# ---- design 1 ----
`config.mk`:
```
export PLATFORM = sky130hd
export DESIGN_NAME = hazard_ctrl
export DESIGN_NICKNAME = d
export VERILOG_FILES = /design/src/rtl/pipe_pkg.sv /design/src/rtl/fwd_unit.sv /design/src/rtl/hazard_ctrl.sv
export SDC_FILE = /design/constraint.sdc
export NUM_CORES = 1
export LEC_CHECK = 0
export CAP_MARGIN = 40
export CELL_PAD_IN_SITES_DETAIL_PLACEMENT = 1
export CELL_PAD_IN_SITES_GLOBAL_PLACEMENT = 2
export CORE_MARGIN = 4
export CORE_UTILIZATION = 21
export DETAILED_ROUTE_END_ITERATION = 10
export GPL_TIMING_DRIVEN = 0
export PLACE_DENSITY_LB_ADDON = 0.12
export SLEW_MARGIN = 25
export SYNTH_ARGS = -nofsm -noshare
export SYNTH_HDL_FRONTEND = slang
export SYNTH_SLANG_ARGS = --single-unit
```
`constraint.sdc`:
```
create_clock -name clk -period 2.1 [get_ports clk]
set_input_delay 0.42 -clock clk [delete_from_list [all_inputs] [get_ports clk]]
set_output_delay 0.42 -clock clk [all_outputs]
set_load 0.01 [all_outputs]
```
`src/rtl/pipe_pkg.sv`:
```
// Shared pipeline-control definitions: hazard FSM state encoding and
// EX-stage forwarding select codes.
package pipe_pkg;

  typedef enum logic [1:0] {
    ST_RUN     = 2'd0,
    ST_LDUSE   = 2'd1,
    ST_FLUSH   = 2'd2,
    ST_MEMWAIT = 2'd3
  } state_t;

  localparam logic [1:0] FWD_RF  = 2'd0;
  localparam logic [1:0] FWD_MEM = 2'd1;
  localparam logic [1:0] FWD_WB  = 2'd2;

endpackage

```
`src/rtl/fwd_unit.sv`:
```
// EX-stage operand forwarding selects; purely combinational, zero latency.
// The MEM result wins over the WB result, and register 0 is never forwarded.
module fwd_unit
  import pipe_pkg::*;
(
  input  logic [4:0] rs_ex,
  input  logic [4:0] rt_ex,
  input  logic [4:0] dst_mem,
  input  logic       regwrite_mem,
  input  logic [4:0] dst_wb,
  input  logic       regwrite_wb,
  output logic [1:0] fwd_a,
  output logic [1:0] fwd_b
);

  function automatic logic [1:0] pick(input logic [4:0] src);
    logic [1:0] sel;
    sel = FWD_RF;
    if (regwrite_mem && (dst_mem != 5'd0) && (dst_mem == src)) begin
      sel = FWD_MEM;
    end else if (regwrite_wb && (dst_wb != 5'd0) && (dst_wb == src)) begin
      sel = FWD_WB;
    end
    return sel;
  endfunction

  assign fwd_a = pick(rs_ex);
  assign fwd_b = pick(rt_ex);

endmodule

```
`src/rtl/hazard_ctrl.sv`:
```
// Hazard controller: FSM sequences load-use stalls, branch flushes and memory
// waits; holds/bubbles are combinational from state and inputs, state and counter registered.
module hazard_ctrl
  import pipe_pkg::*;
#(
  parameter int CNT_W = 16
) (
  input  logic             clk,
  input  logic             reset,
  input  logic [4:0]       rs_id,
  input  logic [4:0]       rt_id,
  input  logic             uses_rt_id,
  input  logic [4:0]       rs_ex,
  input  logic [4:0]       rt_ex,
  input  logic [4:0]       dst_ex,
  input  logic             memread_ex,
  input  logic [4:0]       dst_mem,
  input  logic             regwrite_mem,
  input  logic [4:0]       dst_wb,
  input  logic             regwrite_wb,
  input  logic             branch_taken_ex,
  input  logic             mem_busy,
  output logic             pc_hold,
  output logic             ifid_hold,
  output logic             ifid_flush,
  output logic             idex_hold,
  output logic             idex_bubble,
  output logic             exmem_hold,
  output logic [1:0]       fwd_a,
  output logic [1:0]       fwd_b,
  output logic [1:0]       state,
  output logic [CNT_W-1:0] stall_cnt
);

  state_t           state_q, state_d;
  logic [CNT_W-1:0] cnt_q, cnt_d;
  logic             ldu;
  logic [1:0]       fwd_a_raw, fwd_b_raw;

  assign ldu = memread_ex && (dst_ex != 5'd0) &&
               ((dst_ex == rs_id) || (uses_rt_id && (dst_ex == rt_id)));

  always_ff @(posedge clk) begin
    if (reset) begin
      state_q <= ST_RUN;
      cnt_q   <= '0;
    end else begin
      state_q <= state_d;
      cnt_q   <= cnt_d;
    end
  end

  always_comb begin
    state_d     = state_q;
    pc_hold     = 1'b0;
    ifid_hold   = 1'b0;
    ifid_flush  = 1'b0;
    idex_hold   = 1'b0;
    idex_bubble = 1'b0;
    exmem_hold  = 1'b0;
    case (state_q)
      ST_RUN: begin
        if (mem_busy) begin
          pc_hold    = 1'b1;
          ifid_hold  = 1'b1;
          idex_hold  = 1'b1;
          exmem_hold = 1'b1;
          state_d    = ST_MEMWAIT;
        end else if (branch_taken_ex) begin
          ifid_flush  = 1'b1;
          idex_bubble = 1'b1;
          state_d     = ST_FLUSH;
        end else if (ldu) begin
          pc_hold     = 1'b1;
          ifid_hold   = 1'b1;
          idex_bubble = 1'b1;
          state_d     = ST_LDUSE;
        end
      end
      // EX holds a bubble or the load has moved on: one quiet cycle, then resume.
      ST_LDUSE, ST_FLUSH: state_d = ST_RUN;
      ST_MEMWAIT: begin
        if (mem_busy) begin
          pc_hold    = 1'b1;
          ifid_hold  = 1'b1;
          idex_hold  = 1'b1;
          exmem_hold = 1'b1;
        end else begin
          state_d = ST_RUN;
        end
      end
      default: state_d = ST_RUN;
    endcase
    if (reset) begin
      state_d     = ST_RUN;
      pc_hold     = 1'b0;
      ifid_hold   = 1'b0;
      ifid_flush  = 1'b0;
      idex_hold   = 1'b0;
      idex_bubble = 1'b0;
      exmem_hold  = 1'b0;
    end
  end

  always_comb begin
    cnt_d = cnt_q;
    if (pc_hold && (cnt_q != {CNT_W{1'b1}})) begin
      cnt_d = cnt_q + CNT_W'(1);
    end
  end

  fwd_unit u_fwd (
    .rs_ex        (rs_ex),
    .rt_ex        (rt_ex),
    .dst_mem      (dst_mem),
    .regwrite_mem (regwrite_mem),
    .dst_wb       (dst_wb),
    .regwrite_wb  (regwrite_wb),
    .fwd_a        (fwd_a_raw),
    .fwd_b        (fwd_b_raw)
  );

  assign fwd_a     = reset ? FWD_RF : fwd_a_raw;
  assign fwd_b     = reset ? FWD_RF : fwd_b_raw;
  assign state     = state_q;
  assign stall_cnt = cnt_q;

endmodule

```
# ---- design 2 ----
## config.mk

```make
export PLATFORM = sky130hd
export DESIGN_NAME = led_pwm_fader
export DESIGN_NICKNAME = d
export VERILOG_FILES = /design/src/rtl/led_pwm_fader_pkg.sv /design/src/rtl/led_fade_channel.sv /design/src/rtl/led_pwm_fader.sv
export SDC_FILE = /design/constraint.sdc
export NUM_CORES = 1
export LEC_CHECK = 0
export CAP_MARGIN = 20
export CORE_UTILIZATION = 30
export DETAILED_ROUTE_END_ITERATION = 8
export PLACE_DENSITY_LB_ADDON = 0.12
export SYNTH_ARGS = -nofsm -noshare
export SYNTH_HDL_FRONTEND = slang
export SYNTH_SLANG_ARGS = --single-unit
```

## constraint.sdc

```tcl
create_clock -name clk100khz -period 11.2 [get_ports clk100khz]
set_input_delay 2.24 -clock clk100khz [delete_from_list [all_inputs] [get_ports clk100khz]]
set_output_delay 2.24 -clock clk100khz [all_outputs]
set_load 0.005 [all_outputs]
```

## src/rtl/led_pwm_fader_pkg.sv

```systemverilog
// Shared defaults and types for the LED PWM fader: channel count, brightness
// resolution and the level type used by the channels.
package led_pkg;

   localparam int DEF_LED_COUNT = 8;
   localparam int DEF_PWM_BITS  = 4;

   typedef logic [DEF_PWM_BITS-1:0] level_t;

   localparam level_t PWM_MAX = level_t'((1 << DEF_PWM_BITS) - 1);

endpackage

```

## src/rtl/led_fade_channel.sv

```systemverilog
// One LED channel: holds the current brightness level, steps it toward the
// target on fade ticks (or snaps when fading is off), and compares it to the PWM phase.
module led_fade_channel
   import led_pkg::*;
#(
   parameter int PWM_BITS = DEF_PWM_BITS
) (
   input  logic                clk100khz,
   input  logic                rst,
   input  logic [PWM_BITS-1:0] target,
   input  logic                tick,
   input  logic                fade_en,
   input  logic [PWM_BITS-1:0] pwm_cnt,
   output logic                led,
   output logic                neq
);

   logic [PWM_BITS-1:0] level;
   logic [PWM_BITS-1:0] level_next;

   // NOTE: default assignment first so every path assigns level_next; no latch.
   always_comb begin
      level_next = level;
      if (!fade_en) begin
         level_next = target;
      end else if (tick) begin
         if (level < target)      level_next = level + 1'b1;
         else if (level > target) level_next = level - 1'b1;
      end
   end

   // NOTE: sequential state uses non-blocking assignments; reset is synchronous.
   always_ff @(posedge clk100khz) begin
      if (rst) level <= '0;
      else     level <= level_next;
   end

   assign led = (level > pwm_cnt);
   // Compared on the post-update level so busy clears on the edge the ramp lands.
   assign neq = (level_next != target);

endmodule

```

## src/rtl/led_pwm_fader.sv

```systemverilog
// PWM brightness stage with optional per-LED fading between off and the
// programmed brightness; sits between the pattern generator and the LED pins.
module led_pwm_fader
   import led_pkg::*;
#(
   parameter int LED_COUNT = DEF_LED_COUNT,
   parameter int PWM_BITS  = DEF_PWM_BITS,
   parameter int STEP_DIV  = 625
) (
   input  logic                 clk100khz,
   input  logic                 rst,
   input  logic [LED_COUNT-1:0] light_in,
   input  logic [PWM_BITS-1:0]  brightness,
   input  logic                 fade_en,
   output logic [LED_COUNT-1:0] led_out,
   output logic                 busy
);

   localparam int DIV_W = (STEP_DIV > 1) ? $clog2(STEP_DIV) : 1;
   localparam logic [DIV_W-1:0]    DIV_LAST = DIV_W'(STEP_DIV - 1);
   // PWM period is 2^PWM_BITS-1 so the top level can be fully on.
   localparam logic [PWM_BITS-1:0] CNT_LAST = {{(PWM_BITS-1){1'b1}}, 1'b0};

   logic [LED_COUNT-1:0] light_q;
   logic [LED_COUNT-1:0] led_bit;
   logic [LED_COUNT-1:0] neq;
   logic [PWM_BITS-1:0]  pwm_cnt;
   logic [DIV_W-1:0]     div_cnt;
   logic                 tick;

   assign tick = (div_cnt == DIV_LAST);

   always_ff @(posedge clk100khz) begin
      if (rst) begin
         light_q <= '0;
         pwm_cnt <= '0;
         div_cnt <= '0;
         led_out <= '0;
         busy    <= 1'b0;
      end else begin
         light_q <= light_in;
         pwm_cnt <= (pwm_cnt == CNT_LAST) ? '0 : pwm_cnt + 1'b1;
         div_cnt <= tick ? '0 : div_cnt + 1'b1;
         led_out <= led_bit;
         busy    <= |neq;
      end
   end

   for (genvar i = 0; i < LED_COUNT; i++) begin : g_ch
      logic [PWM_BITS-1:0] target;
      assign target = light_q[i] ? brightness : '0;

      led_fade_channel #(.PWM_BITS(PWM_BITS)) u_ch (
         .clk100khz (clk100khz),
         .rst       (rst),
         .target    (target),
         .tick      (tick),
         .fade_en   (fade_en),
         .pwm_cnt   (pwm_cnt),
         .led       (led_bit[i]),
         .neq       (neq[i])
      );
   end

endmodule

```

# ---- design 3 ----
## config.mk

```make
export PLATFORM = sky130hd
export DESIGN_NAME = adex_param_streamer
export DESIGN_NICKNAME = d
export VERILOG_FILES = /design/src/rtl/adex_param_pkg.sv /design/src/rtl/adex_param_streamer.sv
export SDC_FILE = /design/constraint.sdc
export NUM_CORES = 1
export LEC_CHECK = 0
export ABC_AREA = 1
export CAP_MARGIN = 20
export CORE_MARGIN = 2
export CORE_UTILIZATION = 53
export DETAILED_ROUTE_END_ITERATION = 16
export HOLD_SLACK_MARGIN = 0.02
export PLACE_DENSITY_LB_ADDON = 0.25
export SLEW_MARGIN = 20
export SYNTH_ARGS = -nofsm -noshare
export SYNTH_HDL_FRONTEND = slang
export SYNTH_SLANG_ARGS = --single-unit
```

## constraint.sdc

```tcl
create_clock -name clk -period 3.9 [get_ports clk]
set_input_delay 0.585 -clock clk [delete_from_list [all_inputs] [get_ports clk]]
set_output_delay 0.585 -clock clk [all_outputs]
set_load 0.05 [all_outputs]
```

## src/rtl/adex_param_pkg.sv

```systemverilog
// Constants shared by the AdEx parameter streamer and the neuron's nibble-serial loader.
// Also holds the streamer state encoding and the strobe-to-nibble mapping.
package adex_param_pkg;

  localparam int NUM_PARAMS  = 8;
  localparam int NUM_STROBES = 18;

  localparam logic [3:0] FOOTER_NIB  = 4'hF;
  localparam logic [4:0] LAST_STROBE = 5'(NUM_STROBES - 1);

  // Byte k lives at [8k+7:8k]: DeltaT, TauW, a, b, Vreset, VT, Ibias, C
  localparam logic [8*NUM_PARAMS-1:0] DEFAULT_PARAMS =
    {8'd200, 8'd143, 8'd78, 8'd63, 8'd168, 8'd130, 8'd228, 8'd130};

  typedef enum logic [2:0] {
    ST_IDLE,
    ST_SETUP,
    ST_STR_HI,
    ST_STR_LO,
    ST_HOLD
  } streamer_state_e;

  // Strobe 0 arms the loader, 1..16 carry bytes high nibble first, 17 is the footer
  function automatic logic [3:0] strobe_nibble(input logic [8*NUM_PARAMS-1:0] bytes,
                                               input logic [4:0] s);
    logic [7:0] b;
    b = 8'h00;
    strobe_nibble = 4'h0;
    if (s == LAST_STROBE) begin
      strobe_nibble = FOOTER_NIB;
    end else if (s != 5'd0) begin
      b = bytes[8*((int'(s) - 1) / 2) +: 8];
      strobe_nibble = s[0] ? b[7:4] : b[3:0];
    end
  endfunction

endpackage

```

## src/rtl/adex_param_streamer.sv

```systemverilog
// Transmit side of the neuron's nibble-serial parameter-load protocol: snapshots eight bytes
// on start and strobes them out as arm, 16 data nibbles and a footer, then holds load_mode.
module adex_param_streamer
  import adex_param_pkg::*;
#(
  parameter int SETUP_CYCLES = 2,
  parameter int HI_CYCLES    = 2,
  parameter int LO_CYCLES    = 2,
  parameter int HOLD_CYCLES  = 4
) (
  input  logic        clk,
  input  logic        rst_n,
  input  logic        start,
  input  logic        abort,
  input  logic [63:0] params_in,
  output logic        load_mode,
  output logic        load_enable,
  output logic [3:0]  nibble,
  output logic        busy,
  output logic        done
);

  localparam int MAX_SH    = (SETUP_CYCLES > HI_CYCLES) ? SETUP_CYCLES : HI_CYCLES;
  localparam int MAX_LH    = (LO_CYCLES > HOLD_CYCLES) ? LO_CYCLES : HOLD_CYCLES;
  localparam int MAX_PHASE = (MAX_SH > MAX_LH) ? MAX_SH : MAX_LH;
  localparam int PHASE_W   = $clog2(MAX_PHASE) + 1;

  localparam logic [PHASE_W-1:0] SETUP_LAST = PHASE_W'(SETUP_CYCLES - 1);
  localparam logic [PHASE_W-1:0] HI_LAST    = PHASE_W'(HI_CYCLES - 1);
  localparam logic [PHASE_W-1:0] LO_LAST    = PHASE_W'(LO_CYCLES - 1);
  localparam logic [PHASE_W-1:0] HOLD_LAST  = PHASE_W'(HOLD_CYCLES - 1);

  streamer_state_e    state, state_d;
  logic [PHASE_W-1:0] phase_cnt, phase_d;
  logic [4:0]         strobe_cnt, strobe_d;
  logic [63:0]        snapshot;
  logic               load_mode_d, load_enable_d, busy_d, done_d;
  logic [3:0]         nibble_d;
  logic               accept;

  assign accept = (state == ST_IDLE) && start && !abort;

  // Every output is registered from its next-cycle value so the neuron sees glitch-free lines
  always_ff @(posedge clk or negedge rst_n) begin
    if (!rst_n) begin
      state       <= ST_IDLE;
      phase_cnt   <= '0;
      strobe_cnt  <= '0;
      snapshot    <= '0;
      load_mode   <= 1'b0;
      load_enable <= 1'b0;
      nibble      <= 4'h0;
      busy        <= 1'b0;
      done        <= 1'b0;
    end else begin
      state       <= state_d;
      phase_cnt   <= phase_d;
      strobe_cnt  <= strobe_d;
      if (accept) snapshot <= params_in;
      load_mode   <= load_mode_d;
      load_enable <= load_enable_d;
      nibble      <= nibble_d;
      busy        <= busy_d;
      done        <= done_d;
    end
  end

  always_comb begin
    state_d  = state;
    phase_d  = phase_cnt;
    strobe_d = strobe_cnt;
    if (abort) begin
      state_d  = ST_IDLE;
      phase_d  = '0;
      strobe_d = '0;
    end else begin
      case (state)
        ST_IDLE: begin
          if (start) begin
            state_d  = ST_SETUP;
            phase_d  = '0;
            strobe_d = '0;
          end
        end
        ST_SETUP: begin
          if (phase_cnt == SETUP_LAST) begin
            state_d = ST_STR_HI;
            phase_d = '0;
          end else begin
            phase_d = phase_cnt + PHASE_W'(1);
          end
        end
        ST_STR_HI: begin
          if (phase_cnt == HI_LAST) begin
            state_d = ST_STR_LO;
            phase_d = '0;
          end else begin
            phase_d = phase_cnt + PHASE_W'(1);
          end
        end
        // The footer's low phase is the last strobe cycle; the counter stops at 17
        ST_STR_LO: begin
          if (phase_cnt == LO_LAST) begin
            phase_d = '0;
            if (strobe_cnt == LAST_STROBE) begin
              state_d = ST_HOLD;
            end else begin
              state_d  = ST_STR_HI;
              strobe_d = strobe_cnt + 5'd1;
            end
          end else begin
            phase_d = phase_cnt + PHASE_W'(1);
          end
        end
        ST_HOLD: begin
          if (phase_cnt == HOLD_LAST) begin
            state_d = ST_IDLE;
            phase_d = '0;
          end else begin
            phase_d = phase_cnt + PHASE_W'(1);
          end
        end
        default: begin
          state_d  = ST_IDLE;
          phase_d  = '0;
          strobe_d = '0;
        end
      endcase
    end
  end

  // The nibble is loaded only as load_enable rises, so it is stable for the whole strobe
  always_comb begin
    load_mode_d   = (state_d != ST_IDLE);
    busy_d        = (state_d != ST_IDLE);
    load_enable_d = (state_d == ST_STR_HI);
    done_d        = (state == ST_HOLD) && (state_d == ST_IDLE) && !abort;
    nibble_d      = nibble;
    if (abort && (state != ST_IDLE)) begin
      nibble_d = 4'h0;
    end else if ((state_d == ST_STR_HI) && (state != ST_STR_HI)) begin
      nibble_d = strobe_nibble(snapshot, strobe_d);
    end
  end

endmodule
```


==> gallery <==
Signal wires on met3.
shot_01.png
Drawn at 4 px/µm.
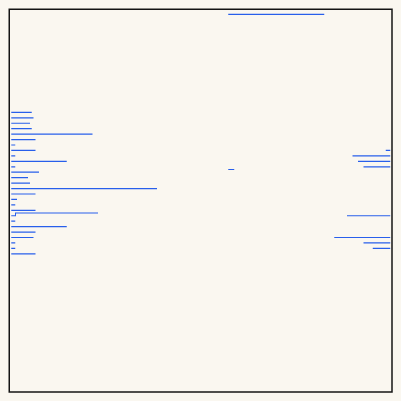
shot_02.png
Drawn at 4 px/µm.
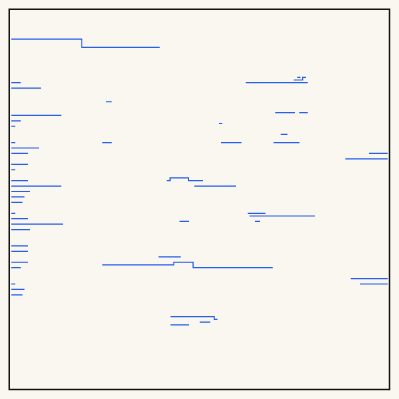
shot_03.png
Drawn at 3 px/µm.
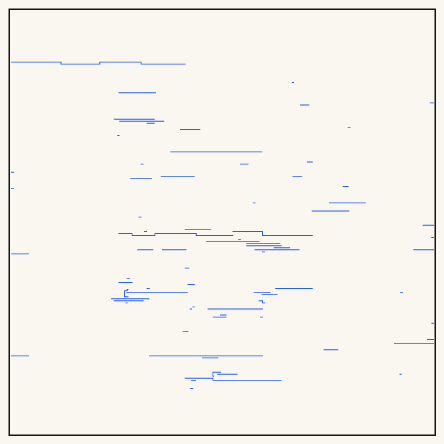
shot_02.png -> design 3
shot_03.png -> design 2
shot_01.png -> design 1
- largest die: shot_03.png

**Design 1: sequential cells grouped by signal name**

Drawn at 6 px/µm.
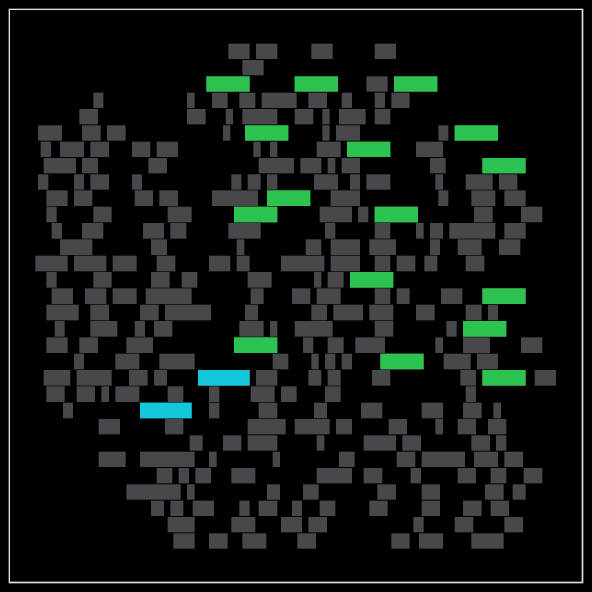
state -> cyan  # flops 2
stall_cnt -> green  # flops 16
flop share of the area: 12.9%
power of the sequential group: 365 µW

==> flow_summary.toml, design 1 <==
# generated from flow reports
[power]
total_power_mw = 1.15

[place]
dp_slack_ns = -1.37

[synthesis]
yosys_warnings = 0
yosys.area.top_type = "sky130_fd_sc_hd__dfxtp_1"
synthXorXnorAreaFrac_pct = 16.4

[clocking]
hold_buffers = 0

[timing]
fin_ws_ns = -0.194
post-route-min-period_ns = 2.29
final_setup_violation_count = 6

[hold_path]
hold_end = "stall_cnt[14]$_SDFFE_PP0P_"

[global_route]
busiest_metal_layer_after_global_routing = "met2"

[status]
run_status = "finished with violations"
failing_checks = "setup timing"

[critical_path]
crit_end = "pc_hold"
setup.worst_path.class = "in2out"

[layout]
layout.cells.non_filler = 377

[floorplanning]
fp-utilization_pct = 21.8
==> design 1: final cells by class <==
type,instances,area (µm²)
Clock buffer,4,55.1
Fill cell,847,4480
Tap cell,99,124
Inverter,7,33.8
Multi-Input combinational cell,153,1370
Timing Repair Buffer,87,791
Buffer,9,104
Sequential cell,18,368
==> design 1: report_power, final <==
part           leakage, nW  internal, mW  switching (mW)  total [mW]
sequential           0.147         0.351          0.0140       0.365
clock               0.0288         0.167           0.126       0.293
combinational        0.866         0.255           0.234       0.489
total                 1.04         0.772           0.374        1.15
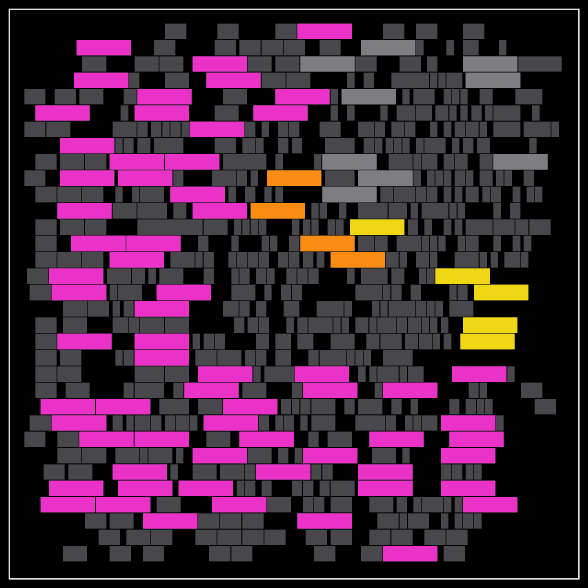
**Above:** design 3 (sequential cells grouped by signal name).
Drawn at 6 px/µm.
nibble -> orange  # flops 4
strobe_cnt -> yellow  # flops 5, where right middle
snapshot -> magenta  # flops 64
not colored = 9
final core occ: 67.4%
Seq. cell area: 2050 µm²

==> flow_summary.toml, design 3 <==
# generated from flow reports
[critical_path]
crit_buf_inv = 4
critical_path.max_fanout = 11
worstReg2RegStart = "phase_cnt[1]$_DFFE_PN0P_"

[floorplanning]
tap_cells = 105
die-height_um = 94.7

[synthesis]
synth.cell_area_um2 = 4360
synth.cells.most_frequent = "82 x sky130_fd_sc_hd__dfrtp_1, 74 x sky130_fd_sc_hd__nand2_1, 55 x sky130_fd_sc_hd__mux2_2"
distinct_lib_cells = 33
area_leaders = "sky130_fd_sc_hd__dfrtp_1 47%, sky130_fd_sc_hd__mux2_2 14%, sky130_fd_sc_hd__nand2_1 6.4%"
yosys.area.top_type = "sky130_fd_sc_hd__dfrtp_1"
synthFlopType = "sky130_fd_sc_hd__dfrtp_1"

[place]
dp_slack_ns = 0.176

[timing]
report.final.hold_viol_count = 0

[power]
sw_frac_of_total_pct = 25.2

[job]
max_cap_violations = 0

[status]
run_status = "complete, no violations"
## design 3: flip-flops by register name, indices dropped and copies added, names as in the netlist
register     count
busy             1
snapshot        64
state            3
load_enable      1
done             1
phase_cnt        3
strobe_cnt       5
nibble           4
## design 3: power groups by stage
stage          Sequential [mW]  Clock (mW)  Combinational, mW
2_1_floorplan             1.04           0              0.207
3_3_place_gp              1.06           0              0.333
3_5_place_dp              1.06           0              0.343
4_1_cts                   1.05       0.638              0.345
5_1_grt                   1.06       0.677              0.377
6_report                  1.05       0.625              0.342
**Design 2: cell placement**

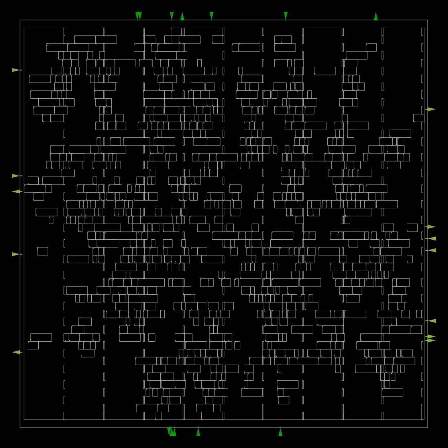
flop share of the area: 19.0%
Core Footprint: 18900 µm²
non-filler cells in the finished layout: 1024

==> flow_summary.toml, design 2 <==
# generated from flow reports
[status]
run_status = "complete, no violations"

[synthesis]
yosys-dominant-comb-family = "simple AND/OR/NAND/NOR gates"
synthesis.instances = 750

[layout]
final-clk-cell-share_pct = 5.02
post_route_cells_drive_above_1_share_pct = 4.84
final.signal_inverter_count = 41
comb_area_share_pct = 64.8

[timing]
finalCritPeriodShare_pct = 53.1
final_setup_violation_count = 0
relSlewSlack_pct = 41.8

[place]
port_buffers = 23
dp_slack_ns = 4.92

[clocking]
post-cts-setup-buffer-count = 0
cts-root-buf = "sky130_fd_sc_hd__clkbuf_16"
hold_buffers = 0

[floorplanning]
tap_cells = 260
fp-utilization_pct = 30.9

[route]
drc_errors = 0
drt_iter0_drc = 384
met2RoutedLength_um = 8860

[power]
p_per_area_nw_per_um2 = 117
pwr.group.clock_uw = 326

[job]
max_cap_violations = 0

[global_route]
use_met3_pct = 2.87
met1_usage_pct = 25.7

[hold_path]
hold_path.class = "reg2reg"
-- design 2: worst paths after layout --
kind	startpoint	endpoint	cells past startpoint
max	brightness[3]	busy$_SDFF_PP0_	12
min reg2reg	div_cnt[0]$_SDFF_PP0_	div_cnt[0]$_SDFF_PP0_	1
min	div_cnt[0]$_SDFF_PP0_	div_cnt[0]$_SDFF_PP0_	1
max reg2reg	light_q[6]$_SDFF_PP0_	busy$_SDFF_PP0_	11
-- design 2: flip-flops by register name (all words and copies together), names as in the netlist --
name	count
div_cnt	10
pwm_cnt	4
busy	1
light_q	8
led_out	8
g_ch.u_ch.level	32

# ---- design 4 ----
**Design 4: signal wires on met3**

Drawn at 4 px/µm.
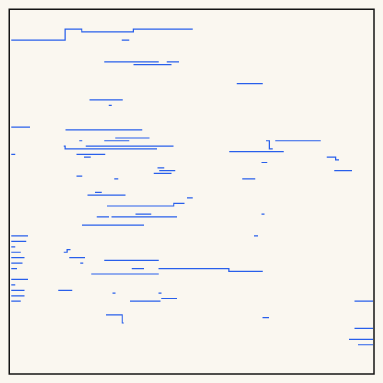

[src/rtl/audio_pkg.sv]
// Shared audio constants and the meter FSM state type.
// The display blocks reuse MAX_LEVEL from here as their row scale.
package audio_pkg;

  localparam int SAMPLE_W  = 12;
  localparam int LEVEL_W   = 6;
  localparam int MAX_LEVEL = 21;
  localparam int MID       = 2 ** (SAMPLE_W - 1);
  localparam int STEP      = MID / (MAX_LEVEL + 1);

  typedef enum logic [1:0] {
    IDLE    = 2'd0,
    QUANT   = 2'd1,
    PUBLISH = 2'd2
  } meter_state_t;

endpackage

[src/rtl/volume_quantizer.sv]
// Serial threshold walk that turns a window peak into a volume level,
// followed by an optional one-step-per-window decay of the published value.
module volume_quantizer #(
  parameter int SAMPLE_W  = audio_pkg::SAMPLE_W,
  parameter int LEVEL_W   = audio_pkg::LEVEL_W,
  parameter int MAX_LEVEL = audio_pkg::MAX_LEVEL
) (
  input  logic                clk_20khz,
  input  logic                rst_n,
  input  logic                start,
  input  logic [SAMPLE_W-2:0] work,
  input  logic                decay_en,
  output logic [LEVEL_W-1:0]  level,
  output logic                done,
  output logic                busy
);
  import audio_pkg::*;

  localparam int AMP_W = SAMPLE_W - 1;
  localparam logic [SAMPLE_W-1:0] STEP_V = SAMPLE_W'((2 ** (SAMPLE_W - 1)) / (MAX_LEVEL + 1));
  localparam logic [LEVEL_W-1:0]  MAX_V  = LEVEL_W'(MAX_LEVEL);

  meter_state_t        state;
  logic [AMP_W-1:0]    work_q;
  logic [SAMPLE_W-1:0] thr;
  logic [LEVEL_W-1:0]  lvl;

  // A rise is always taken at once; a fall is limited to one step when decaying.
  function automatic logic [LEVEL_W-1:0] decay_step(input logic en,
                                                    input logic [LEVEL_W-1:0] cur,
                                                    input logic [LEVEL_W-1:0] nxt);
    return (en && (cur > nxt)) ? (cur - LEVEL_W'(1)) : nxt;
  endfunction

  assign busy = (state != IDLE);

  always_ff @(posedge clk_20khz or negedge rst_n) begin
    if (!rst_n) begin
      state  <= IDLE;
      work_q <= '0;
      thr    <= '0;
      lvl    <= '0;
      level  <= '0;
      done   <= 1'b0;
    end else begin
      done <= 1'b0;
      case (state)
        IDLE: begin
          if (start) begin
            work_q <= work;
            lvl    <= '0;
            thr    <= STEP_V;
            state  <= QUANT;
          end
        end
        QUANT: begin
          if (({1'b0, work_q} >= thr) && (lvl < MAX_V)) begin
            lvl <= lvl + LEVEL_W'(1);
            thr <= thr + STEP_V;
          end else begin
            state <= PUBLISH;
          end
        end
        PUBLISH: begin
          level <= decay_step(decay_en, level, lvl);
          done  <= 1'b1;
          state <= IDLE;
        end
        default: state <= IDLE;
      endcase
    end
  end

endmodule

[src/rtl/volume_level_meter.sv]
// Mic sample front end: amplitude about mid-scale, per-window peak hold and
// window counter, handing each closed window's peak to the quantizer.
module volume_level_meter #(
  parameter int SAMPLE_W  = audio_pkg::SAMPLE_W,
  parameter int LEVEL_W   = audio_pkg::LEVEL_W,
  parameter int MAX_LEVEL = audio_pkg::MAX_LEVEL,
  parameter int WINDOW    = 4000
) (
  input  logic                clk_20khz,
  input  logic                rst_n,
  input  logic                sample_valid,
  input  logic [SAMPLE_W-1:0] mic_in,
  input  logic                pause_switch,
  input  logic                decay_en,
  output logic [LEVEL_W-1:0]  volume_level,
  output logic                level_valid,
  output logic [SAMPLE_W-2:0] peak_raw
);
  import audio_pkg::*;

  localparam int AMP_W = SAMPLE_W - 1;
  localparam int CNT_W = (WINDOW > 1) ? $clog2(WINDOW) : 1;
  localparam logic [CNT_W-1:0] LAST = CNT_W'(WINDOW - 1);

  // Offset-binary to magnitude; mic_in = 0 gives MID, which does not fit and saturates.
  function automatic logic [AMP_W-1:0] sat_amp(input logic [SAMPLE_W-1:0] s);
    logic signed [SAMPLE_W:0] mid_s;
    logic signed [SAMPLE_W:0] top_s;
    logic signed [SAMPLE_W:0] diff;
    logic signed [SAMPLE_W:0] mag;
    mid_s = (SAMPLE_W + 1)'(2 ** (SAMPLE_W - 1));
    top_s = (SAMPLE_W + 1)'(2 ** AMP_W - 1);
    diff  = $signed({1'b0, s}) - mid_s;
    mag   = (diff < 0) ? -diff : diff;
    if (mag > top_s) return '1;
    return mag[AMP_W-1:0];
  endfunction

  logic [AMP_W-1:0] amp;
  logic [AMP_W-1:0] peak;
  logic [AMP_W-1:0] peak_next;
  logic [CNT_W-1:0] cnt;
  logic             take;
  logic             close;
  logic             q_busy;
  logic             q_start;

  assign amp       = sat_amp(mic_in);
  assign take      = sample_valid && !pause_switch;
  assign close     = take && (cnt == LAST);
  assign peak_next = (amp > peak) ? amp : peak;
  // A close arriving while the quantizer is still busy is dropped.
  assign q_start   = close && !q_busy;

  always_ff @(posedge clk_20khz or negedge rst_n) begin
    if (!rst_n) begin
      cnt      <= '0;
      peak     <= '0;
      peak_raw <= '0;
    end else if (take) begin
      if (close) begin
        cnt  <= '0;
        peak <= '0;
        if (!q_busy) peak_raw <= peak_next;
      end else begin
        cnt  <= cnt + CNT_W'(1);
        peak <= peak_next;
      end
    end
  end

  volume_quantizer #(
    .SAMPLE_W  (SAMPLE_W),
    .LEVEL_W   (LEVEL_W),
    .MAX_LEVEL (MAX_LEVEL)
  ) u_quant (
    .clk_20khz (clk_20khz),
    .rst_n     (rst_n),
    .start     (q_start),
    .work      (peak_next),
    .decay_en  (decay_en),
    .level     (volume_level),
    .done      (level_valid),
    .busy      (q_busy)
  );

endmodule

[config.mk]
export PLATFORM = sky130hd
export DESIGN_NAME = volume_level_meter
export DESIGN_NICKNAME = d
export VERILOG_FILES = /design/src/rtl/audio_pkg.sv /design/src/rtl/volume_quantizer.sv /design/src/rtl/volume_level_meter.sv
export SDC_FILE = /design/constraint.sdc
export NUM_CORES = 1
export LEC_CHECK = 0
export CORE_MARGIN = 2
export CORE_UTILIZATION = 60
export DETAILED_ROUTE_END_ITERATION = 7
export GPL_TIMING_DRIVEN = 1
export HOLD_SLACK_MARGIN = 0.1
export PLACE_DENSITY = 0.79
export RECOVER_POWER = 25
export SYNTH_ARGS = -nofsm -noshare
export SYNTH_HDL_FRONTEND = slang
export SYNTH_HIERARCHICAL = 1
export SYNTH_SLANG_ARGS = --single-unit
[constraint.sdc]
create_clock -name clk_20khz -period 4.6 [get_ports clk_20khz]
set_input_delay 0.46 -clock clk_20khz [delete_from_list [all_inputs] [get_ports clk_20khz]]
set_output_delay 0.46 -clock clk_20khz [all_outputs]
set_load 0.01 [all_outputs]
# ---- design 5 ----
--- src/rtl/fetch_redirect_pkg.sv ---
// Shared fetch/pipeline definitions: opcode enum, fetch FSM states, BTB entry
// layout and PC constants used by fetch_redirect and its BTB.
package fetch_redirect_pkg;

  localparam logic [31:0] RESET_PC_DEFAULT = 32'h0000_0000;
  localparam logic [31:0] PC_INC           = 32'd4;

  typedef enum logic [6:0] {
    OP_LUI    = 7'b0110111,
    OP_AUIPC  = 7'b0010111,
    OP_JAL    = 7'b1101111,
    OP_JALR   = 7'b1100111,
    OP_BRANCH = 7'b1100011,
    OP_LOAD   = 7'b0000011,
    OP_STORE  = 7'b0100011,
    OP_IMM    = 7'b0010011,
    OP_REG    = 7'b0110011
  } opcode_e;

  typedef enum logic {
    BOOT = 1'b0,
    RUN  = 1'b1
  } fetch_state_e;

  // Tag is held zero-extended to 32 bits so the layout is independent of depth.
  typedef struct packed {
    logic        valid;
    logic [31:0] tag;
    logic [31:0] target;
  } btb_entry_t;

  function automatic logic [31:0] pc_tag(input logic [31:0] pc, input int idx_w);
    return pc >> (idx_w + 2);
  endfunction

endpackage

--- src/rtl/fetch_redirect_btb.sv ---
// Direct-mapped branch target buffer: combinational lookup on the fetch PC,
// single update port driven by execute-stage resolution.
module fetch_redirect_btb
  import fetch_redirect_pkg::*;
#(
  parameter int ENTRIES = 16
) (
  input  logic        clk,
  input  logic        rst_n,
  input  logic [31:0] lk_pc,
  output logic        lk_hit,
  output logic [31:0] lk_target,
  input  logic        upd_en,
  input  logic [31:0] upd_pc,
  input  logic        upd_taken,
  input  logic [31:0] upd_target
);

  localparam int IDX = $clog2(ENTRIES);

  logic [ENTRIES-1:0] valid_q;
  logic [31:0]        tag_q [ENTRIES];
  logic [31:0]        tgt_q [ENTRIES];

  logic [IDX-1:0] lk_idx;
  logic [IDX-1:0] up_idx;
  btb_entry_t     lk_ent;
  logic           up_match;

  assign lk_idx = lk_pc[IDX+1:2];
  assign up_idx = upd_pc[IDX+1:2];

  // Reads see pre-update contents when lookup and update share an index.
  assign lk_ent    = '{valid: valid_q[lk_idx], tag: tag_q[lk_idx], target: tgt_q[lk_idx]};
  assign lk_hit    = lk_ent.valid && (lk_ent.tag == pc_tag(lk_pc, IDX));
  assign lk_target = lk_ent.target;
  assign up_match  = (tag_q[up_idx] == pc_tag(upd_pc, IDX));

  always_ff @(posedge clk or negedge rst_n) begin
    if (!rst_n) begin
      valid_q <= '0;
    end else if (upd_en) begin
      if (upd_taken) begin
        valid_q[up_idx] <= 1'b1;
      end else if (up_match) begin
        valid_q[up_idx] <= 1'b0;
      end
    end
  end

  always_ff @(posedge clk) begin
    if (upd_en && upd_taken) begin
      tag_q[up_idx] <= pc_tag(upd_pc, IDX);
      tgt_q[up_idx] <= upd_target;
    end
  end

endmodule

--- src/rtl/fetch_redirect.sv ---
// Program counter owner: steers fetch on execute-stage redirects and squashes
// wrong-path IF/ID and ID/EX. BTB prediction is enabled by BTB_PREDICT_EN.
module fetch_redirect
  import fetch_redirect_pkg::*;
#(
  parameter logic [31:0] RESET_PC    = RESET_PC_DEFAULT,
  parameter int          BTB_ENTRIES = 16
) (
  input  logic        clk,
  input  logic        rst_n,
  input  logic        stall_i,
  input  logic        ex_valid_i,
  input  logic        ex_is_cf_i,
  input  logic        br_taken_i,
  input  logic [31:0] ex_target_i,
  input  logic [31:0] ex_pc_i,
  input  logic        ex_pred_taken_i,
  input  logic [31:0] ex_pred_target_i,
  output logic [31:0] if_pc_o,
  output logic        if_valid_o,
  output logic        if_pred_taken_o,
  output logic [31:0] if_pred_target_o,
  output logic        flush_if_id_o,
  output logic        flush_id_ex_o,
  output logic [31:0] mispredict_cnt_o
);

  if (BTB_ENTRIES < 2 || (BTB_ENTRIES & (BTB_ENTRIES - 1)) != 0) begin : g_bad_depth
    $error("BTB_ENTRIES must be a power of two and at least 2");
  end

  function automatic logic [31:0] sat_inc(input logic [31:0] v);
    return (v == 32'hFFFF_FFFF) ? v : v + 32'd1;
  endfunction

  fetch_state_e state_q;
  logic [31:0]  pc_q;
  logic [31:0]  cnt_q;
  logic         valid_q;

  logic         resolve;
  logic         redirect;
  logic [31:0]  fix_target;
  logic [31:0]  next_pc;
  logic         pred_hit;
  logic [31:0]  pred_tgt;

  assign resolve    = ex_valid_i & ex_is_cf_i;
  // Nothing in EX is real while booting, so a redirect is only honoured in RUN.
  assign redirect   = (state_q == RUN) & resolve &
                      ((br_taken_i != ex_pred_taken_i) |
                       (br_taken_i & (ex_target_i != ex_pred_target_i)));
  assign fix_target = br_taken_i ? ex_target_i : ex_pc_i + PC_INC;

`ifdef BTB_PREDICT_EN
  logic        lk_hit;
  logic [31:0] lk_target;

  fetch_redirect_btb #(
    .ENTRIES (BTB_ENTRIES)
  ) u_btb (
    .clk        (clk),
    .rst_n      (rst_n),
    .lk_pc      (pc_q),
    .lk_hit     (lk_hit),
    .lk_target  (lk_target),
    .upd_en     (resolve),
    .upd_pc     (ex_pc_i),
    .upd_taken  (br_taken_i),
    .upd_target (ex_target_i)
  );

  assign pred_hit = lk_hit;
  assign pred_tgt = lk_hit ? lk_target : 32'd0;
`else
  assign pred_hit = 1'b0;
  assign pred_tgt = 32'd0;
`endif

  always_comb begin
    next_pc = pc_q + PC_INC;
    if (redirect) begin
      next_pc = fix_target;
    end else if (stall_i) begin
      next_pc = pc_q;
    end else if (pred_hit) begin
      next_pc = pred_tgt;
    end
  end

  always_ff @(posedge clk or negedge rst_n) begin
    if (!rst_n) begin
      state_q <= BOOT;
      pc_q    <= RESET_PC;
      valid_q <= 1'b0;
      cnt_q   <= 32'd0;
    end else begin
      case (state_q)
        BOOT: begin
          state_q <= RUN;
          valid_q <= 1'b1;
          pc_q    <= RESET_PC;
        end
        default: begin
          pc_q <= next_pc;
        end
      endcase
      if (redirect) begin
        cnt_q <= sat_inc(cnt_q);
      end
    end
  end

  assign if_pc_o          = pc_q;
  assign if_valid_o       = valid_q;
  assign if_pred_taken_o  = pred_hit;
  assign if_pred_target_o = pred_tgt;
  assign flush_if_id_o    = redirect;
  assign flush_id_ex_o    = redirect;
  assign mispredict_cnt_o = cnt_q;

endmodule
--- config.mk ---
export PLATFORM = sky130hd
export DESIGN_NAME = fetch_redirect
export DESIGN_NICKNAME = d
export VERILOG_FILES = /design/src/rtl/fetch_redirect_pkg.sv /design/src/rtl/fetch_redirect_btb.sv /design/src/rtl/fetch_redirect.sv
export SDC_FILE = /design/constraint.sdc
export NUM_CORES = 1
export LEC_CHECK = 0
export CORE_MARGIN = 8
export CORE_UTILIZATION = 30
export DETAILED_ROUTE_END_ITERATION = 10
export PLACE_DENSITY = 0.65
export SYNTH_ARGS = -nofsm -noshare
export SYNTH_HDL_FRONTEND = slang
export SYNTH_SLANG_ARGS = --single-unit
--- constraint.sdc ---
create_clock -name clk -period 2.8 [get_ports clk]
set_input_delay 0.56 -clock clk [delete_from_list [all_inputs] [get_ports clk]]
set_output_delay 0.56 -clock clk [all_outputs]
set_load 0.05 [all_outputs]
# ---- design 6 ----
File: src/rtl/types_pkg.sv
// Shared type definitions for the RV32I cores.
// Holds the opcode, ALU operation and immediate-format encodings used by
// both cores, plus the state and mux-select encodings of the multicycle
// controller.
// No ports: this file is a package only.
package types_pkg;

   typedef enum logic [6:0] {
      OP_LOAD      = 7'b0000011,
      OP_I_ARITH   = 7'b0010011,
      OP_S         = 7'b0100011,
      OP_R         = 7'b0110011,
      OP_RV64_TYPE = 7'b0111011,
      OP_B         = 7'b1100011,
      OP_J         = 7'b1101111
   } opcode_e;

   typedef enum logic [3:0] {
      ALU_ADD  = 4'd0,
      ALU_SUB  = 4'd1,
      ALU_SLL  = 4'd2,
      ALU_SLT  = 4'd3,
      ALU_SLTU = 4'd4,
      ALU_XOR  = 4'd5,
      ALU_SRL  = 4'd6,
      ALU_SRA  = 4'd7,
      ALU_OR   = 4'd8,
      ALU_AND  = 4'd9
   } aluop_e;

   typedef enum logic [1:0] {
      ALUOP_ADD   = 2'd0,
      ALUOP_SUB   = 2'd1,
      ALUOP_FUNCT = 2'd2
   } aluop_type_e;

   typedef enum logic [1:0] {
      IMM_I = 2'd0,
      IMM_S = 2'd1,
      IMM_B = 2'd2,
      IMM_J = 2'd3
   } immsrc_e;

   typedef enum logic [3:0] {
      FETCH    = 4'd0,
      DECODE   = 4'd1,
      MEMADR   = 4'd2,
      MEMREAD  = 4'd3,
      MEMWB    = 4'd4,
      MEMWRITE = 4'd5,
      EXECR    = 4'd6,
      EXECI    = 4'd7,
      ALUWB    = 4'd8,
      BRANCH   = 4'd9,
      JAL      = 4'd10,
      TRAP     = 4'd11
   } mc_state_e;

   typedef enum logic [1:0] {
      SRCA_PC    = 2'd0,
      SRCA_OLDPC = 2'd1,
      SRCA_REGA  = 2'd2
   } alusrca_e;

   typedef enum logic [1:0] {
      SRCB_REGB = 2'd0,
      SRCB_IMM  = 2'd1,
      SRCB_FOUR = 2'd2
   } alusrcb_e;

   typedef enum logic [1:0] {
      RES_ALUOUT    = 2'd0,
      RES_DATA      = 2'd1,
      RES_ALURESULT = 2'd2
   } mc_resultsrc_e;

endpackage

File: src/rtl/mc_alu_decoder.sv
// ALU operation decoder for the multicycle controller.
// Turns the controller's requested operation class plus the instruction
// funct fields into a concrete ALU operation. Purely combinational.
// Ports:
//   alu_type    in  2  aluop_type_e requested by the FSM
//   funct3      in  3  IR[14:12]
//   funct7b5    in  1  IR[30]
//   op5         in  1  opcode bit 5 (1 = register form, 0 = immediate form)
//   alu_control out 4  aluop_e
module mc_alu_decoder
   import types_pkg::*;
(
   input  logic [1:0] alu_type,
   input  logic [2:0] funct3,
   input  logic       funct7b5,
   input  logic       op5,
   output logic [3:0] alu_control
);

   // funct3=000 is only a subtract for the register form; ADDI reuses
   // IR[30] as part of its immediate, so it must not select SUB.
   always_comb begin
      alu_control = ALU_ADD;
      case (alu_type)
         ALUOP_ADD: alu_control = ALU_ADD;
         ALUOP_SUB: alu_control = ALU_SUB;
         default: begin
            case (funct3)
               3'b000:  alu_control = (op5 & funct7b5) ? ALU_SUB : ALU_ADD;
               3'b001:  alu_control = ALU_SLL;
               3'b010:  alu_control = ALU_SLT;
               3'b011:  alu_control = ALU_SLTU;
               3'b100:  alu_control = ALU_XOR;
               3'b101:  alu_control = funct7b5 ? ALU_SRA : ALU_SRL;
               3'b110:  alu_control = ALU_OR;
               default: alu_control = ALU_AND;
            endcase
         end
      endcase
   end

endmodule

File: src/rtl/multicycle_controller.sv
// Moore FSM that sequences the multicycle RV32I datapath (unified memory,
// IR, ALU, PC, register file). Drives every datapath strobe and mux select
// from the opcode/funct fields, the ALU zero flag and a memory ready
// handshake.
// Optional feature: define MC_ILLEGAL_TRAP_EN to add the illegal_instr
// output and a sticky TRAP state for illegal opcodes. Without it an illegal
// opcode is treated as a NOP.
// Ports:
//   clk, rst_n        clock (rising edge) and async active-low reset
//   op, funct3, funct7b5  instruction fields from IR
//   zero              ALU result == 0
//   mem_ready         memory completes the current access this cycle
//   mem_req, mem_write, adr_src       memory interface controls
//   ir_write, pc_write, reg_write     architectural state strobes
//   result_src, alu_src_a, alu_src_b, imm_src, alu_control  mux/ALU selects
//   illegal_instr     sticky illegal-opcode flag (MC_ILLEGAL_TRAP_EN only)
//   state_o           current state, for debug
module multicycle_controller
   import types_pkg::*;
(
   input  logic       clk,
   input  logic       rst_n,
   input  logic [6:0] op,
   input  logic [2:0] funct3,
   input  logic       funct7b5,
   input  logic       zero,
   input  logic       mem_ready,
   output logic       mem_req,
   output logic       mem_write,
   output logic       adr_src,
   output logic       ir_write,
   output logic       pc_write,
   output logic       reg_write,
   output logic [1:0] result_src,
   output logic [1:0] alu_src_a,
   output logic [1:0] alu_src_b,
   output logic [1:0] imm_src,
   output logic [3:0] alu_control,
`ifdef MC_ILLEGAL_TRAP_EN
   output logic       illegal_instr,
`endif
   output logic [3:0] state_o
);

   mc_state_e   state_q, state_d;
   logic [1:0]  alu_type;
   logic [3:0]  alu_dec;
   logic        legal_op;

   assign legal_op = (op == OP_LOAD) || (op == OP_S) || (op == OP_R) ||
                     (op == OP_I_ARITH) || (op == OP_B) || (op == OP_J);

   // Next-state logic. mem_ready only matters in the three memory states.
   always_comb begin
      state_d = state_q;
      case (state_q)
         FETCH:    if (mem_ready) state_d = DECODE;
         DECODE: begin
            if (op == OP_LOAD || op == OP_S) state_d = MEMADR;
            else if (op == OP_R)             state_d = EXECR;
            else if (op == OP_I_ARITH)       state_d = EXECI;
            else if (op == OP_B)             state_d = BRANCH;
            else if (op == OP_J)             state_d = JAL;
            else begin
`ifdef MC_ILLEGAL_TRAP_EN
               state_d = TRAP;
`else
               state_d = FETCH;
`endif
            end
         end
         MEMADR:   state_d = (op == OP_LOAD) ? MEMREAD : MEMWRITE;
         MEMREAD:  if (mem_ready) state_d = MEMWB;
         MEMWB:    state_d = FETCH;
         MEMWRITE: if (mem_ready) state_d = FETCH;
         EXECR:    state_d = ALUWB;
         EXECI:    state_d = ALUWB;
         ALUWB:    state_d = FETCH;
         BRANCH:   state_d = FETCH;
         JAL:      state_d = ALUWB;
`ifdef MC_ILLEGAL_TRAP_EN
         TRAP:     state_d = TRAP;
`endif
         default:  state_d = FETCH;
      endcase
   end

   always_ff @(posedge clk or negedge rst_n) begin
      if (!rst_n) state_q <= FETCH;
      else        state_q <= state_d;
   end

`ifdef MC_ILLEGAL_TRAP_EN
   logic illegal_instr_q, illegal_instr_d;

   // Set on the way out of DECODE with an illegal opcode; only reset clears it.
   always_comb begin
      illegal_instr_d = illegal_instr_q | ((state_q == DECODE) && !legal_op);
   end

   always_ff @(posedge clk or negedge rst_n) begin
      if (!rst_n) illegal_instr_q <= 1'b0;
      else        illegal_instr_q <= illegal_instr_d;
   end

   assign illegal_instr = illegal_instr_q;
`else
   logic unused_legal;
   assign unused_legal = legal_op;
`endif

   // Operation class requested from the ALU decoder in each state.
   always_comb begin
      alu_type = ALUOP_ADD;
      case (state_q)
         EXECR, EXECI: alu_type = ALUOP_FUNCT;
         BRANCH:       alu_type = ALUOP_SUB;
         default:      alu_type = ALUOP_ADD;
      endcase
   end

   mc_alu_decoder u_alu_decoder (
      .alu_type    (alu_type),
      .funct3      (funct3),
      .funct7b5    (funct7b5),
      .op5         (op[5]),
      .alu_control (alu_dec)
   );

   // Moore output table. The fetch strobes wait for the memory handshake and
   // the branch PC write waits for the compare; holding reset overrides all.
   always_comb begin
      mem_req     = 1'b0;
      mem_write   = 1'b0;
      adr_src     = 1'b0;
      ir_write    = 1'b0;
      pc_write    = 1'b0;
      reg_write   = 1'b0;
      result_src  = RES_ALUOUT;
      alu_src_a   = SRCA_PC;
      alu_src_b   = SRCB_REGB;
      alu_control = alu_dec;
      imm_src     = IMM_I;
      state_o     = state_q;

      if (op == OP_S)      imm_src = IMM_S;
      else if (op == OP_B) imm_src = IMM_B;
      else if (op == OP_J) imm_src = IMM_J;

      case (state_q)
         FETCH: begin
            mem_req    = 1'b1;
            alu_src_a  = SRCA_PC;
            alu_src_b  = SRCB_FOUR;
            result_src = RES_ALURESULT;
            ir_write   = mem_ready;
            pc_write   = mem_ready;
         end
         DECODE: begin
            alu_src_a = SRCA_OLDPC;
            alu_src_b = SRCB_IMM;
         end
         MEMADR: begin
            alu_src_a = SRCA_REGA;
            alu_src_b = SRCB_IMM;
         end
         MEMREAD: begin
            mem_req = 1'b1;
            adr_src = 1'b1;
         end
         MEMWB: begin
            result_src = RES_DATA;
            reg_write  = 1'b1;
         end
         MEMWRITE: begin
            mem_req   = 1'b1;
            mem_write = 1'b1;
            adr_src   = 1'b1;
         end
         EXECR: begin
            alu_src_a = SRCA_REGA;
            alu_src_b = SRCB_REGB;
         end
         EXECI: begin
            alu_src_a = SRCA_REGA;
            alu_src_b = SRCB_IMM;
         end
         ALUWB: begin
            result_src = RES_ALUOUT;
            reg_write  = 1'b1;
         end
         BRANCH: begin
            alu_src_a  = SRCA_REGA;
            alu_src_b  = SRCB_REGB;
            result_src = RES_ALUOUT;
            pc_write   = zero ^ funct3[0];
         end
         JAL: begin
            alu_src_a  = SRCA_OLDPC;
            alu_src_b  = SRCB_FOUR;
            result_src = RES_ALUOUT;
            pc_write   = 1'b1;
         end
         default: ;
      endcase

      if (!rst_n) begin
         mem_req     = 1'b0;
         mem_write   = 1'b0;
         adr_src     = 1'b0;
         ir_write    = 1'b0;
         pc_write    = 1'b0;
         reg_write   = 1'b0;
         result_src  = 2'd0;
         alu_src_a   = 2'd0;
         alu_src_b   = 2'd0;
         imm_src     = 2'd0;
         alu_control = 4'd0;
      end
   end

endmodule
File: config.mk
export PLATFORM = sky130hd
export DESIGN_NAME = multicycle_controller
export DESIGN_NICKNAME = d
export VERILOG_FILES = /design/src/rtl/types_pkg.sv /design/src/rtl/mc_alu_decoder.sv /design/src/rtl/multicycle_controller.sv
export SDC_FILE = /design/constraint.sdc
export NUM_CORES = 1
export LEC_CHECK = 0
export CAP_MARGIN = 20
export CELL_PAD_IN_SITES_DETAIL_PLACEMENT = 1
export CELL_PAD_IN_SITES_GLOBAL_PLACEMENT = 1
export CORE_MARGIN = 1.5
export CORE_UTILIZATION = 25
export CTS_BUF_LIST = sky130_fd_sc_hd__clkbuf_4 sky130_fd_sc_hd__clkbuf_8
export DETAILED_ROUTE_END_ITERATION = 12
export GPL_TIMING_DRIVEN = 0
export PLACE_DENSITY_LB_ADDON = 0.1
export RECOVER_POWER = 100
export SYNTH_ARGS = -nofsm -noshare
export SYNTH_HDL_FRONTEND = slang
export SYNTH_SLANG_ARGS = --single-unit
export TNS_END_PERCENT = 100
File: constraint.sdc
create_clock -name clk -period 1.9 [get_ports clk]
set_clock_uncertainty 0.05 [all_clocks]
set_input_delay 0.38 -clock clk [delete_from_list [all_inputs] [get_ports clk]]
set_output_delay 0.38 -clock clk [all_outputs]
set_load 0.02 [all_outputs]

==> layout pictures side by side <==
Cell placement.
picture 1
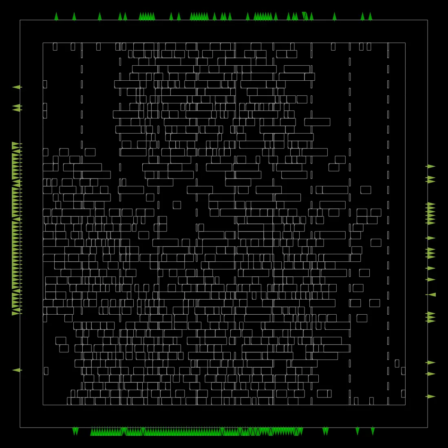
picture 2
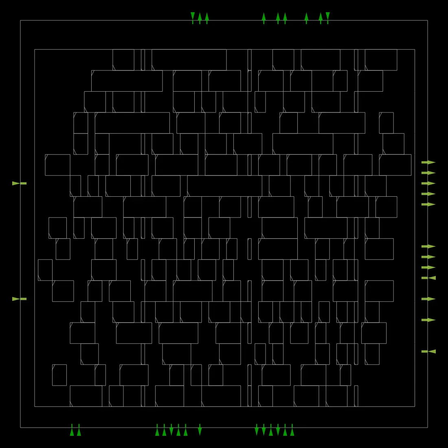
picture 3
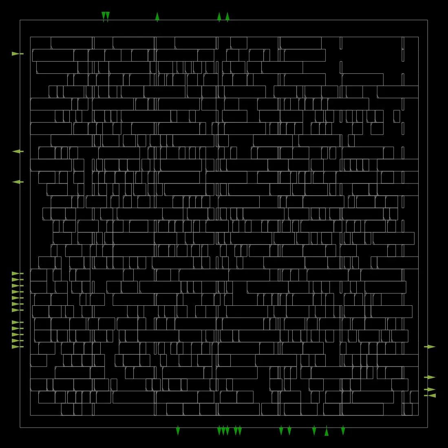
Picture 1 is design 5.
Picture 3 is design 4.
Picture 2 is design 6.

**Design 4: sequential cells grouped by signal name**

Drawn at 6 px/µm.
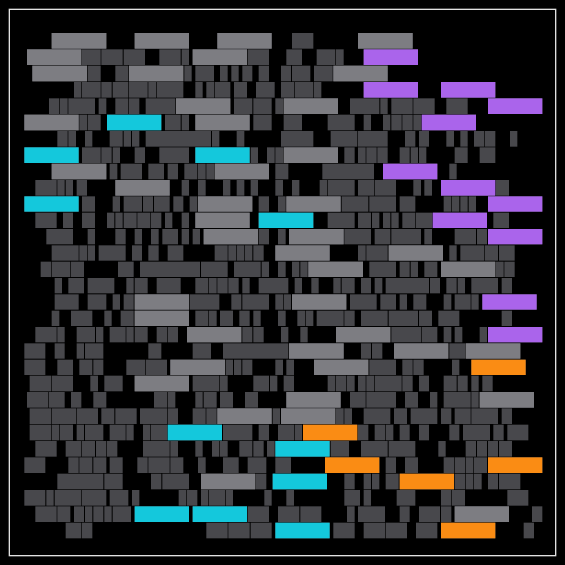
u_quant/thr -> purple  # flops 12
u_quant/level -> orange  # flops 6, where bottom right
peak_raw -> cyan  # flops 11
not colored = 43
power of the sequential group: 746 µW
Seq. cell area: 1800 µm²
flop share of the area: 34.6%
final core occ: 71.3%

**Design 4: cells colored by class**

Drawn at 3 px/µm.
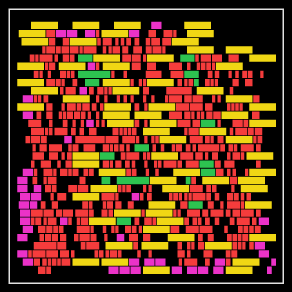
combinational and other logic -> red  # cells 430, share of their area 52%
remaining buffers and delay cells -> magenta  # cells 44, share of their area 8.0%
sequential cells -> yellow  # cells 72, share of their area 35%
clock drivers and dummy loads -> green  # cells 16, share of their area 4.5%
Layout Cell Area excl Fill: 5200 µm²
number of cell rows: 31
Core Footprint: 7290 µm²

Notes on 'signal wires on met3' of design 4 above:
longest straight run = 22.8 µm
wire length on this layer = 438 µm
main direction = horizontal
share of all routed wire = 4.3%
wire length after detailed routing: 10200 µm
via count of the routed design: 3939
GR Util met3: 3.76%

==> flow_summary.toml, design 4 <==
# generated from flow reports
[timing]
drv_slew = 73
final_setup_violation_count = 0

[critical_path]
cell_type_of_the_slowest_stage_on_the_worst_timing_path = "sky130_fd_sc_hd__or4_4"
timing.critical_path.slowest_cell_delay_ns = 0.57

[place]
dp_slack_ns = 0.341

[layout]
final-clk-cell-share_pct = 4.43

[route]
wl_per_cell_um = 15.4

[synthesis]
compound_area_share_pct = 17.9

[clocking]
post-cts-setup-buffer-count = 0
worst_setup_hold_path_clk_slew_ns = 0.08

[status]
run_status = "finished with violations"
failing_checks = "capacitance limit, slew limit"

[power]
power.internal_mw = 1.23
pwr.group.clock_uw = 579

[job]
max_cap_violations = 1
design 4: per-layer routing:
layer / up-vias / track usage (%) / wire length [µm] / share of wire (%)
met2: 110 / 43.5 / 4980 / 49
met1: 1885 / 33.9 / 4540 / 45
met4: 0 / 10.9 / 225 / 2.2
met3: 20 / 3.76 / 437 / 4.3
li1: 1924 / - / - / -
met5: - / 0 / 0 / 0
design 4: cell families after synthesis:
logic type	Yosys count
mux	6
flops	72
xor+xnor	13
compound gates	123
simple gates	207
buf+inv	62
fa+ha+maj	34
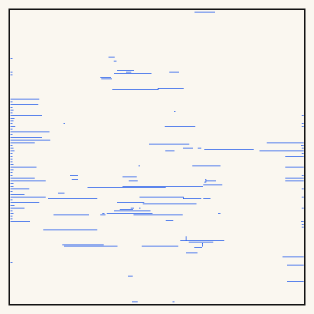
**Above:** design 5 (signal wires on met3).
Drawn at 2 px/µm.
share of all routed wire = 5.1%
longest straight run = 40.0 µm
nets with wire on the layer = 111
main direction = horizontal
wire length on this layer = 990 µm
via count of the routed design: 5162
wire length after detailed routing: 19600 µm
GR Util met3: 2.77%

==> flow_summary.toml, design 5 <==
# generated from flow reports
[layout]
final.signal_inverter_count = 11
final_layout_top_logic_cell = "sky130_fd_sc_hd__clkdlybuf4s50_1"
postLayoutCoreUtil_pct = 45.2
post_route_cells_drive_above_1_share_pct = 14.9

[timing]
relSlewSlack_pct = 56.6
clock_skew_ns = 0.00747
fin_ws_ns = 0.0548
hold-worst-slack_ns = 0.248

[global_route]
global_route.usage.met2_pct = 29.0
busiest_metal_layer_after_global_routing = "met2"
gr-total-overflow = 0

[synthesis]
distinct_lib_cells = 52
synth.cell_area_um2 = 5140
most_frequent_cell_after_synthesis = "sky130_fd_sc_hd__dfrtp_1"
synthesis.instances = 587
edf_count = 0
synth.cells.most_frequent = "66 x sky130_fd_sc_hd__dfrtp_1, 60 x sky130_fd_sc_hd__xor2_1, 59 x sky130_fd_sc_hd__xnor2_1"

[critical_path]
worstReg2RegStart = "mispredict_cnt_o[16]$_DFFE_PN0P_"
crit_buf_inv = 4
setup.worst_path.class = "in2out"

[floorplanning]
fp.coreArea_um2 = 17100
pin_count = 203

[clocking]
cts_tree = "built"
clock_latency_ns = 0.33

[power]
p_seq_mw = 1.09
total_power_mw = 3.10

[status]
run_status = "complete, no violations"

[place]
port_buffers = 169
## design 5: cell families (layout without fill, tap and decap cells)
group | Yosys count | after routing | share of synthesized area (%)
AND/OR/NAND/NOR | 231 | 231 | 25.4
adder cells (fa/ha/maj) | 3 | 3 | 0.730
other | 2 | 34 | 0.146
multiplexers | 20 | 20 | 3.99
AND-OR/OR-AND | 71 | 71 | 8.93
buffers and inverters | 75 | 253 | 8.49
flip-flops | 66 | 66 | 32.1
XOR/XNOR | 119 | 119 | 20.3
**Design 6: local utilization**

Drawn at 8 px/µm. 11 x 11 tiles, from black (low) to pale yellow (high), 0 to 100% covered.
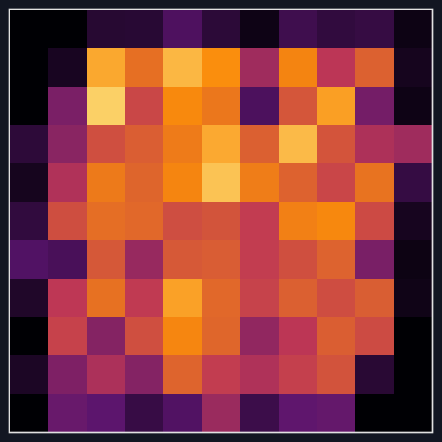
mean over tiles = 42%
nearly empty tiles = 8.3%
fullest tile = 90%
tiles over 75% full = 7.4%
densest ninth of the die = middle
final core occ: 53.1%
Floorplan Utilization: 27.2%
Core Footprint: 2280 µm²

**Design 6: metal layers overlaid**

Drawn at 8 px/µm. Only two layers are drawn.
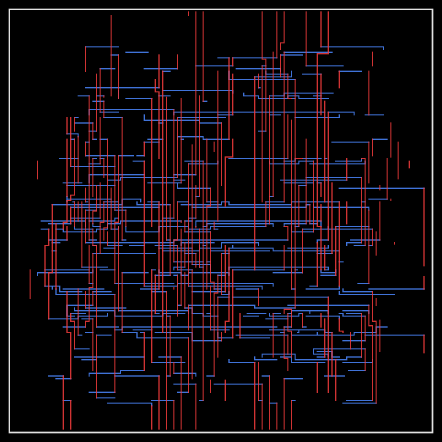
metal 1 -> blue  # wire length 1180 µm
metal 2 -> red  # wire length 1470 µm
via count of the routed design: 931
wire length after detailed routing: 2780 µm
per-cell routed wire length: 15.8 µm
Overall Global Routing Usage: 20.1%

==> flow_summary.toml, design 6 <==
# generated from flow reports
[status]
run_status = "finished with violations"
failing_checks = "setup timing"

[route]
firstDrtPassIters = 4
drt-vias-per-instance = 5.29

[timing]
report.final.hold_viol_count = 0
final_setup_violation_count = 3
fin_ws_ns = -0.0583

[synthesis]
yosys.area_share.adder_pct = 0
yosys_warnings = 0
yosys.area.top_type = "sky130_fd_sc_hd__dfrtp_1"
synthFlopType = "sky130_fd_sc_hd__dfrtp_1"

[floorplanning]
die-height_um = 52.7

[layout]
final_layout_top_logic_cell = "sky130_fd_sc_hd__buf_4"

[critical_path]
timing.critical_path.slowest_cell_delay_ns = 0.45

[global_route]
global_route.usage.met2_pct = 37.3
global_route_wire_length_before_repair_um = 4110

[job]
max_cap_violations = 0
[design 6: layout make-up]
| type | count | share of cell area, % |
|---|---|---|
| Timing Repair Buffer | 51 | 32.2 |
| Inverter | 3 | 0.933 |
| Clock buffer | 3 | 1.87 |
| Buffer | 4 | 4.46 |
| Tap cell | 28 | 2.90 |
| Sequential cell | 4 | 8.60 |
| Multi-Input combinational cell | 83 | 49.0 |
[design 6: worst max-delay path, delay by kind of cell (launching register included)]
family	cells	cell delay (ns)
flip-flops	1	0.45
AND-OR/OR-AND	2	0.39
AND/OR/NAND/NOR	1	0.29
buffers and inverters	1	0.17

# ---- design 7 ----
**Design 7: metal layers overlaid**

Drawn at 4 px/µm. Only two layers are drawn.
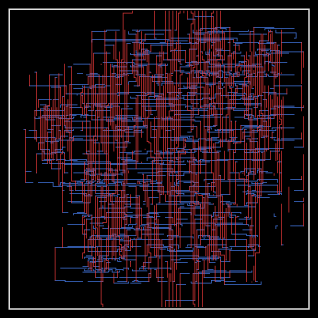

--- src/rtl/spi_xfer_arbiter_if.sv ---
// rtl/spi_xfer_arbiter_if.sv - requester/pin bundle of the three-slave SPI transfer arbiter
interface spi_xfer_arbiter_if #(
    parameter int DATA_W = 8
);
    logic [2:0]        req;
    logic [DATA_W-1:0] tx0_i;
    logic [DATA_W-1:0] tx1_i;
    logic [DATA_W-1:0] tx2_i;
    logic              miso;
    logic [2:0]        gnt;
    logic [2:0]        done;
    logic [DATA_W-1:0] rx_data;
    logic              ss0;
    logic              ss1;
    logic              ss2;
    logic              sclk;
    logic              mosi;
    logic              busy;

    modport slave (
        input  req, tx0_i, tx1_i, tx2_i, miso,
        output gnt, done, rx_data, ss0, ss1, ss2, sclk, mosi, busy
    );

    modport master (
        output req, tx0_i, tx1_i, tx2_i, miso,
        input  gnt, done, rx_data, ss0, ss1, ss2, sclk, mosi, busy
    );
endinterface

--- src/rtl/spi_xfer_arbiter.sv ---
// rtl/spi_xfer_arbiter.sv - arbitrates three byte requesters onto one mode-0 SPI link
// SPI_ARB_FIXED_PRIO_EN selects fixed priority req[0] > req[1] > req[2] instead of round-robin.
module spi_xfer_arbiter #(
    parameter int DATA_W  = 8,
    parameter int CLK_DIV = 1
) (
    input logic               clk,
    input logic               rst_n,
    spi_xfer_arbiter_if.slave bus
);
    localparam int CNT_W = $clog2(2 * CLK_DIV) + 1;
    localparam int BIT_W = $clog2(DATA_W + 1);
    localparam logic [CNT_W-1:0] HALF_END = CNT_W'(CLK_DIV - 1);
    localparam logic [CNT_W-1:0] HOLD_END = CNT_W'(2 * CLK_DIV - 1);
    localparam logic [BIT_W-1:0] LAST_BIT = BIT_W'(DATA_W);

    typedef enum logic [1:0] {IDLE, SETUP, SHIFT, HOLD} state_t;

    state_t            state, state_nxt;
    logic [CNT_W-1:0]  cnt, cnt_nxt;
    logic [BIT_W-1:0]  bit_cnt, bit_cnt_nxt;
    logic [DATA_W-1:0] tx_sr, tx_sr_nxt;
    logic [DATA_W-1:0] rx_sr, rx_sr_nxt;
    logic [DATA_W-1:0] rx_q, rx_q_nxt;
    logic [1:0]        sel, sel_nxt;
    logic [2:0]        gnt_q, gnt_nxt;
    logic [2:0]        done_q, done_nxt;
    logic [2:0]        ss_q, ss_nxt;
    logic              sclk_q, sclk_nxt;
    logic              mosi_q, mosi_nxt;
    logic              busy_q, busy_nxt;
    logic [1:0]        win;
    logic [DATA_W-1:0] win_tx;
    logic              grant;

    assign grant = (state == IDLE) && (|bus.req);

`ifdef SPI_ARB_FIXED_PRIO_EN
    always_comb begin
        if (bus.req[0])      win = 2'd0;
        else if (bus.req[1]) win = 2'd1;
        else                 win = 2'd2;
    end
`else
    logic [1:0] last, last_nxt;

    // search starts just after the previous winner
    always_comb begin
        case (last)
            2'd0:    win = bus.req[1] ? 2'd1 : (bus.req[2] ? 2'd2 : 2'd0);
            2'd1:    win = bus.req[2] ? 2'd2 : (bus.req[0] ? 2'd0 : 2'd1);
            default: win = bus.req[0] ? 2'd0 : (bus.req[1] ? 2'd1 : 2'd2);
        endcase
        last_nxt = grant ? win : last;
    end

    always_ff @(posedge clk) begin
        if (!rst_n) last <= 2'd2;
        else        last <= last_nxt;
    end
`endif

    always_comb begin
        case (win)
            2'd0:    win_tx = bus.tx0_i;
            2'd1:    win_tx = bus.tx1_i;
            default: win_tx = bus.tx2_i;
        endcase
    end

    always_comb begin
        state_nxt   = state;
        cnt_nxt     = cnt;
        bit_cnt_nxt = bit_cnt;
        tx_sr_nxt   = tx_sr;
        rx_sr_nxt   = rx_sr;
        rx_q_nxt    = rx_q;
        sel_nxt     = sel;
        gnt_nxt     = 3'b000;
        done_nxt    = 3'b000;
        ss_nxt      = ss_q;
        sclk_nxt    = sclk_q;
        mosi_nxt    = mosi_q;
        busy_nxt    = busy_q;
        case (state)
            IDLE: begin
                if (grant) begin
                    sel_nxt     = win;
                    tx_sr_nxt   = win_tx;
                    mosi_nxt    = win_tx[DATA_W-1];
                    gnt_nxt     = 3'b001 << win;
                    ss_nxt      = ~(3'b001 << win);
                    busy_nxt    = 1'b1;
                    cnt_nxt     = '0;
                    bit_cnt_nxt = '0;
                    state_nxt   = SETUP;
                end
            end
            SETUP: begin
                if (cnt == HALF_END) begin
                    cnt_nxt     = '0;
                    sclk_nxt    = 1'b1;
                    rx_sr_nxt   = {rx_sr[DATA_W-2:0], bus.miso};
                    bit_cnt_nxt = bit_cnt + 1'b1;
                    state_nxt   = SHIFT;
                end else begin
                    cnt_nxt = cnt + 1'b1;
                end
            end
            SHIFT: begin
                if (cnt == HALF_END) begin
                    cnt_nxt = '0;
                    if (sclk_q) begin
                        sclk_nxt = 1'b0;
                        if (bit_cnt == LAST_BIT) begin
                            state_nxt = HOLD;
                        end else begin
                            tx_sr_nxt = tx_sr << 1;
                            mosi_nxt  = tx_sr[DATA_W-2];
                        end
                    end else begin
                        sclk_nxt    = 1'b1;
                        rx_sr_nxt   = {rx_sr[DATA_W-2:0], bus.miso};
                        bit_cnt_nxt = bit_cnt + 1'b1;
                    end
                end else begin
                    cnt_nxt = cnt + 1'b1;
                end
            end
            HOLD: begin
                // covers the trailing SCLK-low half-period plus the select hold time
                if (cnt == HOLD_END) begin
                    cnt_nxt   = '0;
                    ss_nxt    = 3'b111;
                    done_nxt  = 3'b001 << sel;
                    rx_q_nxt  = rx_sr;
                    busy_nxt  = 1'b0;
                    state_nxt = IDLE;
                end else begin
                    cnt_nxt = cnt + 1'b1;
                end
            end
            default: state_nxt = IDLE;
        endcase
    end

    always_ff @(posedge clk) begin
        if (!rst_n) begin
            state   <= IDLE;
            cnt     <= '0;
            bit_cnt <= '0;
            tx_sr   <= '0;
            rx_sr   <= '0;
            rx_q    <= '0;
            sel     <= 2'd0;
            gnt_q   <= 3'b000;
            done_q  <= 3'b000;
            ss_q    <= 3'b111;
            sclk_q  <= 1'b0;
            mosi_q  <= 1'b0;
            busy_q  <= 1'b0;
        end else begin
            state   <= state_nxt;
            cnt     <= cnt_nxt;
            bit_cnt <= bit_cnt_nxt;
            tx_sr   <= tx_sr_nxt;
            rx_sr   <= rx_sr_nxt;
            rx_q    <= rx_q_nxt;
            sel     <= sel_nxt;
            gnt_q   <= gnt_nxt;
            done_q  <= done_nxt;
            ss_q    <= ss_nxt;
            sclk_q  <= sclk_nxt;
            mosi_q  <= mosi_nxt;
            busy_q  <= busy_nxt;
        end
    end

    assign bus.gnt     = gnt_q;
    assign bus.done    = done_q;
    assign bus.rx_data = rx_q;
    assign bus.ss0     = ss_q[0];
    assign bus.ss1     = ss_q[1];
    assign bus.ss2     = ss_q[2];
    assign bus.sclk    = sclk_q;
    assign bus.mosi    = mosi_q;
    assign bus.busy    = busy_q;
endmodule
--- src/flat_wrapper.sv ---
// flat-port wrapper written by rule: the top's interface ports become plain ports
module spi_xfer_arbiter_flat 
#(
    parameter int DATA_W  = 8,
    parameter int CLK_DIV = 1
)
  (clk, rst_n, bus_req, bus_tx0_i, bus_tx1_i, bus_tx2_i, bus_miso, bus_gnt, bus_done, bus_rx_data, bus_ss0, bus_ss1, bus_ss2, bus_sclk, bus_mosi, bus_busy);
  spi_xfer_arbiter_if #(.DATA_W(DATA_W)) bus_i ();
  input logic clk;
  input logic rst_n;
  input wire logic [$bits(bus_i.req)-1:0] bus_req;
  input wire logic [$bits(bus_i.tx0_i)-1:0] bus_tx0_i;
  input wire logic [$bits(bus_i.tx1_i)-1:0] bus_tx1_i;
  input wire logic [$bits(bus_i.tx2_i)-1:0] bus_tx2_i;
  input wire logic [$bits(bus_i.miso)-1:0] bus_miso;
  output wire logic [$bits(bus_i.gnt)-1:0] bus_gnt;
  output wire logic [$bits(bus_i.done)-1:0] bus_done;
  output wire logic [$bits(bus_i.rx_data)-1:0] bus_rx_data;
  output wire logic [$bits(bus_i.ss0)-1:0] bus_ss0;
  output wire logic [$bits(bus_i.ss1)-1:0] bus_ss1;
  output wire logic [$bits(bus_i.ss2)-1:0] bus_ss2;
  output wire logic [$bits(bus_i.sclk)-1:0] bus_sclk;
  output wire logic [$bits(bus_i.mosi)-1:0] bus_mosi;
  output wire logic [$bits(bus_i.busy)-1:0] bus_busy;
  assign bus_i.req = bus_req;
  assign bus_i.tx0_i = bus_tx0_i;
  assign bus_i.tx1_i = bus_tx1_i;
  assign bus_i.tx2_i = bus_tx2_i;
  assign bus_i.miso = bus_miso;
  assign bus_gnt = bus_i.gnt;
  assign bus_done = bus_i.done;
  assign bus_rx_data = bus_i.rx_data;
  assign bus_ss0 = bus_i.ss0;
  assign bus_ss1 = bus_i.ss1;
  assign bus_ss2 = bus_i.ss2;
  assign bus_sclk = bus_i.sclk;
  assign bus_mosi = bus_i.mosi;
  assign bus_busy = bus_i.busy;
  spi_xfer_arbiter #(.DATA_W(DATA_W), .CLK_DIV(CLK_DIV)) u_core (.clk(clk), .rst_n(rst_n), .bus(bus_i));
endmodule
--- config.mk ---
export PLATFORM = sky130hd
export DESIGN_NAME = spi_xfer_arbiter_flat
export DESIGN_NICKNAME = d
export VERILOG_FILES = /design/src/rtl/spi_xfer_arbiter_if.sv /design/src/rtl/spi_xfer_arbiter.sv /design/src/flat_wrapper.sv
export SDC_FILE = /design/constraint.sdc
export NUM_CORES = 1
export LEC_CHECK = 0
export ABC_AREA = 1
export CORE_MARGIN = 3
export CORE_UTILIZATION = 47
export CTS_BUF_LIST = sky130_fd_sc_hd__clkbuf_8
export CTS_CLUSTER_DIAMETER = 80
export DETAILED_ROUTE_END_ITERATION = 8
export GPL_ROUTABILITY_DRIVEN = 1
export PLACE_DENSITY = 0.89
export SLEW_MARGIN = 20
export SYNTH_ARGS = -nofsm -noshare
export SYNTH_HDL_FRONTEND = slang
export SYNTH_SLANG_ARGS = --single-unit
--- constraint.sdc ---
create_clock -name clk -period 1.5 [get_ports clk]
set_input_delay 0.3 -clock clk [delete_from_list [all_inputs] [get_ports clk]]
set_output_delay 0.3 -clock clk [all_outputs]
set_load 0.005 [all_outputs]
# ---- design 8 ----
--- src/rtl/mips_multicycle_controller.sv ---
// Main control FSM for the multicycle MIPS core. It sequences the shared ALU, the unified memory port and the register file.
// Latency: instructions take 3-5 cycles (BEQ/J 3; SW/R/ADDI 4; LW 5). Each memory wait cycle adds one.
// Backpressure: mem_ready stalls FETCH, MEMRD and MEMWR. TRAP holds until rst.
// Ports: clk/rst (sync, active-high); opcode, mem_ready and alu_err in; the datapath mux selects,
//        the write strobes, instr_done and the sticky illegal_instr out.

package mips_ctrl_pkg;
    typedef enum logic [1:0] {
        ADD_Op    = 2'b00,
        SUB_Op    = 2'b01,
        R_Type_Op = 2'b10
    } alu_op_t;
endpackage

module mips_multicycle_controller
    import mips_ctrl_pkg::*;
(
    input  logic       clk,
    input  logic       rst,
    input  logic [5:0] opcode,
    input  logic       mem_ready,
    input  logic       alu_err,
    output alu_op_t    alu_op,
    output logic       alu_src_a,
    output logic [1:0] alu_src_b,
    output logic [1:0] pc_src,
    output logic       iord,
    output logic       pc_write,
    output logic       branch,
    output logic       ir_write,
    output logic       mem_write,
    output logic       reg_write,
    output logic       reg_dst,
    output logic       mem_to_reg,
    output logic       instr_done,
    output logic       illegal_instr
);

    localparam logic [5:0] OP_R    = 6'b000000;
    localparam logic [5:0] OP_LW   = 6'b100011;
    localparam logic [5:0] OP_SW   = 6'b101011;
    localparam logic [5:0] OP_BEQ  = 6'b000100;
    localparam logic [5:0] OP_ADDI = 6'b001000;
    localparam logic [5:0] OP_J    = 6'b000010;

    typedef enum logic [3:0] {
        S_FETCH, S_DECODE, S_MEMADR, S_MEMRD, S_MEMWB, S_MEMWR, S_EXECUTE,
        S_ALUWB, S_BRANCH, S_ADDIEX, S_ADDIWB, S_JUMP, S_TRAP
    } state_t;

    // Per-state control word. The fields qualified by mem_ready are kept as
    // flags and are combined with mem_ready at the output:
    // fetch    -> ir_write/pc_write
    // mem_write -> the retire pulse of a store
    typedef struct packed {
        alu_op_t    alu_op;
        logic       alu_src_a;
        logic [1:0] alu_src_b;
        logic [1:0] pc_src;
        logic       iord;
        logic       fetch;
        logic       jump_pc;
        logic       branch;
        logic       mem_write;
        logic       reg_write;
        logic       reg_dst;
        logic       mem_to_reg;
        logic       done;
        logic       illegal;
    } ctrl_t;

    function automatic ctrl_t decode_state(input state_t s);
        ctrl_t c;
        c        = '0;
        c.alu_op = ADD_Op;
        case (s)
            S_FETCH: begin
                c.alu_src_b = 2'b01;
                c.fetch     = 1'b1;
            end
            S_DECODE: c.alu_src_b = 2'b11;  // precompute the branch target
            S_MEMADR, S_ADDIEX: begin
                c.alu_src_a = 1'b1;
                c.alu_src_b = 2'b10;
            end
            S_MEMRD: c.iord = 1'b1;
            S_MEMWB: begin
                c.reg_write  = 1'b1;
                c.mem_to_reg = 1'b1;
                c.done       = 1'b1;
            end
            S_MEMWR: begin
                c.iord      = 1'b1;
                c.mem_write = 1'b1;
            end
            S_EXECUTE: begin
                c.alu_src_a = 1'b1;
                c.alu_op    = R_Type_Op;
            end
            S_ALUWB: begin
                c.reg_write = 1'b1;
                c.reg_dst   = 1'b1;
                c.done      = 1'b1;
            end
            S_BRANCH: begin
                c.alu_src_a = 1'b1;
                c.alu_op    = SUB_Op;
                c.pc_src    = 2'b01;
                c.branch    = 1'b1;
                c.done      = 1'b1;
            end
            S_ADDIWB: begin
                c.reg_write = 1'b1;
                c.done      = 1'b1;
            end
            S_JUMP: begin
                c.pc_src  = 2'b10;
                c.jump_pc = 1'b1;
                c.done    = 1'b1;
            end
            S_TRAP:  c.illegal = 1'b1;
            default: c.illegal = 1'b0;
        endcase
        return c;
    endfunction

    state_t state_q, state_d;
    ctrl_t  ctrl_q, ctrl_d;

    always_comb begin
        state_d = state_q;
        case (state_q)
            S_FETCH:  if (mem_ready) state_d = S_DECODE;
            S_DECODE: begin
                case (opcode)
                    OP_LW, OP_SW: state_d = S_MEMADR;
                    OP_R:         state_d = S_EXECUTE;
                    OP_BEQ:       state_d = S_BRANCH;
                    OP_ADDI:      state_d = S_ADDIEX;
                    OP_J:         state_d = S_JUMP;
                    default:      state_d = S_TRAP;
                endcase
            end
            // Only loads and stores reach this state. Anything else here
            // would mean a corrupted IR, so it traps rather than guessing.
            S_MEMADR: begin
                if (opcode == OP_LW)      state_d = S_MEMRD;
                else if (opcode == OP_SW) state_d = S_MEMWR;
                else                      state_d = S_TRAP;
            end
            S_MEMRD:   if (mem_ready) state_d = S_MEMWB;
            S_MEMWB:   state_d = S_FETCH;
            S_MEMWR:   if (mem_ready) state_d = S_FETCH;
            S_EXECUTE: state_d = alu_err ? S_TRAP : S_ALUWB;
            S_ALUWB:   state_d = S_FETCH;
            S_BRANCH:  state_d = S_FETCH;
            S_ADDIEX:  state_d = S_ADDIWB;
            S_ADDIWB:  state_d = S_FETCH;
            S_JUMP:    state_d = S_FETCH;
            S_TRAP:    state_d = S_TRAP;
            default:   state_d = S_FETCH;
        endcase
    end

    // The outputs are registered from the next state, so ctrl_q always matches state_q.
    always_comb ctrl_d = decode_state(state_d);

    always_ff @(posedge clk) begin
        if (rst) begin
            state_q <= S_FETCH;
            ctrl_q  <= decode_state(S_FETCH);
        end else begin
            state_q <= state_d;
            ctrl_q  <= ctrl_d;
        end
    end

    // Reset masks every output combinationally. This stays true while rst is held,
    // even though the state has already moved to FETCH.
    always_comb begin
        alu_op        = ADD_Op;
        alu_src_a     = 1'b0;
        alu_src_b     = 2'b00;
        pc_src        = 2'b00;
        iord          = 1'b0;
        pc_write      = 1'b0;
        branch        = 1'b0;
        ir_write      = 1'b0;
        mem_write     = 1'b0;
        reg_write     = 1'b0;
        reg_dst       = 1'b0;
        mem_to_reg    = 1'b0;
        instr_done    = 1'b0;
        illegal_instr = 1'b0;
        if (!rst) begin
            alu_op        = ctrl_q.alu_op;
            alu_src_a     = ctrl_q.alu_src_a;
            alu_src_b     = ctrl_q.alu_src_b;
            pc_src        = ctrl_q.pc_src;
            iord          = ctrl_q.iord;
            ir_write      = ctrl_q.fetch & mem_ready;
            pc_write      = (ctrl_q.fetch & mem_ready) | ctrl_q.jump_pc;
            branch        = ctrl_q.branch;
            mem_write     = ctrl_q.mem_write;
            reg_write     = ctrl_q.reg_write;
            reg_dst       = ctrl_q.reg_dst;
            mem_to_reg    = ctrl_q.mem_to_reg;
            instr_done    = ctrl_q.done | (ctrl_q.mem_write & mem_ready);
            illegal_instr = ctrl_q.illegal;
        end
    end

endmodule

--- config.mk ---
export PLATFORM = sky130hd
export DESIGN_NAME = mips_multicycle_controller
export DESIGN_NICKNAME = d
export VERILOG_FILES = /design/src/rtl/mips_multicycle_controller.sv
export SDC_FILE = /design/constraint.sdc
export NUM_CORES = 1
export LEC_CHECK = 0
export CORE_MARGIN = 1
export CORE_UTILIZATION = 44
export CTS_CLUSTER_DIAMETER = 30
export DETAILED_ROUTE_END_ITERATION = 7
export HOLD_SLACK_MARGIN = 0.1
export PLACE_DENSITY = 0.75
export REMOVE_ABC_BUFFERS = 1
export SLEW_MARGIN = 10
export SYNTH_ARGS = -nofsm -noshare
export SYNTH_HDL_FRONTEND = slang
export SYNTH_SLANG_ARGS = --single-unit
--- constraint.sdc ---
create_clock -name clk -period 1.91 [get_ports clk]
set_clock_uncertainty 0.2 [all_clocks]
set_input_delay 0.191 -clock clk [delete_from_list [all_inputs] [get_ports clk]]
set_output_delay 0.191 -clock clk [all_outputs]
set_load 0.01 [all_outputs]
**Design 7: cell placement**

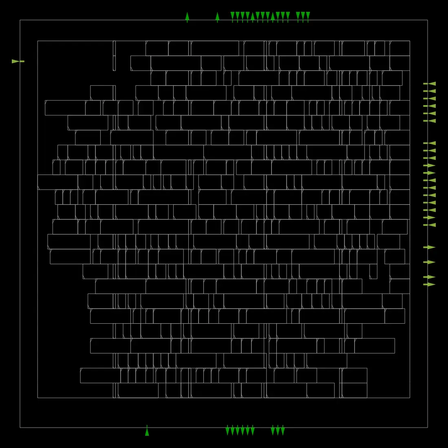
seq_cells: 46
flop share of the area: 27.2%
# fillers: 269
final core occ: 77.3%
Core Footprint: 4440 µm²

Notes on 'metal layers overlaid' of design 7 above:
metal 1 -> blue  # wire length 2680 µm
metal 2 -> red  # wire length 3900 µm
per-cell routed wire length: 16.6 µm
via count of the routed design: 2472

==> flow_summary.toml, design 7 <==
# generated from flow reports
[status]
run_status = "finished with violations"
failing_checks = "setup timing"

[timing]
report.final.hold_viol_count = 0
fin_ws_ns = -0.124
final_setup_violation_count = 12

[floorplanning]
die_w_um = 74.5
die_area_um2 = 5560

[layout]
buffer_area_share_pct = 24.9
final-clk-cell-share_pct = 2.33

[clocking]
post-cts-setup-buffer-count = 5
cts-buffers-inserted = 5
clock_latency_ns = 0.31

[power]
largestPowerGroup = "combinational cells"

[synthesis]
syn-num-nets = 343
synth_flop_count = 46
==> design 7: state kept, by name, summed over array words and instances (netlist names), 3 cells and up <==
name,count
u_core.bus.gnt,3
u_core.tx_sr,7
u_core.bit_cnt,4
u_core.bus.rx_data,8
u_core.rx_sr,8
u_core.bus.done,3
u_core.ss_q,3
==> design 7: cells in the final DEF, fill, tap and decap left out, drive strengths merged, types with 5 or more instances in the layout <==
master	instances
nor2	65
ha	11
o21ai	23
a21oi	24
inv	27
nor3	6
dfxtp	46
nand2	66
dlymetal6s2s	5
clkdlybuf4s50	43
nand3	21
buf	41
clkbuf	5
**Design 8: cells colored by class**

Drawn at 6 px/µm.
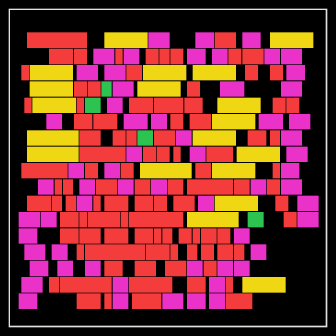
clock drivers and dummy loads -> green  # cells 4, share of their area 1.5%
combinational and other logic -> red  # cells 98, share of their area 47%
sequential cells -> yellow  # cells 19, share of their area 22%
remaining buffers and delay cells -> magenta  # cells 60, share of their area 29%
Layout Cell Area excl Fill: 1820 µm²
number of cell rows: 17
Core Footprint: 2320 µm²

**Design 8: sequential cells grouped by signal name**

Drawn at 12 px/µm.
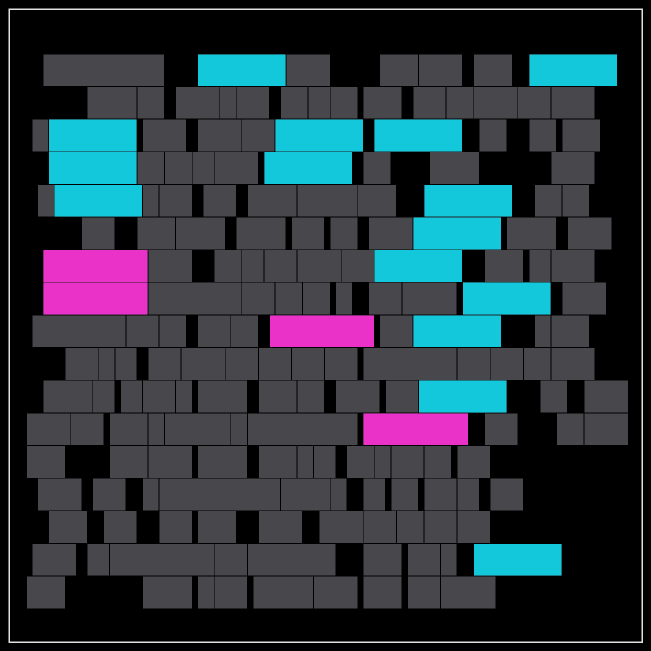
ctrl_q -> cyan  # flops 15
state_q -> magenta  # flops 4
final core occ: 78.4%
power of the sequential group: 436 µW
Seq. cell area: 395 µm²

==> flow_summary.toml, design 8 <==
# generated from flow reports
[timing]
final_setup_violation_count = 12
fin_ws_ns = -0.188

[layout]
antenna_cells_inserted = 0
area_dominant_class = "combinational gates"
buffer_area_share_pct = 28.4

[critical_path]
r2r_cells = 7
worst_setup_path_start_kind = "flip-flop"

[hold_path]
hold_path_startpoint = "rst"

[synthesis]
most_frequent_cell_after_synthesis = "sky130_fd_sc_hd__dfxtp_1"

[status]
failing_checks = "setup timing"
run_status = "finished with violations"

[route]
drt-vias-per-instance = 5.74

[job]
warnings = 27

[floorplanning]
tap_cells = 28

[global_route]
antenna_found_initial = 0

[clocking]
clock_latency_ns = 0.31
cts-root-buf = "sky130_fd_sc_hd__clkbuf_4"
design 8: state kept, by name, summed over array words and instances (netlist names):
| register | count |
|---|---|
| ctrl_q | 15 |
| state_q | 4 |
design 8: logic make-up after synthesis:
| logic type | synth area share (%) |
|---|---|
| compound gates | 18.3 |
| simple gates | 41.3 |
| buf+inv | 5.10 |
| xor+xnor | 1.55 |
| flops | 33.7 |
design 8: timing repair:
item | CTS | global route
endpoints found under the setup margin | 25 | 16
gates cloned | 1 | 0
resized | 32 | 14
hold buffers | 0 | 0
pin swaps | 3 | 0

# ---- design 9 ----
`src/rtl/uart_pkg.sv`:
```
// Shared definitions for the UART transmit path: arbiter FSM states,
// the transmitter start-acknowledge window, and index-width helper.
package uart_pkg;

    typedef enum logic [2:0] {
        IDLE,
        LOAD,
        START,
        WAIT_BUSY,
        WAIT_DONE,
        HOLD
    } arb_state_e;

    // Cycles allowed between tx_transmit and tx_busy rising before the
    // transmitter is presumed dead.
    localparam int unsigned BUSY_WAIT_LIMIT = 4;

    // Width of an index into a vector of n entries (never below one bit).
    function automatic int unsigned idx_width(input int unsigned n);
        return (n < 2) ? 1 : $clog2(n);
    endfunction

endpackage

```
`src/rtl/rr_select.sv`:
```
// Round-robin picker: first set bit of valid at or after ptr, wrapping
// from the top entry back to entry 0.
module rr_select
    import uart_pkg::*;
#(
    parameter int unsigned N_REQ = 2,
    parameter int unsigned IDX_W = idx_width(N_REQ)
) (
    input  logic [N_REQ-1:0] valid,
    input  logic [IDX_W-1:0] ptr,
    output logic [N_REQ-1:0] grant_onehot,
    output logic [IDX_W-1:0] idx,
    output logic             any
);

    logic [IDX_W:0]   sum;
    logic [IDX_W-1:0] cand;

    // Walk the candidates in priority order starting at ptr; keep the first hit.
    always_comb begin
        any          = 1'b0;
        idx          = '0;
        sum          = '0;
        cand         = '0;
        grant_onehot = '0;
        for (int unsigned i = 0; i < N_REQ; i++) begin
            sum = {1'b0, ptr} + (IDX_W + 1)'(i);
            if (sum >= (IDX_W + 1)'(N_REQ)) begin
                sum = sum - (IDX_W + 1)'(N_REQ);
            end
            cand = sum[IDX_W-1:0];
            if (!any && valid[cand]) begin
                any = 1'b1;
                idx = cand;
            end
        end
        if (any) begin
            grant_onehot[idx] = 1'b1;
        end
    end

endmodule

```
`src/rtl/uart_tx_arbiter.sv`:
```
// Packet-level arbiter that multiplexes N_REQ byte streams onto a single
// uart_tx. Ownership is held for a whole packet (until a byte with
// req_last), or revoked after HOLD_TIMEOUT idle cycles mid-packet.
module uart_tx_arbiter
    import uart_pkg::*;
#(
    parameter int unsigned N_REQ        = 2,
    parameter int unsigned UART_WIDTH   = 8,
    parameter int unsigned HOLD_TIMEOUT = 255
) (
    input  logic                        clk,
    input  logic                        arstn,
    input  logic [N_REQ-1:0]            req_valid,
    input  logic [N_REQ*UART_WIDTH-1:0] req_data,
    input  logic [N_REQ-1:0]            req_last,
    output logic [N_REQ-1:0]            req_ready,
    output logic [UART_WIDTH-1:0]       tx_data,
    output logic                        tx_transmit,
    input  logic                        tx_busy,
    output logic [N_REQ-1:0]            grant,
    output logic                        timeout_err
);

    localparam int unsigned IDX_W  = idx_width(N_REQ);
    localparam int unsigned HOLD_W = $clog2(HOLD_TIMEOUT + 1);
    localparam int unsigned BUSY_W = idx_width(BUSY_WAIT_LIMIT);

    localparam logic [HOLD_W-1:0] HOLD_MAX  = HOLD_W'(HOLD_TIMEOUT);
    localparam logic [BUSY_W-1:0] BUSY_LAST = BUSY_W'(BUSY_WAIT_LIMIT - 1);
    localparam logic [IDX_W-1:0]  LAST_IDX  = IDX_W'(N_REQ - 1);

    arb_state_e              state_q,    state_d;
    logic [N_REQ-1:0]        grant_q,    grant_d;
    logic [IDX_W-1:0]        owner_q,    owner_d;
    logic [IDX_W-1:0]        rr_ptr_q,   rr_ptr_d;
    logic [UART_WIDTH-1:0]   tx_data_q,  tx_data_d;
    logic                    last_q,     last_d;
    logic [HOLD_W-1:0]       hold_cnt_q, hold_cnt_d;
    logic [BUSY_W-1:0]       busy_cnt_q, busy_cnt_d;

    logic [N_REQ-1:0]        sel_onehot;
    logic [IDX_W-1:0]        sel_idx;
    logic                    sel_any;

    logic                    owner_valid;
    logic                    owner_last;
    logic [UART_WIDTH-1:0]   owner_data;

    logic                    ready_en;
    logic                    transmit;
    logic                    timeout_pulse;
    logic                    byte_done;
    logic                    release_grant;

    rr_select #(
        .N_REQ (N_REQ),
        .IDX_W (IDX_W)
    ) u_rr_select (
        .valid        (req_valid),
        .ptr          (rr_ptr_q),
        .grant_onehot (sel_onehot),
        .idx          (sel_idx),
        .any          (sel_any)
    );

    // View of the current owner's request lane; grant_q is one-hot or zero.
    always_comb begin
        owner_valid = |(req_valid & grant_q);
        owner_last  = |(req_last & grant_q);
        owner_data  = '0;
        for (int unsigned i = 0; i < N_REQ; i++) begin
            if (grant_q[i]) begin
                owner_data = req_data[i*UART_WIDTH +: UART_WIDTH];
            end
        end
    end

    // Next-state and strobe decode for the packet arbitration FSM.
    always_comb begin
        state_d       = state_q;
        grant_d       = grant_q;
        owner_d       = owner_q;
        rr_ptr_d      = rr_ptr_q;
        tx_data_d     = tx_data_q;
        last_d        = last_q;
        hold_cnt_d    = hold_cnt_q;
        busy_cnt_d    = busy_cnt_q;
        ready_en      = 1'b0;
        transmit      = 1'b0;
        timeout_pulse = 1'b0;
        byte_done     = 1'b0;
        release_grant = 1'b0;

        case (state_q)
            IDLE: begin
                if (sel_any) begin
                    grant_d = sel_onehot;
                    owner_d = sel_idx;
                    state_d = LOAD;
                end
            end
            LOAD: begin
                if (owner_valid) begin
                    ready_en  = 1'b1;
                    tx_data_d = owner_data;
                    last_d    = owner_last;
                    state_d   = START;
                end else begin
                    hold_cnt_d = '0;
                    state_d    = HOLD;
                end
            end
            START: begin
                transmit   = 1'b1;
                busy_cnt_d = '0;
                state_d    = WAIT_BUSY;
            end
            WAIT_BUSY: begin
                if (tx_busy) begin
                    state_d = WAIT_DONE;
                end else if (busy_cnt_q == BUSY_LAST) begin
                    timeout_pulse = 1'b1;
                    byte_done     = 1'b1;
                end else begin
                    busy_cnt_d = busy_cnt_q + 1'b1;
                end
            end
            WAIT_DONE: begin
                if (!tx_busy) begin
                    byte_done = 1'b1;
                end
            end
            HOLD: begin
                if (hold_cnt_q != HOLD_MAX) begin
                    hold_cnt_d = hold_cnt_q + 1'b1;
                end
                if (owner_valid) begin
                    state_d = LOAD;
                end else if (hold_cnt_q == HOLD_MAX) begin
                    timeout_pulse = 1'b1;
                    release_grant = 1'b1;
                end
            end
            default: begin
                state_d = IDLE;
            end
        endcase

        // A finished byte (real or presumed after a missing busy) either
        // continues the packet or ends ownership.
        if (byte_done) begin
            if (last_q) begin
                release_grant = 1'b1;
            end else begin
                state_d = LOAD;
            end
        end

        if (release_grant) begin
            grant_d  = '0;
            state_d  = IDLE;
            rr_ptr_d = (owner_q == LAST_IDX) ? '0 : owner_q + 1'b1;
        end
    end

    // State and datapath registers with synchronous active-low reset.
    always_ff @(posedge clk) begin
        if (!arstn) begin
            state_q    <= IDLE;
            grant_q    <= '0;
            owner_q    <= '0;
            rr_ptr_q   <= '0;
            tx_data_q  <= '0;
            last_q     <= 1'b0;
            hold_cnt_q <= '0;
            busy_cnt_q <= '0;
        end else begin
            state_q    <= state_d;
            grant_q    <= grant_d;
            owner_q    <= owner_d;
            rr_ptr_q   <= rr_ptr_d;
            tx_data_q  <= tx_data_d;
            last_q     <= last_d;
            hold_cnt_q <= hold_cnt_d;
            busy_cnt_q <= busy_cnt_d;
        end
    end

    assign req_ready   = {N_REQ{ready_en}} & grant_q;
    assign tx_transmit = transmit;
    assign tx_data     = tx_data_q;
    assign grant       = grant_q;
    assign timeout_err = timeout_pulse;

endmodule
```
`config.mk`:
```
export PLATFORM = sky130hd
export DESIGN_NAME = uart_tx_arbiter
export DESIGN_NICKNAME = d
export VERILOG_FILES = /design/src/rtl/uart_pkg.sv /design/src/rtl/rr_select.sv /design/src/rtl/uart_tx_arbiter.sv
export SDC_FILE = /design/constraint.sdc
export NUM_CORES = 1
export LEC_CHECK = 0
export CORE_ASPECT_RATIO = 1.4
export CORE_MARGIN = 5
export CORE_UTILIZATION = 37
export CTS_CLUSTER_SIZE = 30
export DETAILED_ROUTE_END_ITERATION = 12
export GPL_TIMING_DRIVEN = 0
export PLACE_DENSITY = 0.68
export SLEW_MARGIN = 20
export SYNTH_ARGS = -nofsm -noshare
export SYNTH_HDL_FRONTEND = slang
export SYNTH_SLANG_ARGS = --single-unit
```
`constraint.sdc`:
```
create_clock -name clk -period 2.2 [get_ports clk]
set_input_delay 0.44 -clock clk [delete_from_list [all_inputs] [get_ports clk]]
set_output_delay 0.44 -clock clk [all_outputs]
set_load 0.05 [all_outputs]
```
# ---- design 10 ----
[src/rtl/id_ex_ctrl_pipe_if.sv]
// ID/EX control-path bus: decoder bundle and squash/hold requests in, registered
// EX bundle plus hazard/stall feedback out.
interface id_ex_ctrl_pipe_if #(
   parameter int CNT_W = 16
);
   logic             id_valid;
   logic [1:0]       id_AluOP_MD;
   logic             id_memWrite;
   logic             id_regWrite;
   logic             id_regDest;
   logic             id_aluSrc;
   logic             id_memtoReg;
   logic             id_Branch;
   logic             id_jump;
   logic [4:0]       id_rs;
   logic [4:0]       id_rt;
   logic [4:0]       id_rd;
   logic             flush_i;
   logic             ex_hold_i;

   logic [1:0]       ex_AluOP_MD;
   logic             ex_memWrite;
   logic             ex_regWrite;
   logic             ex_regDest;
   logic             ex_aluSrc;
   logic             ex_memtoReg;
   logic             ex_Branch;
   logic             ex_jump;
   logic [4:0]       ex_rs;
   logic [4:0]       ex_rt;
   logic [4:0]       ex_rd;
   logic             ex_valid;
   logic             hazard_o;
   logic             stall_o;
   logic [CNT_W-1:0] bubble_cnt;

   modport master (
      output id_valid, id_AluOP_MD, id_memWrite, id_regWrite, id_regDest, id_aluSrc,
             id_memtoReg, id_Branch, id_jump, id_rs, id_rt, id_rd, flush_i, ex_hold_i,
      input  ex_AluOP_MD, ex_memWrite, ex_regWrite, ex_regDest, ex_aluSrc, ex_memtoReg,
             ex_Branch, ex_jump, ex_rs, ex_rt, ex_rd, ex_valid, hazard_o, stall_o, bubble_cnt
   );

   modport slave (
      input  id_valid, id_AluOP_MD, id_memWrite, id_regWrite, id_regDest, id_aluSrc,
             id_memtoReg, id_Branch, id_jump, id_rs, id_rt, id_rd, flush_i, ex_hold_i,
      output ex_AluOP_MD, ex_memWrite, ex_regWrite, ex_regDest, ex_aluSrc, ex_memtoReg,
             ex_Branch, ex_jump, ex_rs, ex_rt, ex_rd, ex_valid, hazard_o, stall_o, bubble_cnt
   );
endinterface

[src/rtl/id_ex_ctrl_pipe.sv]
// ID/EX control pipeline register with load-use bubbles, EX hold and flush squash.
// Optional macro ID_EX_BUBBLE_CNT_EN enables the saturating hazard/flush bubble counter.
module id_ex_ctrl_pipe #(
   parameter int FLUSH_DEPTH = 1,
   parameter int CNT_W       = 16
) (
   input logic              clk,
   input logic              rst_n,
   id_ex_ctrl_pipe_if.slave bus
);

   typedef enum logic [1:0] {RUN, HOLD, FLUSH} pipeState_e;

   typedef struct packed {
      logic       valid;
      logic [1:0] aluOp;
      logic       memWrite;
      logic       regWrite;
      logic       regDest;
      logic       aluSrc;
      logic       memtoReg;
      logic       branch;
      logic       jump;
      logic [4:0] rs;
      logic [4:0] rt;
      logic [4:0] rd;
   } exBundle_t;

   pipeState_e state, stateNext;
   exBundle_t  exReg, exNext, idLoad;
   logic [2:0] flushCnt, cntNext;
   logic       hazard;
   logic       countBubble;

   // A bubble is a hard constant so X on id_* while id_valid=0 never reaches EX.
   assign idLoad = bus.id_valid
      ? '{valid: 1'b1, aluOp: bus.id_AluOP_MD, memWrite: bus.id_memWrite,
          regWrite: bus.id_regWrite, regDest: bus.id_regDest, aluSrc: bus.id_aluSrc,
          memtoReg: bus.id_memtoReg, branch: bus.id_Branch, jump: bus.id_jump,
          rs: bus.id_rs, rt: bus.id_rt, rd: bus.id_rd}
      : '0;

   assign hazard = (state == RUN) & exReg.valid & exReg.memtoReg & exReg.regWrite
                 & (exReg.rt != 5'd0) & bus.id_valid
                 & ((exReg.rt == bus.id_rs)
                    | ((exReg.rt == bus.id_rt) & (~bus.id_aluSrc | bus.id_memWrite)));

   assign bus.hazard_o = hazard;
   assign bus.stall_o  = (hazard | bus.ex_hold_i) & ~bus.flush_i & (state != FLUSH);

   always_comb begin
      // NOTE: every output of this block gets a default first so no path infers a latch.
      stateNext   = state;
      cntNext     = flushCnt;
      exNext      = exReg;
      countBubble = 1'b0;
      if (bus.flush_i) begin
         exNext      = '0;
         cntNext     = 3'(FLUSH_DEPTH - 1);
         stateNext   = (FLUSH_DEPTH == 1) ? RUN : FLUSH;
         countBubble = 1'b1;
      end else begin
         unique case (state)
            FLUSH: begin
               exNext      = '0;
               countBubble = 1'b1;
               cntNext     = (flushCnt == 3'd0) ? 3'd0 : flushCnt - 3'd1;
               // The counter reaching zero on this edge ends the squash window.
               if (flushCnt <= 3'd1) stateNext = RUN;
            end
            HOLD: begin
               if (!bus.ex_hold_i) begin
                  stateNext = RUN;
                  exNext    = idLoad;
               end
            end
            default: begin
               if (bus.ex_hold_i) begin
                  stateNext = HOLD;
               end else if (hazard) begin
                  exNext      = '0;
                  countBubble = 1'b1;
               end else begin
                  exNext = idLoad;
               end
            end
         endcase
      end
   end

   // NOTE: sequential state uses non-blocking assignments so all flops update together.
   always_ff @(posedge clk) begin
      if (!rst_n) begin
         state    <= RUN;
         flushCnt <= 3'd0;
         exReg    <= '0;
      end else begin
         state    <= stateNext;
         flushCnt <= cntNext;
         exReg    <= exNext;
      end
   end

`ifdef ID_EX_BUBBLE_CNT_EN
   logic [CNT_W-1:0] bubbleCnt;

   always_ff @(posedge clk) begin
      if (!rst_n) begin
         bubbleCnt <= '0;
      end else if (countBubble && (bubbleCnt != {CNT_W{1'b1}})) begin
         bubbleCnt <= bubbleCnt + 1'b1;
      end
   end

   assign bus.bubble_cnt = bubbleCnt;
`else
   logic unusedCount;
   assign unusedCount    = countBubble;
   assign bus.bubble_cnt = {CNT_W{1'b0}};
`endif

   assign bus.ex_valid    = exReg.valid;
   assign bus.ex_AluOP_MD = exReg.aluOp;
   assign bus.ex_memWrite = exReg.memWrite;
   assign bus.ex_regWrite = exReg.regWrite;
   assign bus.ex_regDest  = exReg.regDest;
   assign bus.ex_aluSrc   = exReg.aluSrc;
   assign bus.ex_memtoReg = exReg.memtoReg;
   assign bus.ex_Branch   = exReg.branch;
   assign bus.ex_jump     = exReg.jump;
   assign bus.ex_rs       = exReg.rs;
   assign bus.ex_rt       = exReg.rt;
   assign bus.ex_rd       = exReg.rd;

endmodule

[src/flat_wrapper.sv]
// flat-port wrapper written by rule: the top's interface ports become plain ports
module id_ex_ctrl_pipe_flat 
#(
   parameter int FLUSH_DEPTH = 1,
   parameter int CNT_W       = 16
)
  (clk, rst_n, bus_id_valid, bus_id_AluOP_MD, bus_id_memWrite, bus_id_regWrite, bus_id_regDest, bus_id_aluSrc, bus_id_memtoReg, bus_id_Branch, bus_id_jump, bus_id_rs, bus_id_rt, bus_id_rd, bus_flush_i, bus_ex_hold_i, bus_ex_AluOP_MD, bus_ex_memWrite, bus_ex_regWrite, bus_ex_regDest, bus_ex_aluSrc, bus_ex_memtoReg, bus_ex_Branch, bus_ex_jump, bus_ex_rs, bus_ex_rt, bus_ex_rd, bus_ex_valid, bus_hazard_o, bus_stall_o, bus_bubble_cnt);
  id_ex_ctrl_pipe_if #(.CNT_W(CNT_W)) bus_i ();
  input logic clk;
  input logic rst_n;
  input wire logic [$bits(bus_i.id_valid)-1:0] bus_id_valid;
  input wire logic [$bits(bus_i.id_AluOP_MD)-1:0] bus_id_AluOP_MD;
  input wire logic [$bits(bus_i.id_memWrite)-1:0] bus_id_memWrite;
  input wire logic [$bits(bus_i.id_regWrite)-1:0] bus_id_regWrite;
  input wire logic [$bits(bus_i.id_regDest)-1:0] bus_id_regDest;
  input wire logic [$bits(bus_i.id_aluSrc)-1:0] bus_id_aluSrc;
  input wire logic [$bits(bus_i.id_memtoReg)-1:0] bus_id_memtoReg;
  input wire logic [$bits(bus_i.id_Branch)-1:0] bus_id_Branch;
  input wire logic [$bits(bus_i.id_jump)-1:0] bus_id_jump;
  input wire logic [$bits(bus_i.id_rs)-1:0] bus_id_rs;
  input wire logic [$bits(bus_i.id_rt)-1:0] bus_id_rt;
  input wire logic [$bits(bus_i.id_rd)-1:0] bus_id_rd;
  input wire logic [$bits(bus_i.flush_i)-1:0] bus_flush_i;
  input wire logic [$bits(bus_i.ex_hold_i)-1:0] bus_ex_hold_i;
  output wire logic [$bits(bus_i.ex_AluOP_MD)-1:0] bus_ex_AluOP_MD;
  output wire logic [$bits(bus_i.ex_memWrite)-1:0] bus_ex_memWrite;
  output wire logic [$bits(bus_i.ex_regWrite)-1:0] bus_ex_regWrite;
  output wire logic [$bits(bus_i.ex_regDest)-1:0] bus_ex_regDest;
  output wire logic [$bits(bus_i.ex_aluSrc)-1:0] bus_ex_aluSrc;
  output wire logic [$bits(bus_i.ex_memtoReg)-1:0] bus_ex_memtoReg;
  output wire logic [$bits(bus_i.ex_Branch)-1:0] bus_ex_Branch;
  output wire logic [$bits(bus_i.ex_jump)-1:0] bus_ex_jump;
  output wire logic [$bits(bus_i.ex_rs)-1:0] bus_ex_rs;
  output wire logic [$bits(bus_i.ex_rt)-1:0] bus_ex_rt;
  output wire logic [$bits(bus_i.ex_rd)-1:0] bus_ex_rd;
  output wire logic [$bits(bus_i.ex_valid)-1:0] bus_ex_valid;
  output wire logic [$bits(bus_i.hazard_o)-1:0] bus_hazard_o;
  output wire logic [$bits(bus_i.stall_o)-1:0] bus_stall_o;
  output wire logic [$bits(bus_i.bubble_cnt)-1:0] bus_bubble_cnt;
  assign bus_i.id_valid = bus_id_valid;
  assign bus_i.id_AluOP_MD = bus_id_AluOP_MD;
  assign bus_i.id_memWrite = bus_id_memWrite;
  assign bus_i.id_regWrite = bus_id_regWrite;
  assign bus_i.id_regDest = bus_id_regDest;
  assign bus_i.id_aluSrc = bus_id_aluSrc;
  assign bus_i.id_memtoReg = bus_id_memtoReg;
  assign bus_i.id_Branch = bus_id_Branch;
  assign bus_i.id_jump = bus_id_jump;
  assign bus_i.id_rs = bus_id_rs;
  assign bus_i.id_rt = bus_id_rt;
  assign bus_i.id_rd = bus_id_rd;
  assign bus_i.flush_i = bus_flush_i;
  assign bus_i.ex_hold_i = bus_ex_hold_i;
  assign bus_ex_AluOP_MD = bus_i.ex_AluOP_MD;
  assign bus_ex_memWrite = bus_i.ex_memWrite;
  assign bus_ex_regWrite = bus_i.ex_regWrite;
  assign bus_ex_regDest = bus_i.ex_regDest;
  assign bus_ex_aluSrc = bus_i.ex_aluSrc;
  assign bus_ex_memtoReg = bus_i.ex_memtoReg;
  assign bus_ex_Branch = bus_i.ex_Branch;
  assign bus_ex_jump = bus_i.ex_jump;
  assign bus_ex_rs = bus_i.ex_rs;
  assign bus_ex_rt = bus_i.ex_rt;
  assign bus_ex_rd = bus_i.ex_rd;
  assign bus_ex_valid = bus_i.ex_valid;
  assign bus_hazard_o = bus_i.hazard_o;
  assign bus_stall_o = bus_i.stall_o;
  assign bus_bubble_cnt = bus_i.bubble_cnt;
  id_ex_ctrl_pipe #(.FLUSH_DEPTH(FLUSH_DEPTH), .CNT_W(CNT_W)) u_core (.clk(clk), .rst_n(rst_n), .bus(bus_i));
endmodule
[config.mk]
export PLATFORM = sky130hd
export DESIGN_NAME = id_ex_ctrl_pipe_flat
export DESIGN_NICKNAME = d
export VERILOG_FILES = /design/src/rtl/id_ex_ctrl_pipe_if.sv /design/src/rtl/id_ex_ctrl_pipe.sv /design/src/flat_wrapper.sv
export SDC_FILE = /design/constraint.sdc
export NUM_CORES = 1
export LEC_CHECK = 0
export CELL_PAD_IN_SITES_DETAIL_PLACEMENT = 1
export CELL_PAD_IN_SITES_GLOBAL_PLACEMENT = 1
export CORE_ASPECT_RATIO = 1.75
export CORE_UTILIZATION = 29
export CTS_BUF_LIST = sky130_fd_sc_hd__clkbuf_16
export DETAILED_ROUTE_END_ITERATION = 12
export GPL_TIMING_DRIVEN = 0
export MAX_ROUTING_LAYER = met4
export PLACE_DENSITY = 0.78
export SKIP_LAST_GASP = 1
export SLEW_MARGIN = 40
export SYNTH_ARGS = -nofsm -noshare
export SYNTH_HDL_FRONTEND = slang
export SYNTH_SLANG_ARGS = --single-unit
[constraint.sdc]
create_clock -name clk -period 1.7 [get_ports clk]
set_input_delay 0.17 -clock clk [delete_from_list [all_inputs] [get_ports clk]]
set_output_delay 0.17 -clock clk [all_outputs]
set_load 0.1 [all_outputs]
**Design 9: signal wires on met3**

Drawn at 4 px/µm.
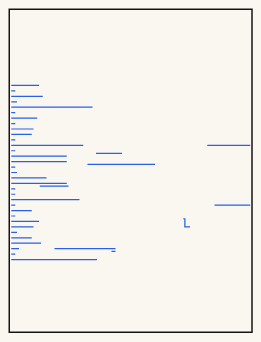
longest straight run = 21.2 µm
nets with wire on the layer = 39
main direction = horizontal
share of all routed wire = 6.9%
wire length on this layer = 265 µm
via count of the routed design: 1384
wire length after detailed routing: 3840 µm
GR Util met3: 5.95%

==> flow_summary.toml, design 9 <==
# generated from flow reports
[status]
run_status = "finished with violations"
failing_checks = "setup timing"

[route]
wl_met3_um = 264

[power]
largestPowerGroup = "registers"
ir_worst_vdd_mv = 0.425

[clocking]
cts-buffers-inserted = 3
h-tree-depth = 1

[global_route]
grt_max_degree = 15

[critical_path]
worstReg2RegStart = "state_q[1]$_SDFF_PP0_"
cp_data_arrival_time_ns = 1.77

[timing]
fin_ws_ns = -0.0100
final_setup_violation_count = 1
report.final.hold_viol_count = 0

[layout]
comb_area_share_pct = 43.0
buffer_area_share_pct = 22.0

[hold_path]
hold_end = "rr_ptr_q$_SDFFE_PN0P_"

[synthesis]
synth.cell_area_um2 = 1310
[design 9: placed cells by master (no fill, tap or decap), types with 4 or more instances in the layout]
cell type / n
sky130_fd_sc_hd__or4_1: 5
sky130_fd_sc_hd__clkdlybuf4s50_1: 30
sky130_fd_sc_hd__nand3_1: 12
sky130_fd_sc_hd__inv_1: 4
sky130_fd_sc_hd__clkbuf_8: 4
sky130_fd_sc_hd__nor2_1: 5
sky130_fd_sc_hd__nand2_1: 15
sky130_fd_sc_hd__dfxtp_1: 22
sky130_fd_sc_hd__a21oi_1: 19
sky130_fd_sc_hd__a22oi_1: 9
sky130_fd_sc_hd__o31ai_1: 4
**Design 10: cells colored by class**

Drawn at 4 px/µm.
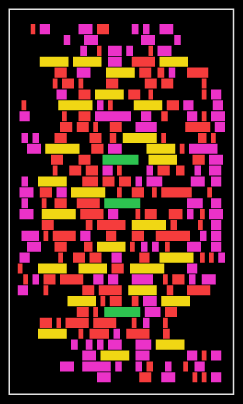
remaining buffers and delay cells -> magenta  # cells 95, share of their area 34%
clock drivers -> green  # cells 3, share of their area 3.2%
combinational and other logic -> red  # cells 120, share of their area 40%
sequential cells -> yellow  # cells 26, share of their area 24%
Layout Cell Area excl Fill: 2390 µm²
final core occ: 50.4%
flop share of the area: 23.0%
number of cell rows: 33

==> flow_summary.toml, design 10 <==
# generated from flow reports
[timing]
post-route-min-period_ns = 1.99
finalCritPeriodShare_pct = 117
final_setup_violation_count = 17
fin_ws_ns = -0.294

[route]
route.final.wire_length_um = 5200
drt-vias-per-instance = 5.19
wl_per_cell_um = 17.6

[clocking]
post-cts-setup-buffer-count = 8
cts-root-buf = "sky130_fd_sc_hd__clkbuf_16"

[place]
gp_routability_congestion = 0.700

[hold_path]
hold_path_startpoint = "bus_id_rt[4]"

[layout]
final_net_count = 276
syn_to_final_growth_pct = 63.7

[critical_path]
cp_num_cells = 5
critical_path_required_ns = 1.53
crit_chain = "or4_4, o211ai_4, nor2_2, a22o_4, buf_12"
critPathCaptureType = "output port"
setup.worst_path.start = "u_core.bus.ex_rt[4]$_SDFFE_PP0P_"

[global_route]
use_met3_pct = 2.28

[status]
run_status = "finished with violations"
failing_checks = "setup timing"

[job]
max_cap_violations = 0
==> design 10: routing by layer <==
layer  share of wire (%)  vias up
met5                   0        -
met4                 3.2        0
met3                 3.7       14
met2                  59       48
met1                  34      738
li1                    -      735
==> design 10: final cells by class <==
cell class	instances	share of cell area [%]
Timing Repair Buffer	68	24.0
Clock buffer	3	3.14
Sequential cell	26	23.0
Inverter	3	0.471
Tap cell	52	2.72
Buffer	27	8.73
Multi-Input combinational cell	117	38.0


==> layout pictures side by side <==
Signal wires on met3.
Plate I
Drawn at 8 px/µm.
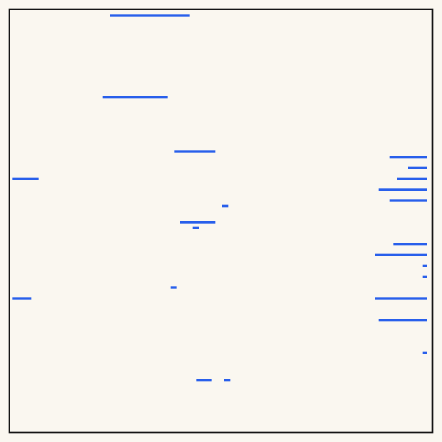
Plate II
Drawn at 4 px/µm.
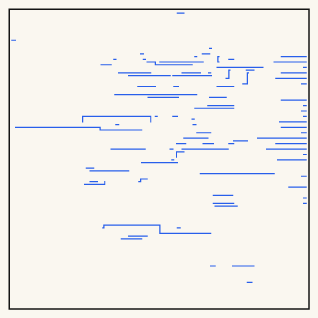
Plate III
Drawn at 8 px/µm.
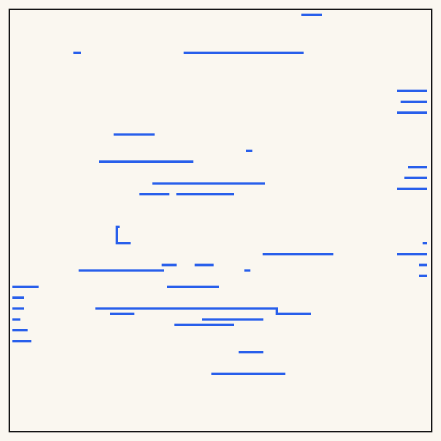
Plate IV
Drawn at 4 px/µm.
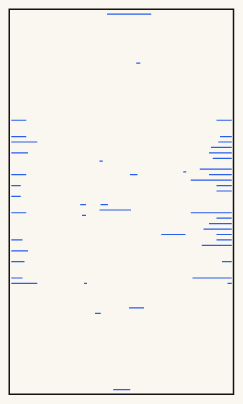
design 10 -> Plate IV
design 6 -> Plate I
design 8 -> Plate III
design 7 -> Plate II


==> gallery <==
Cell placement.
panel A
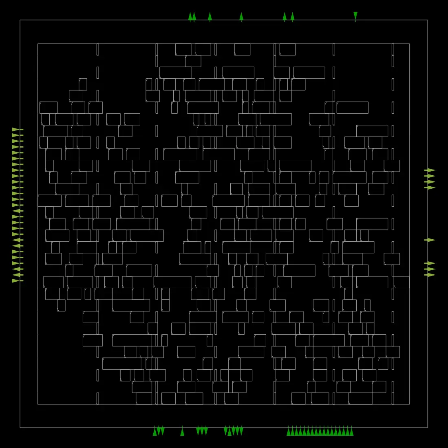
panel B
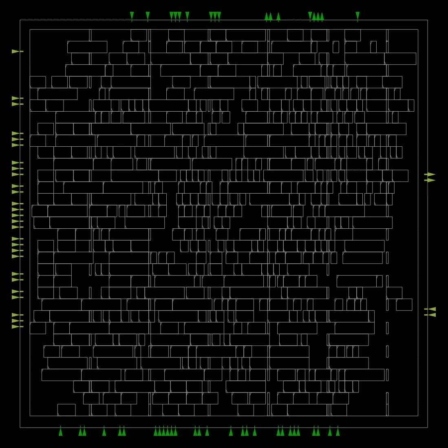
panel C
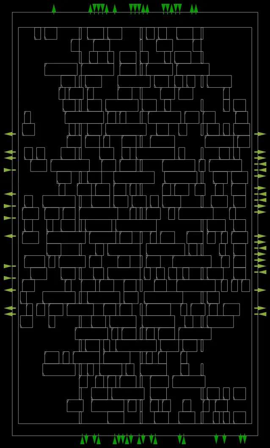
panel D
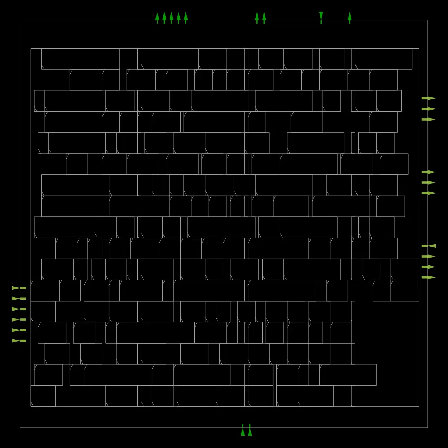
- design 1 = panel A
- design 10 = panel C
- design 3 = panel B
- design 8 = panel D

Power is estimated from default activity; no workload was simulated.
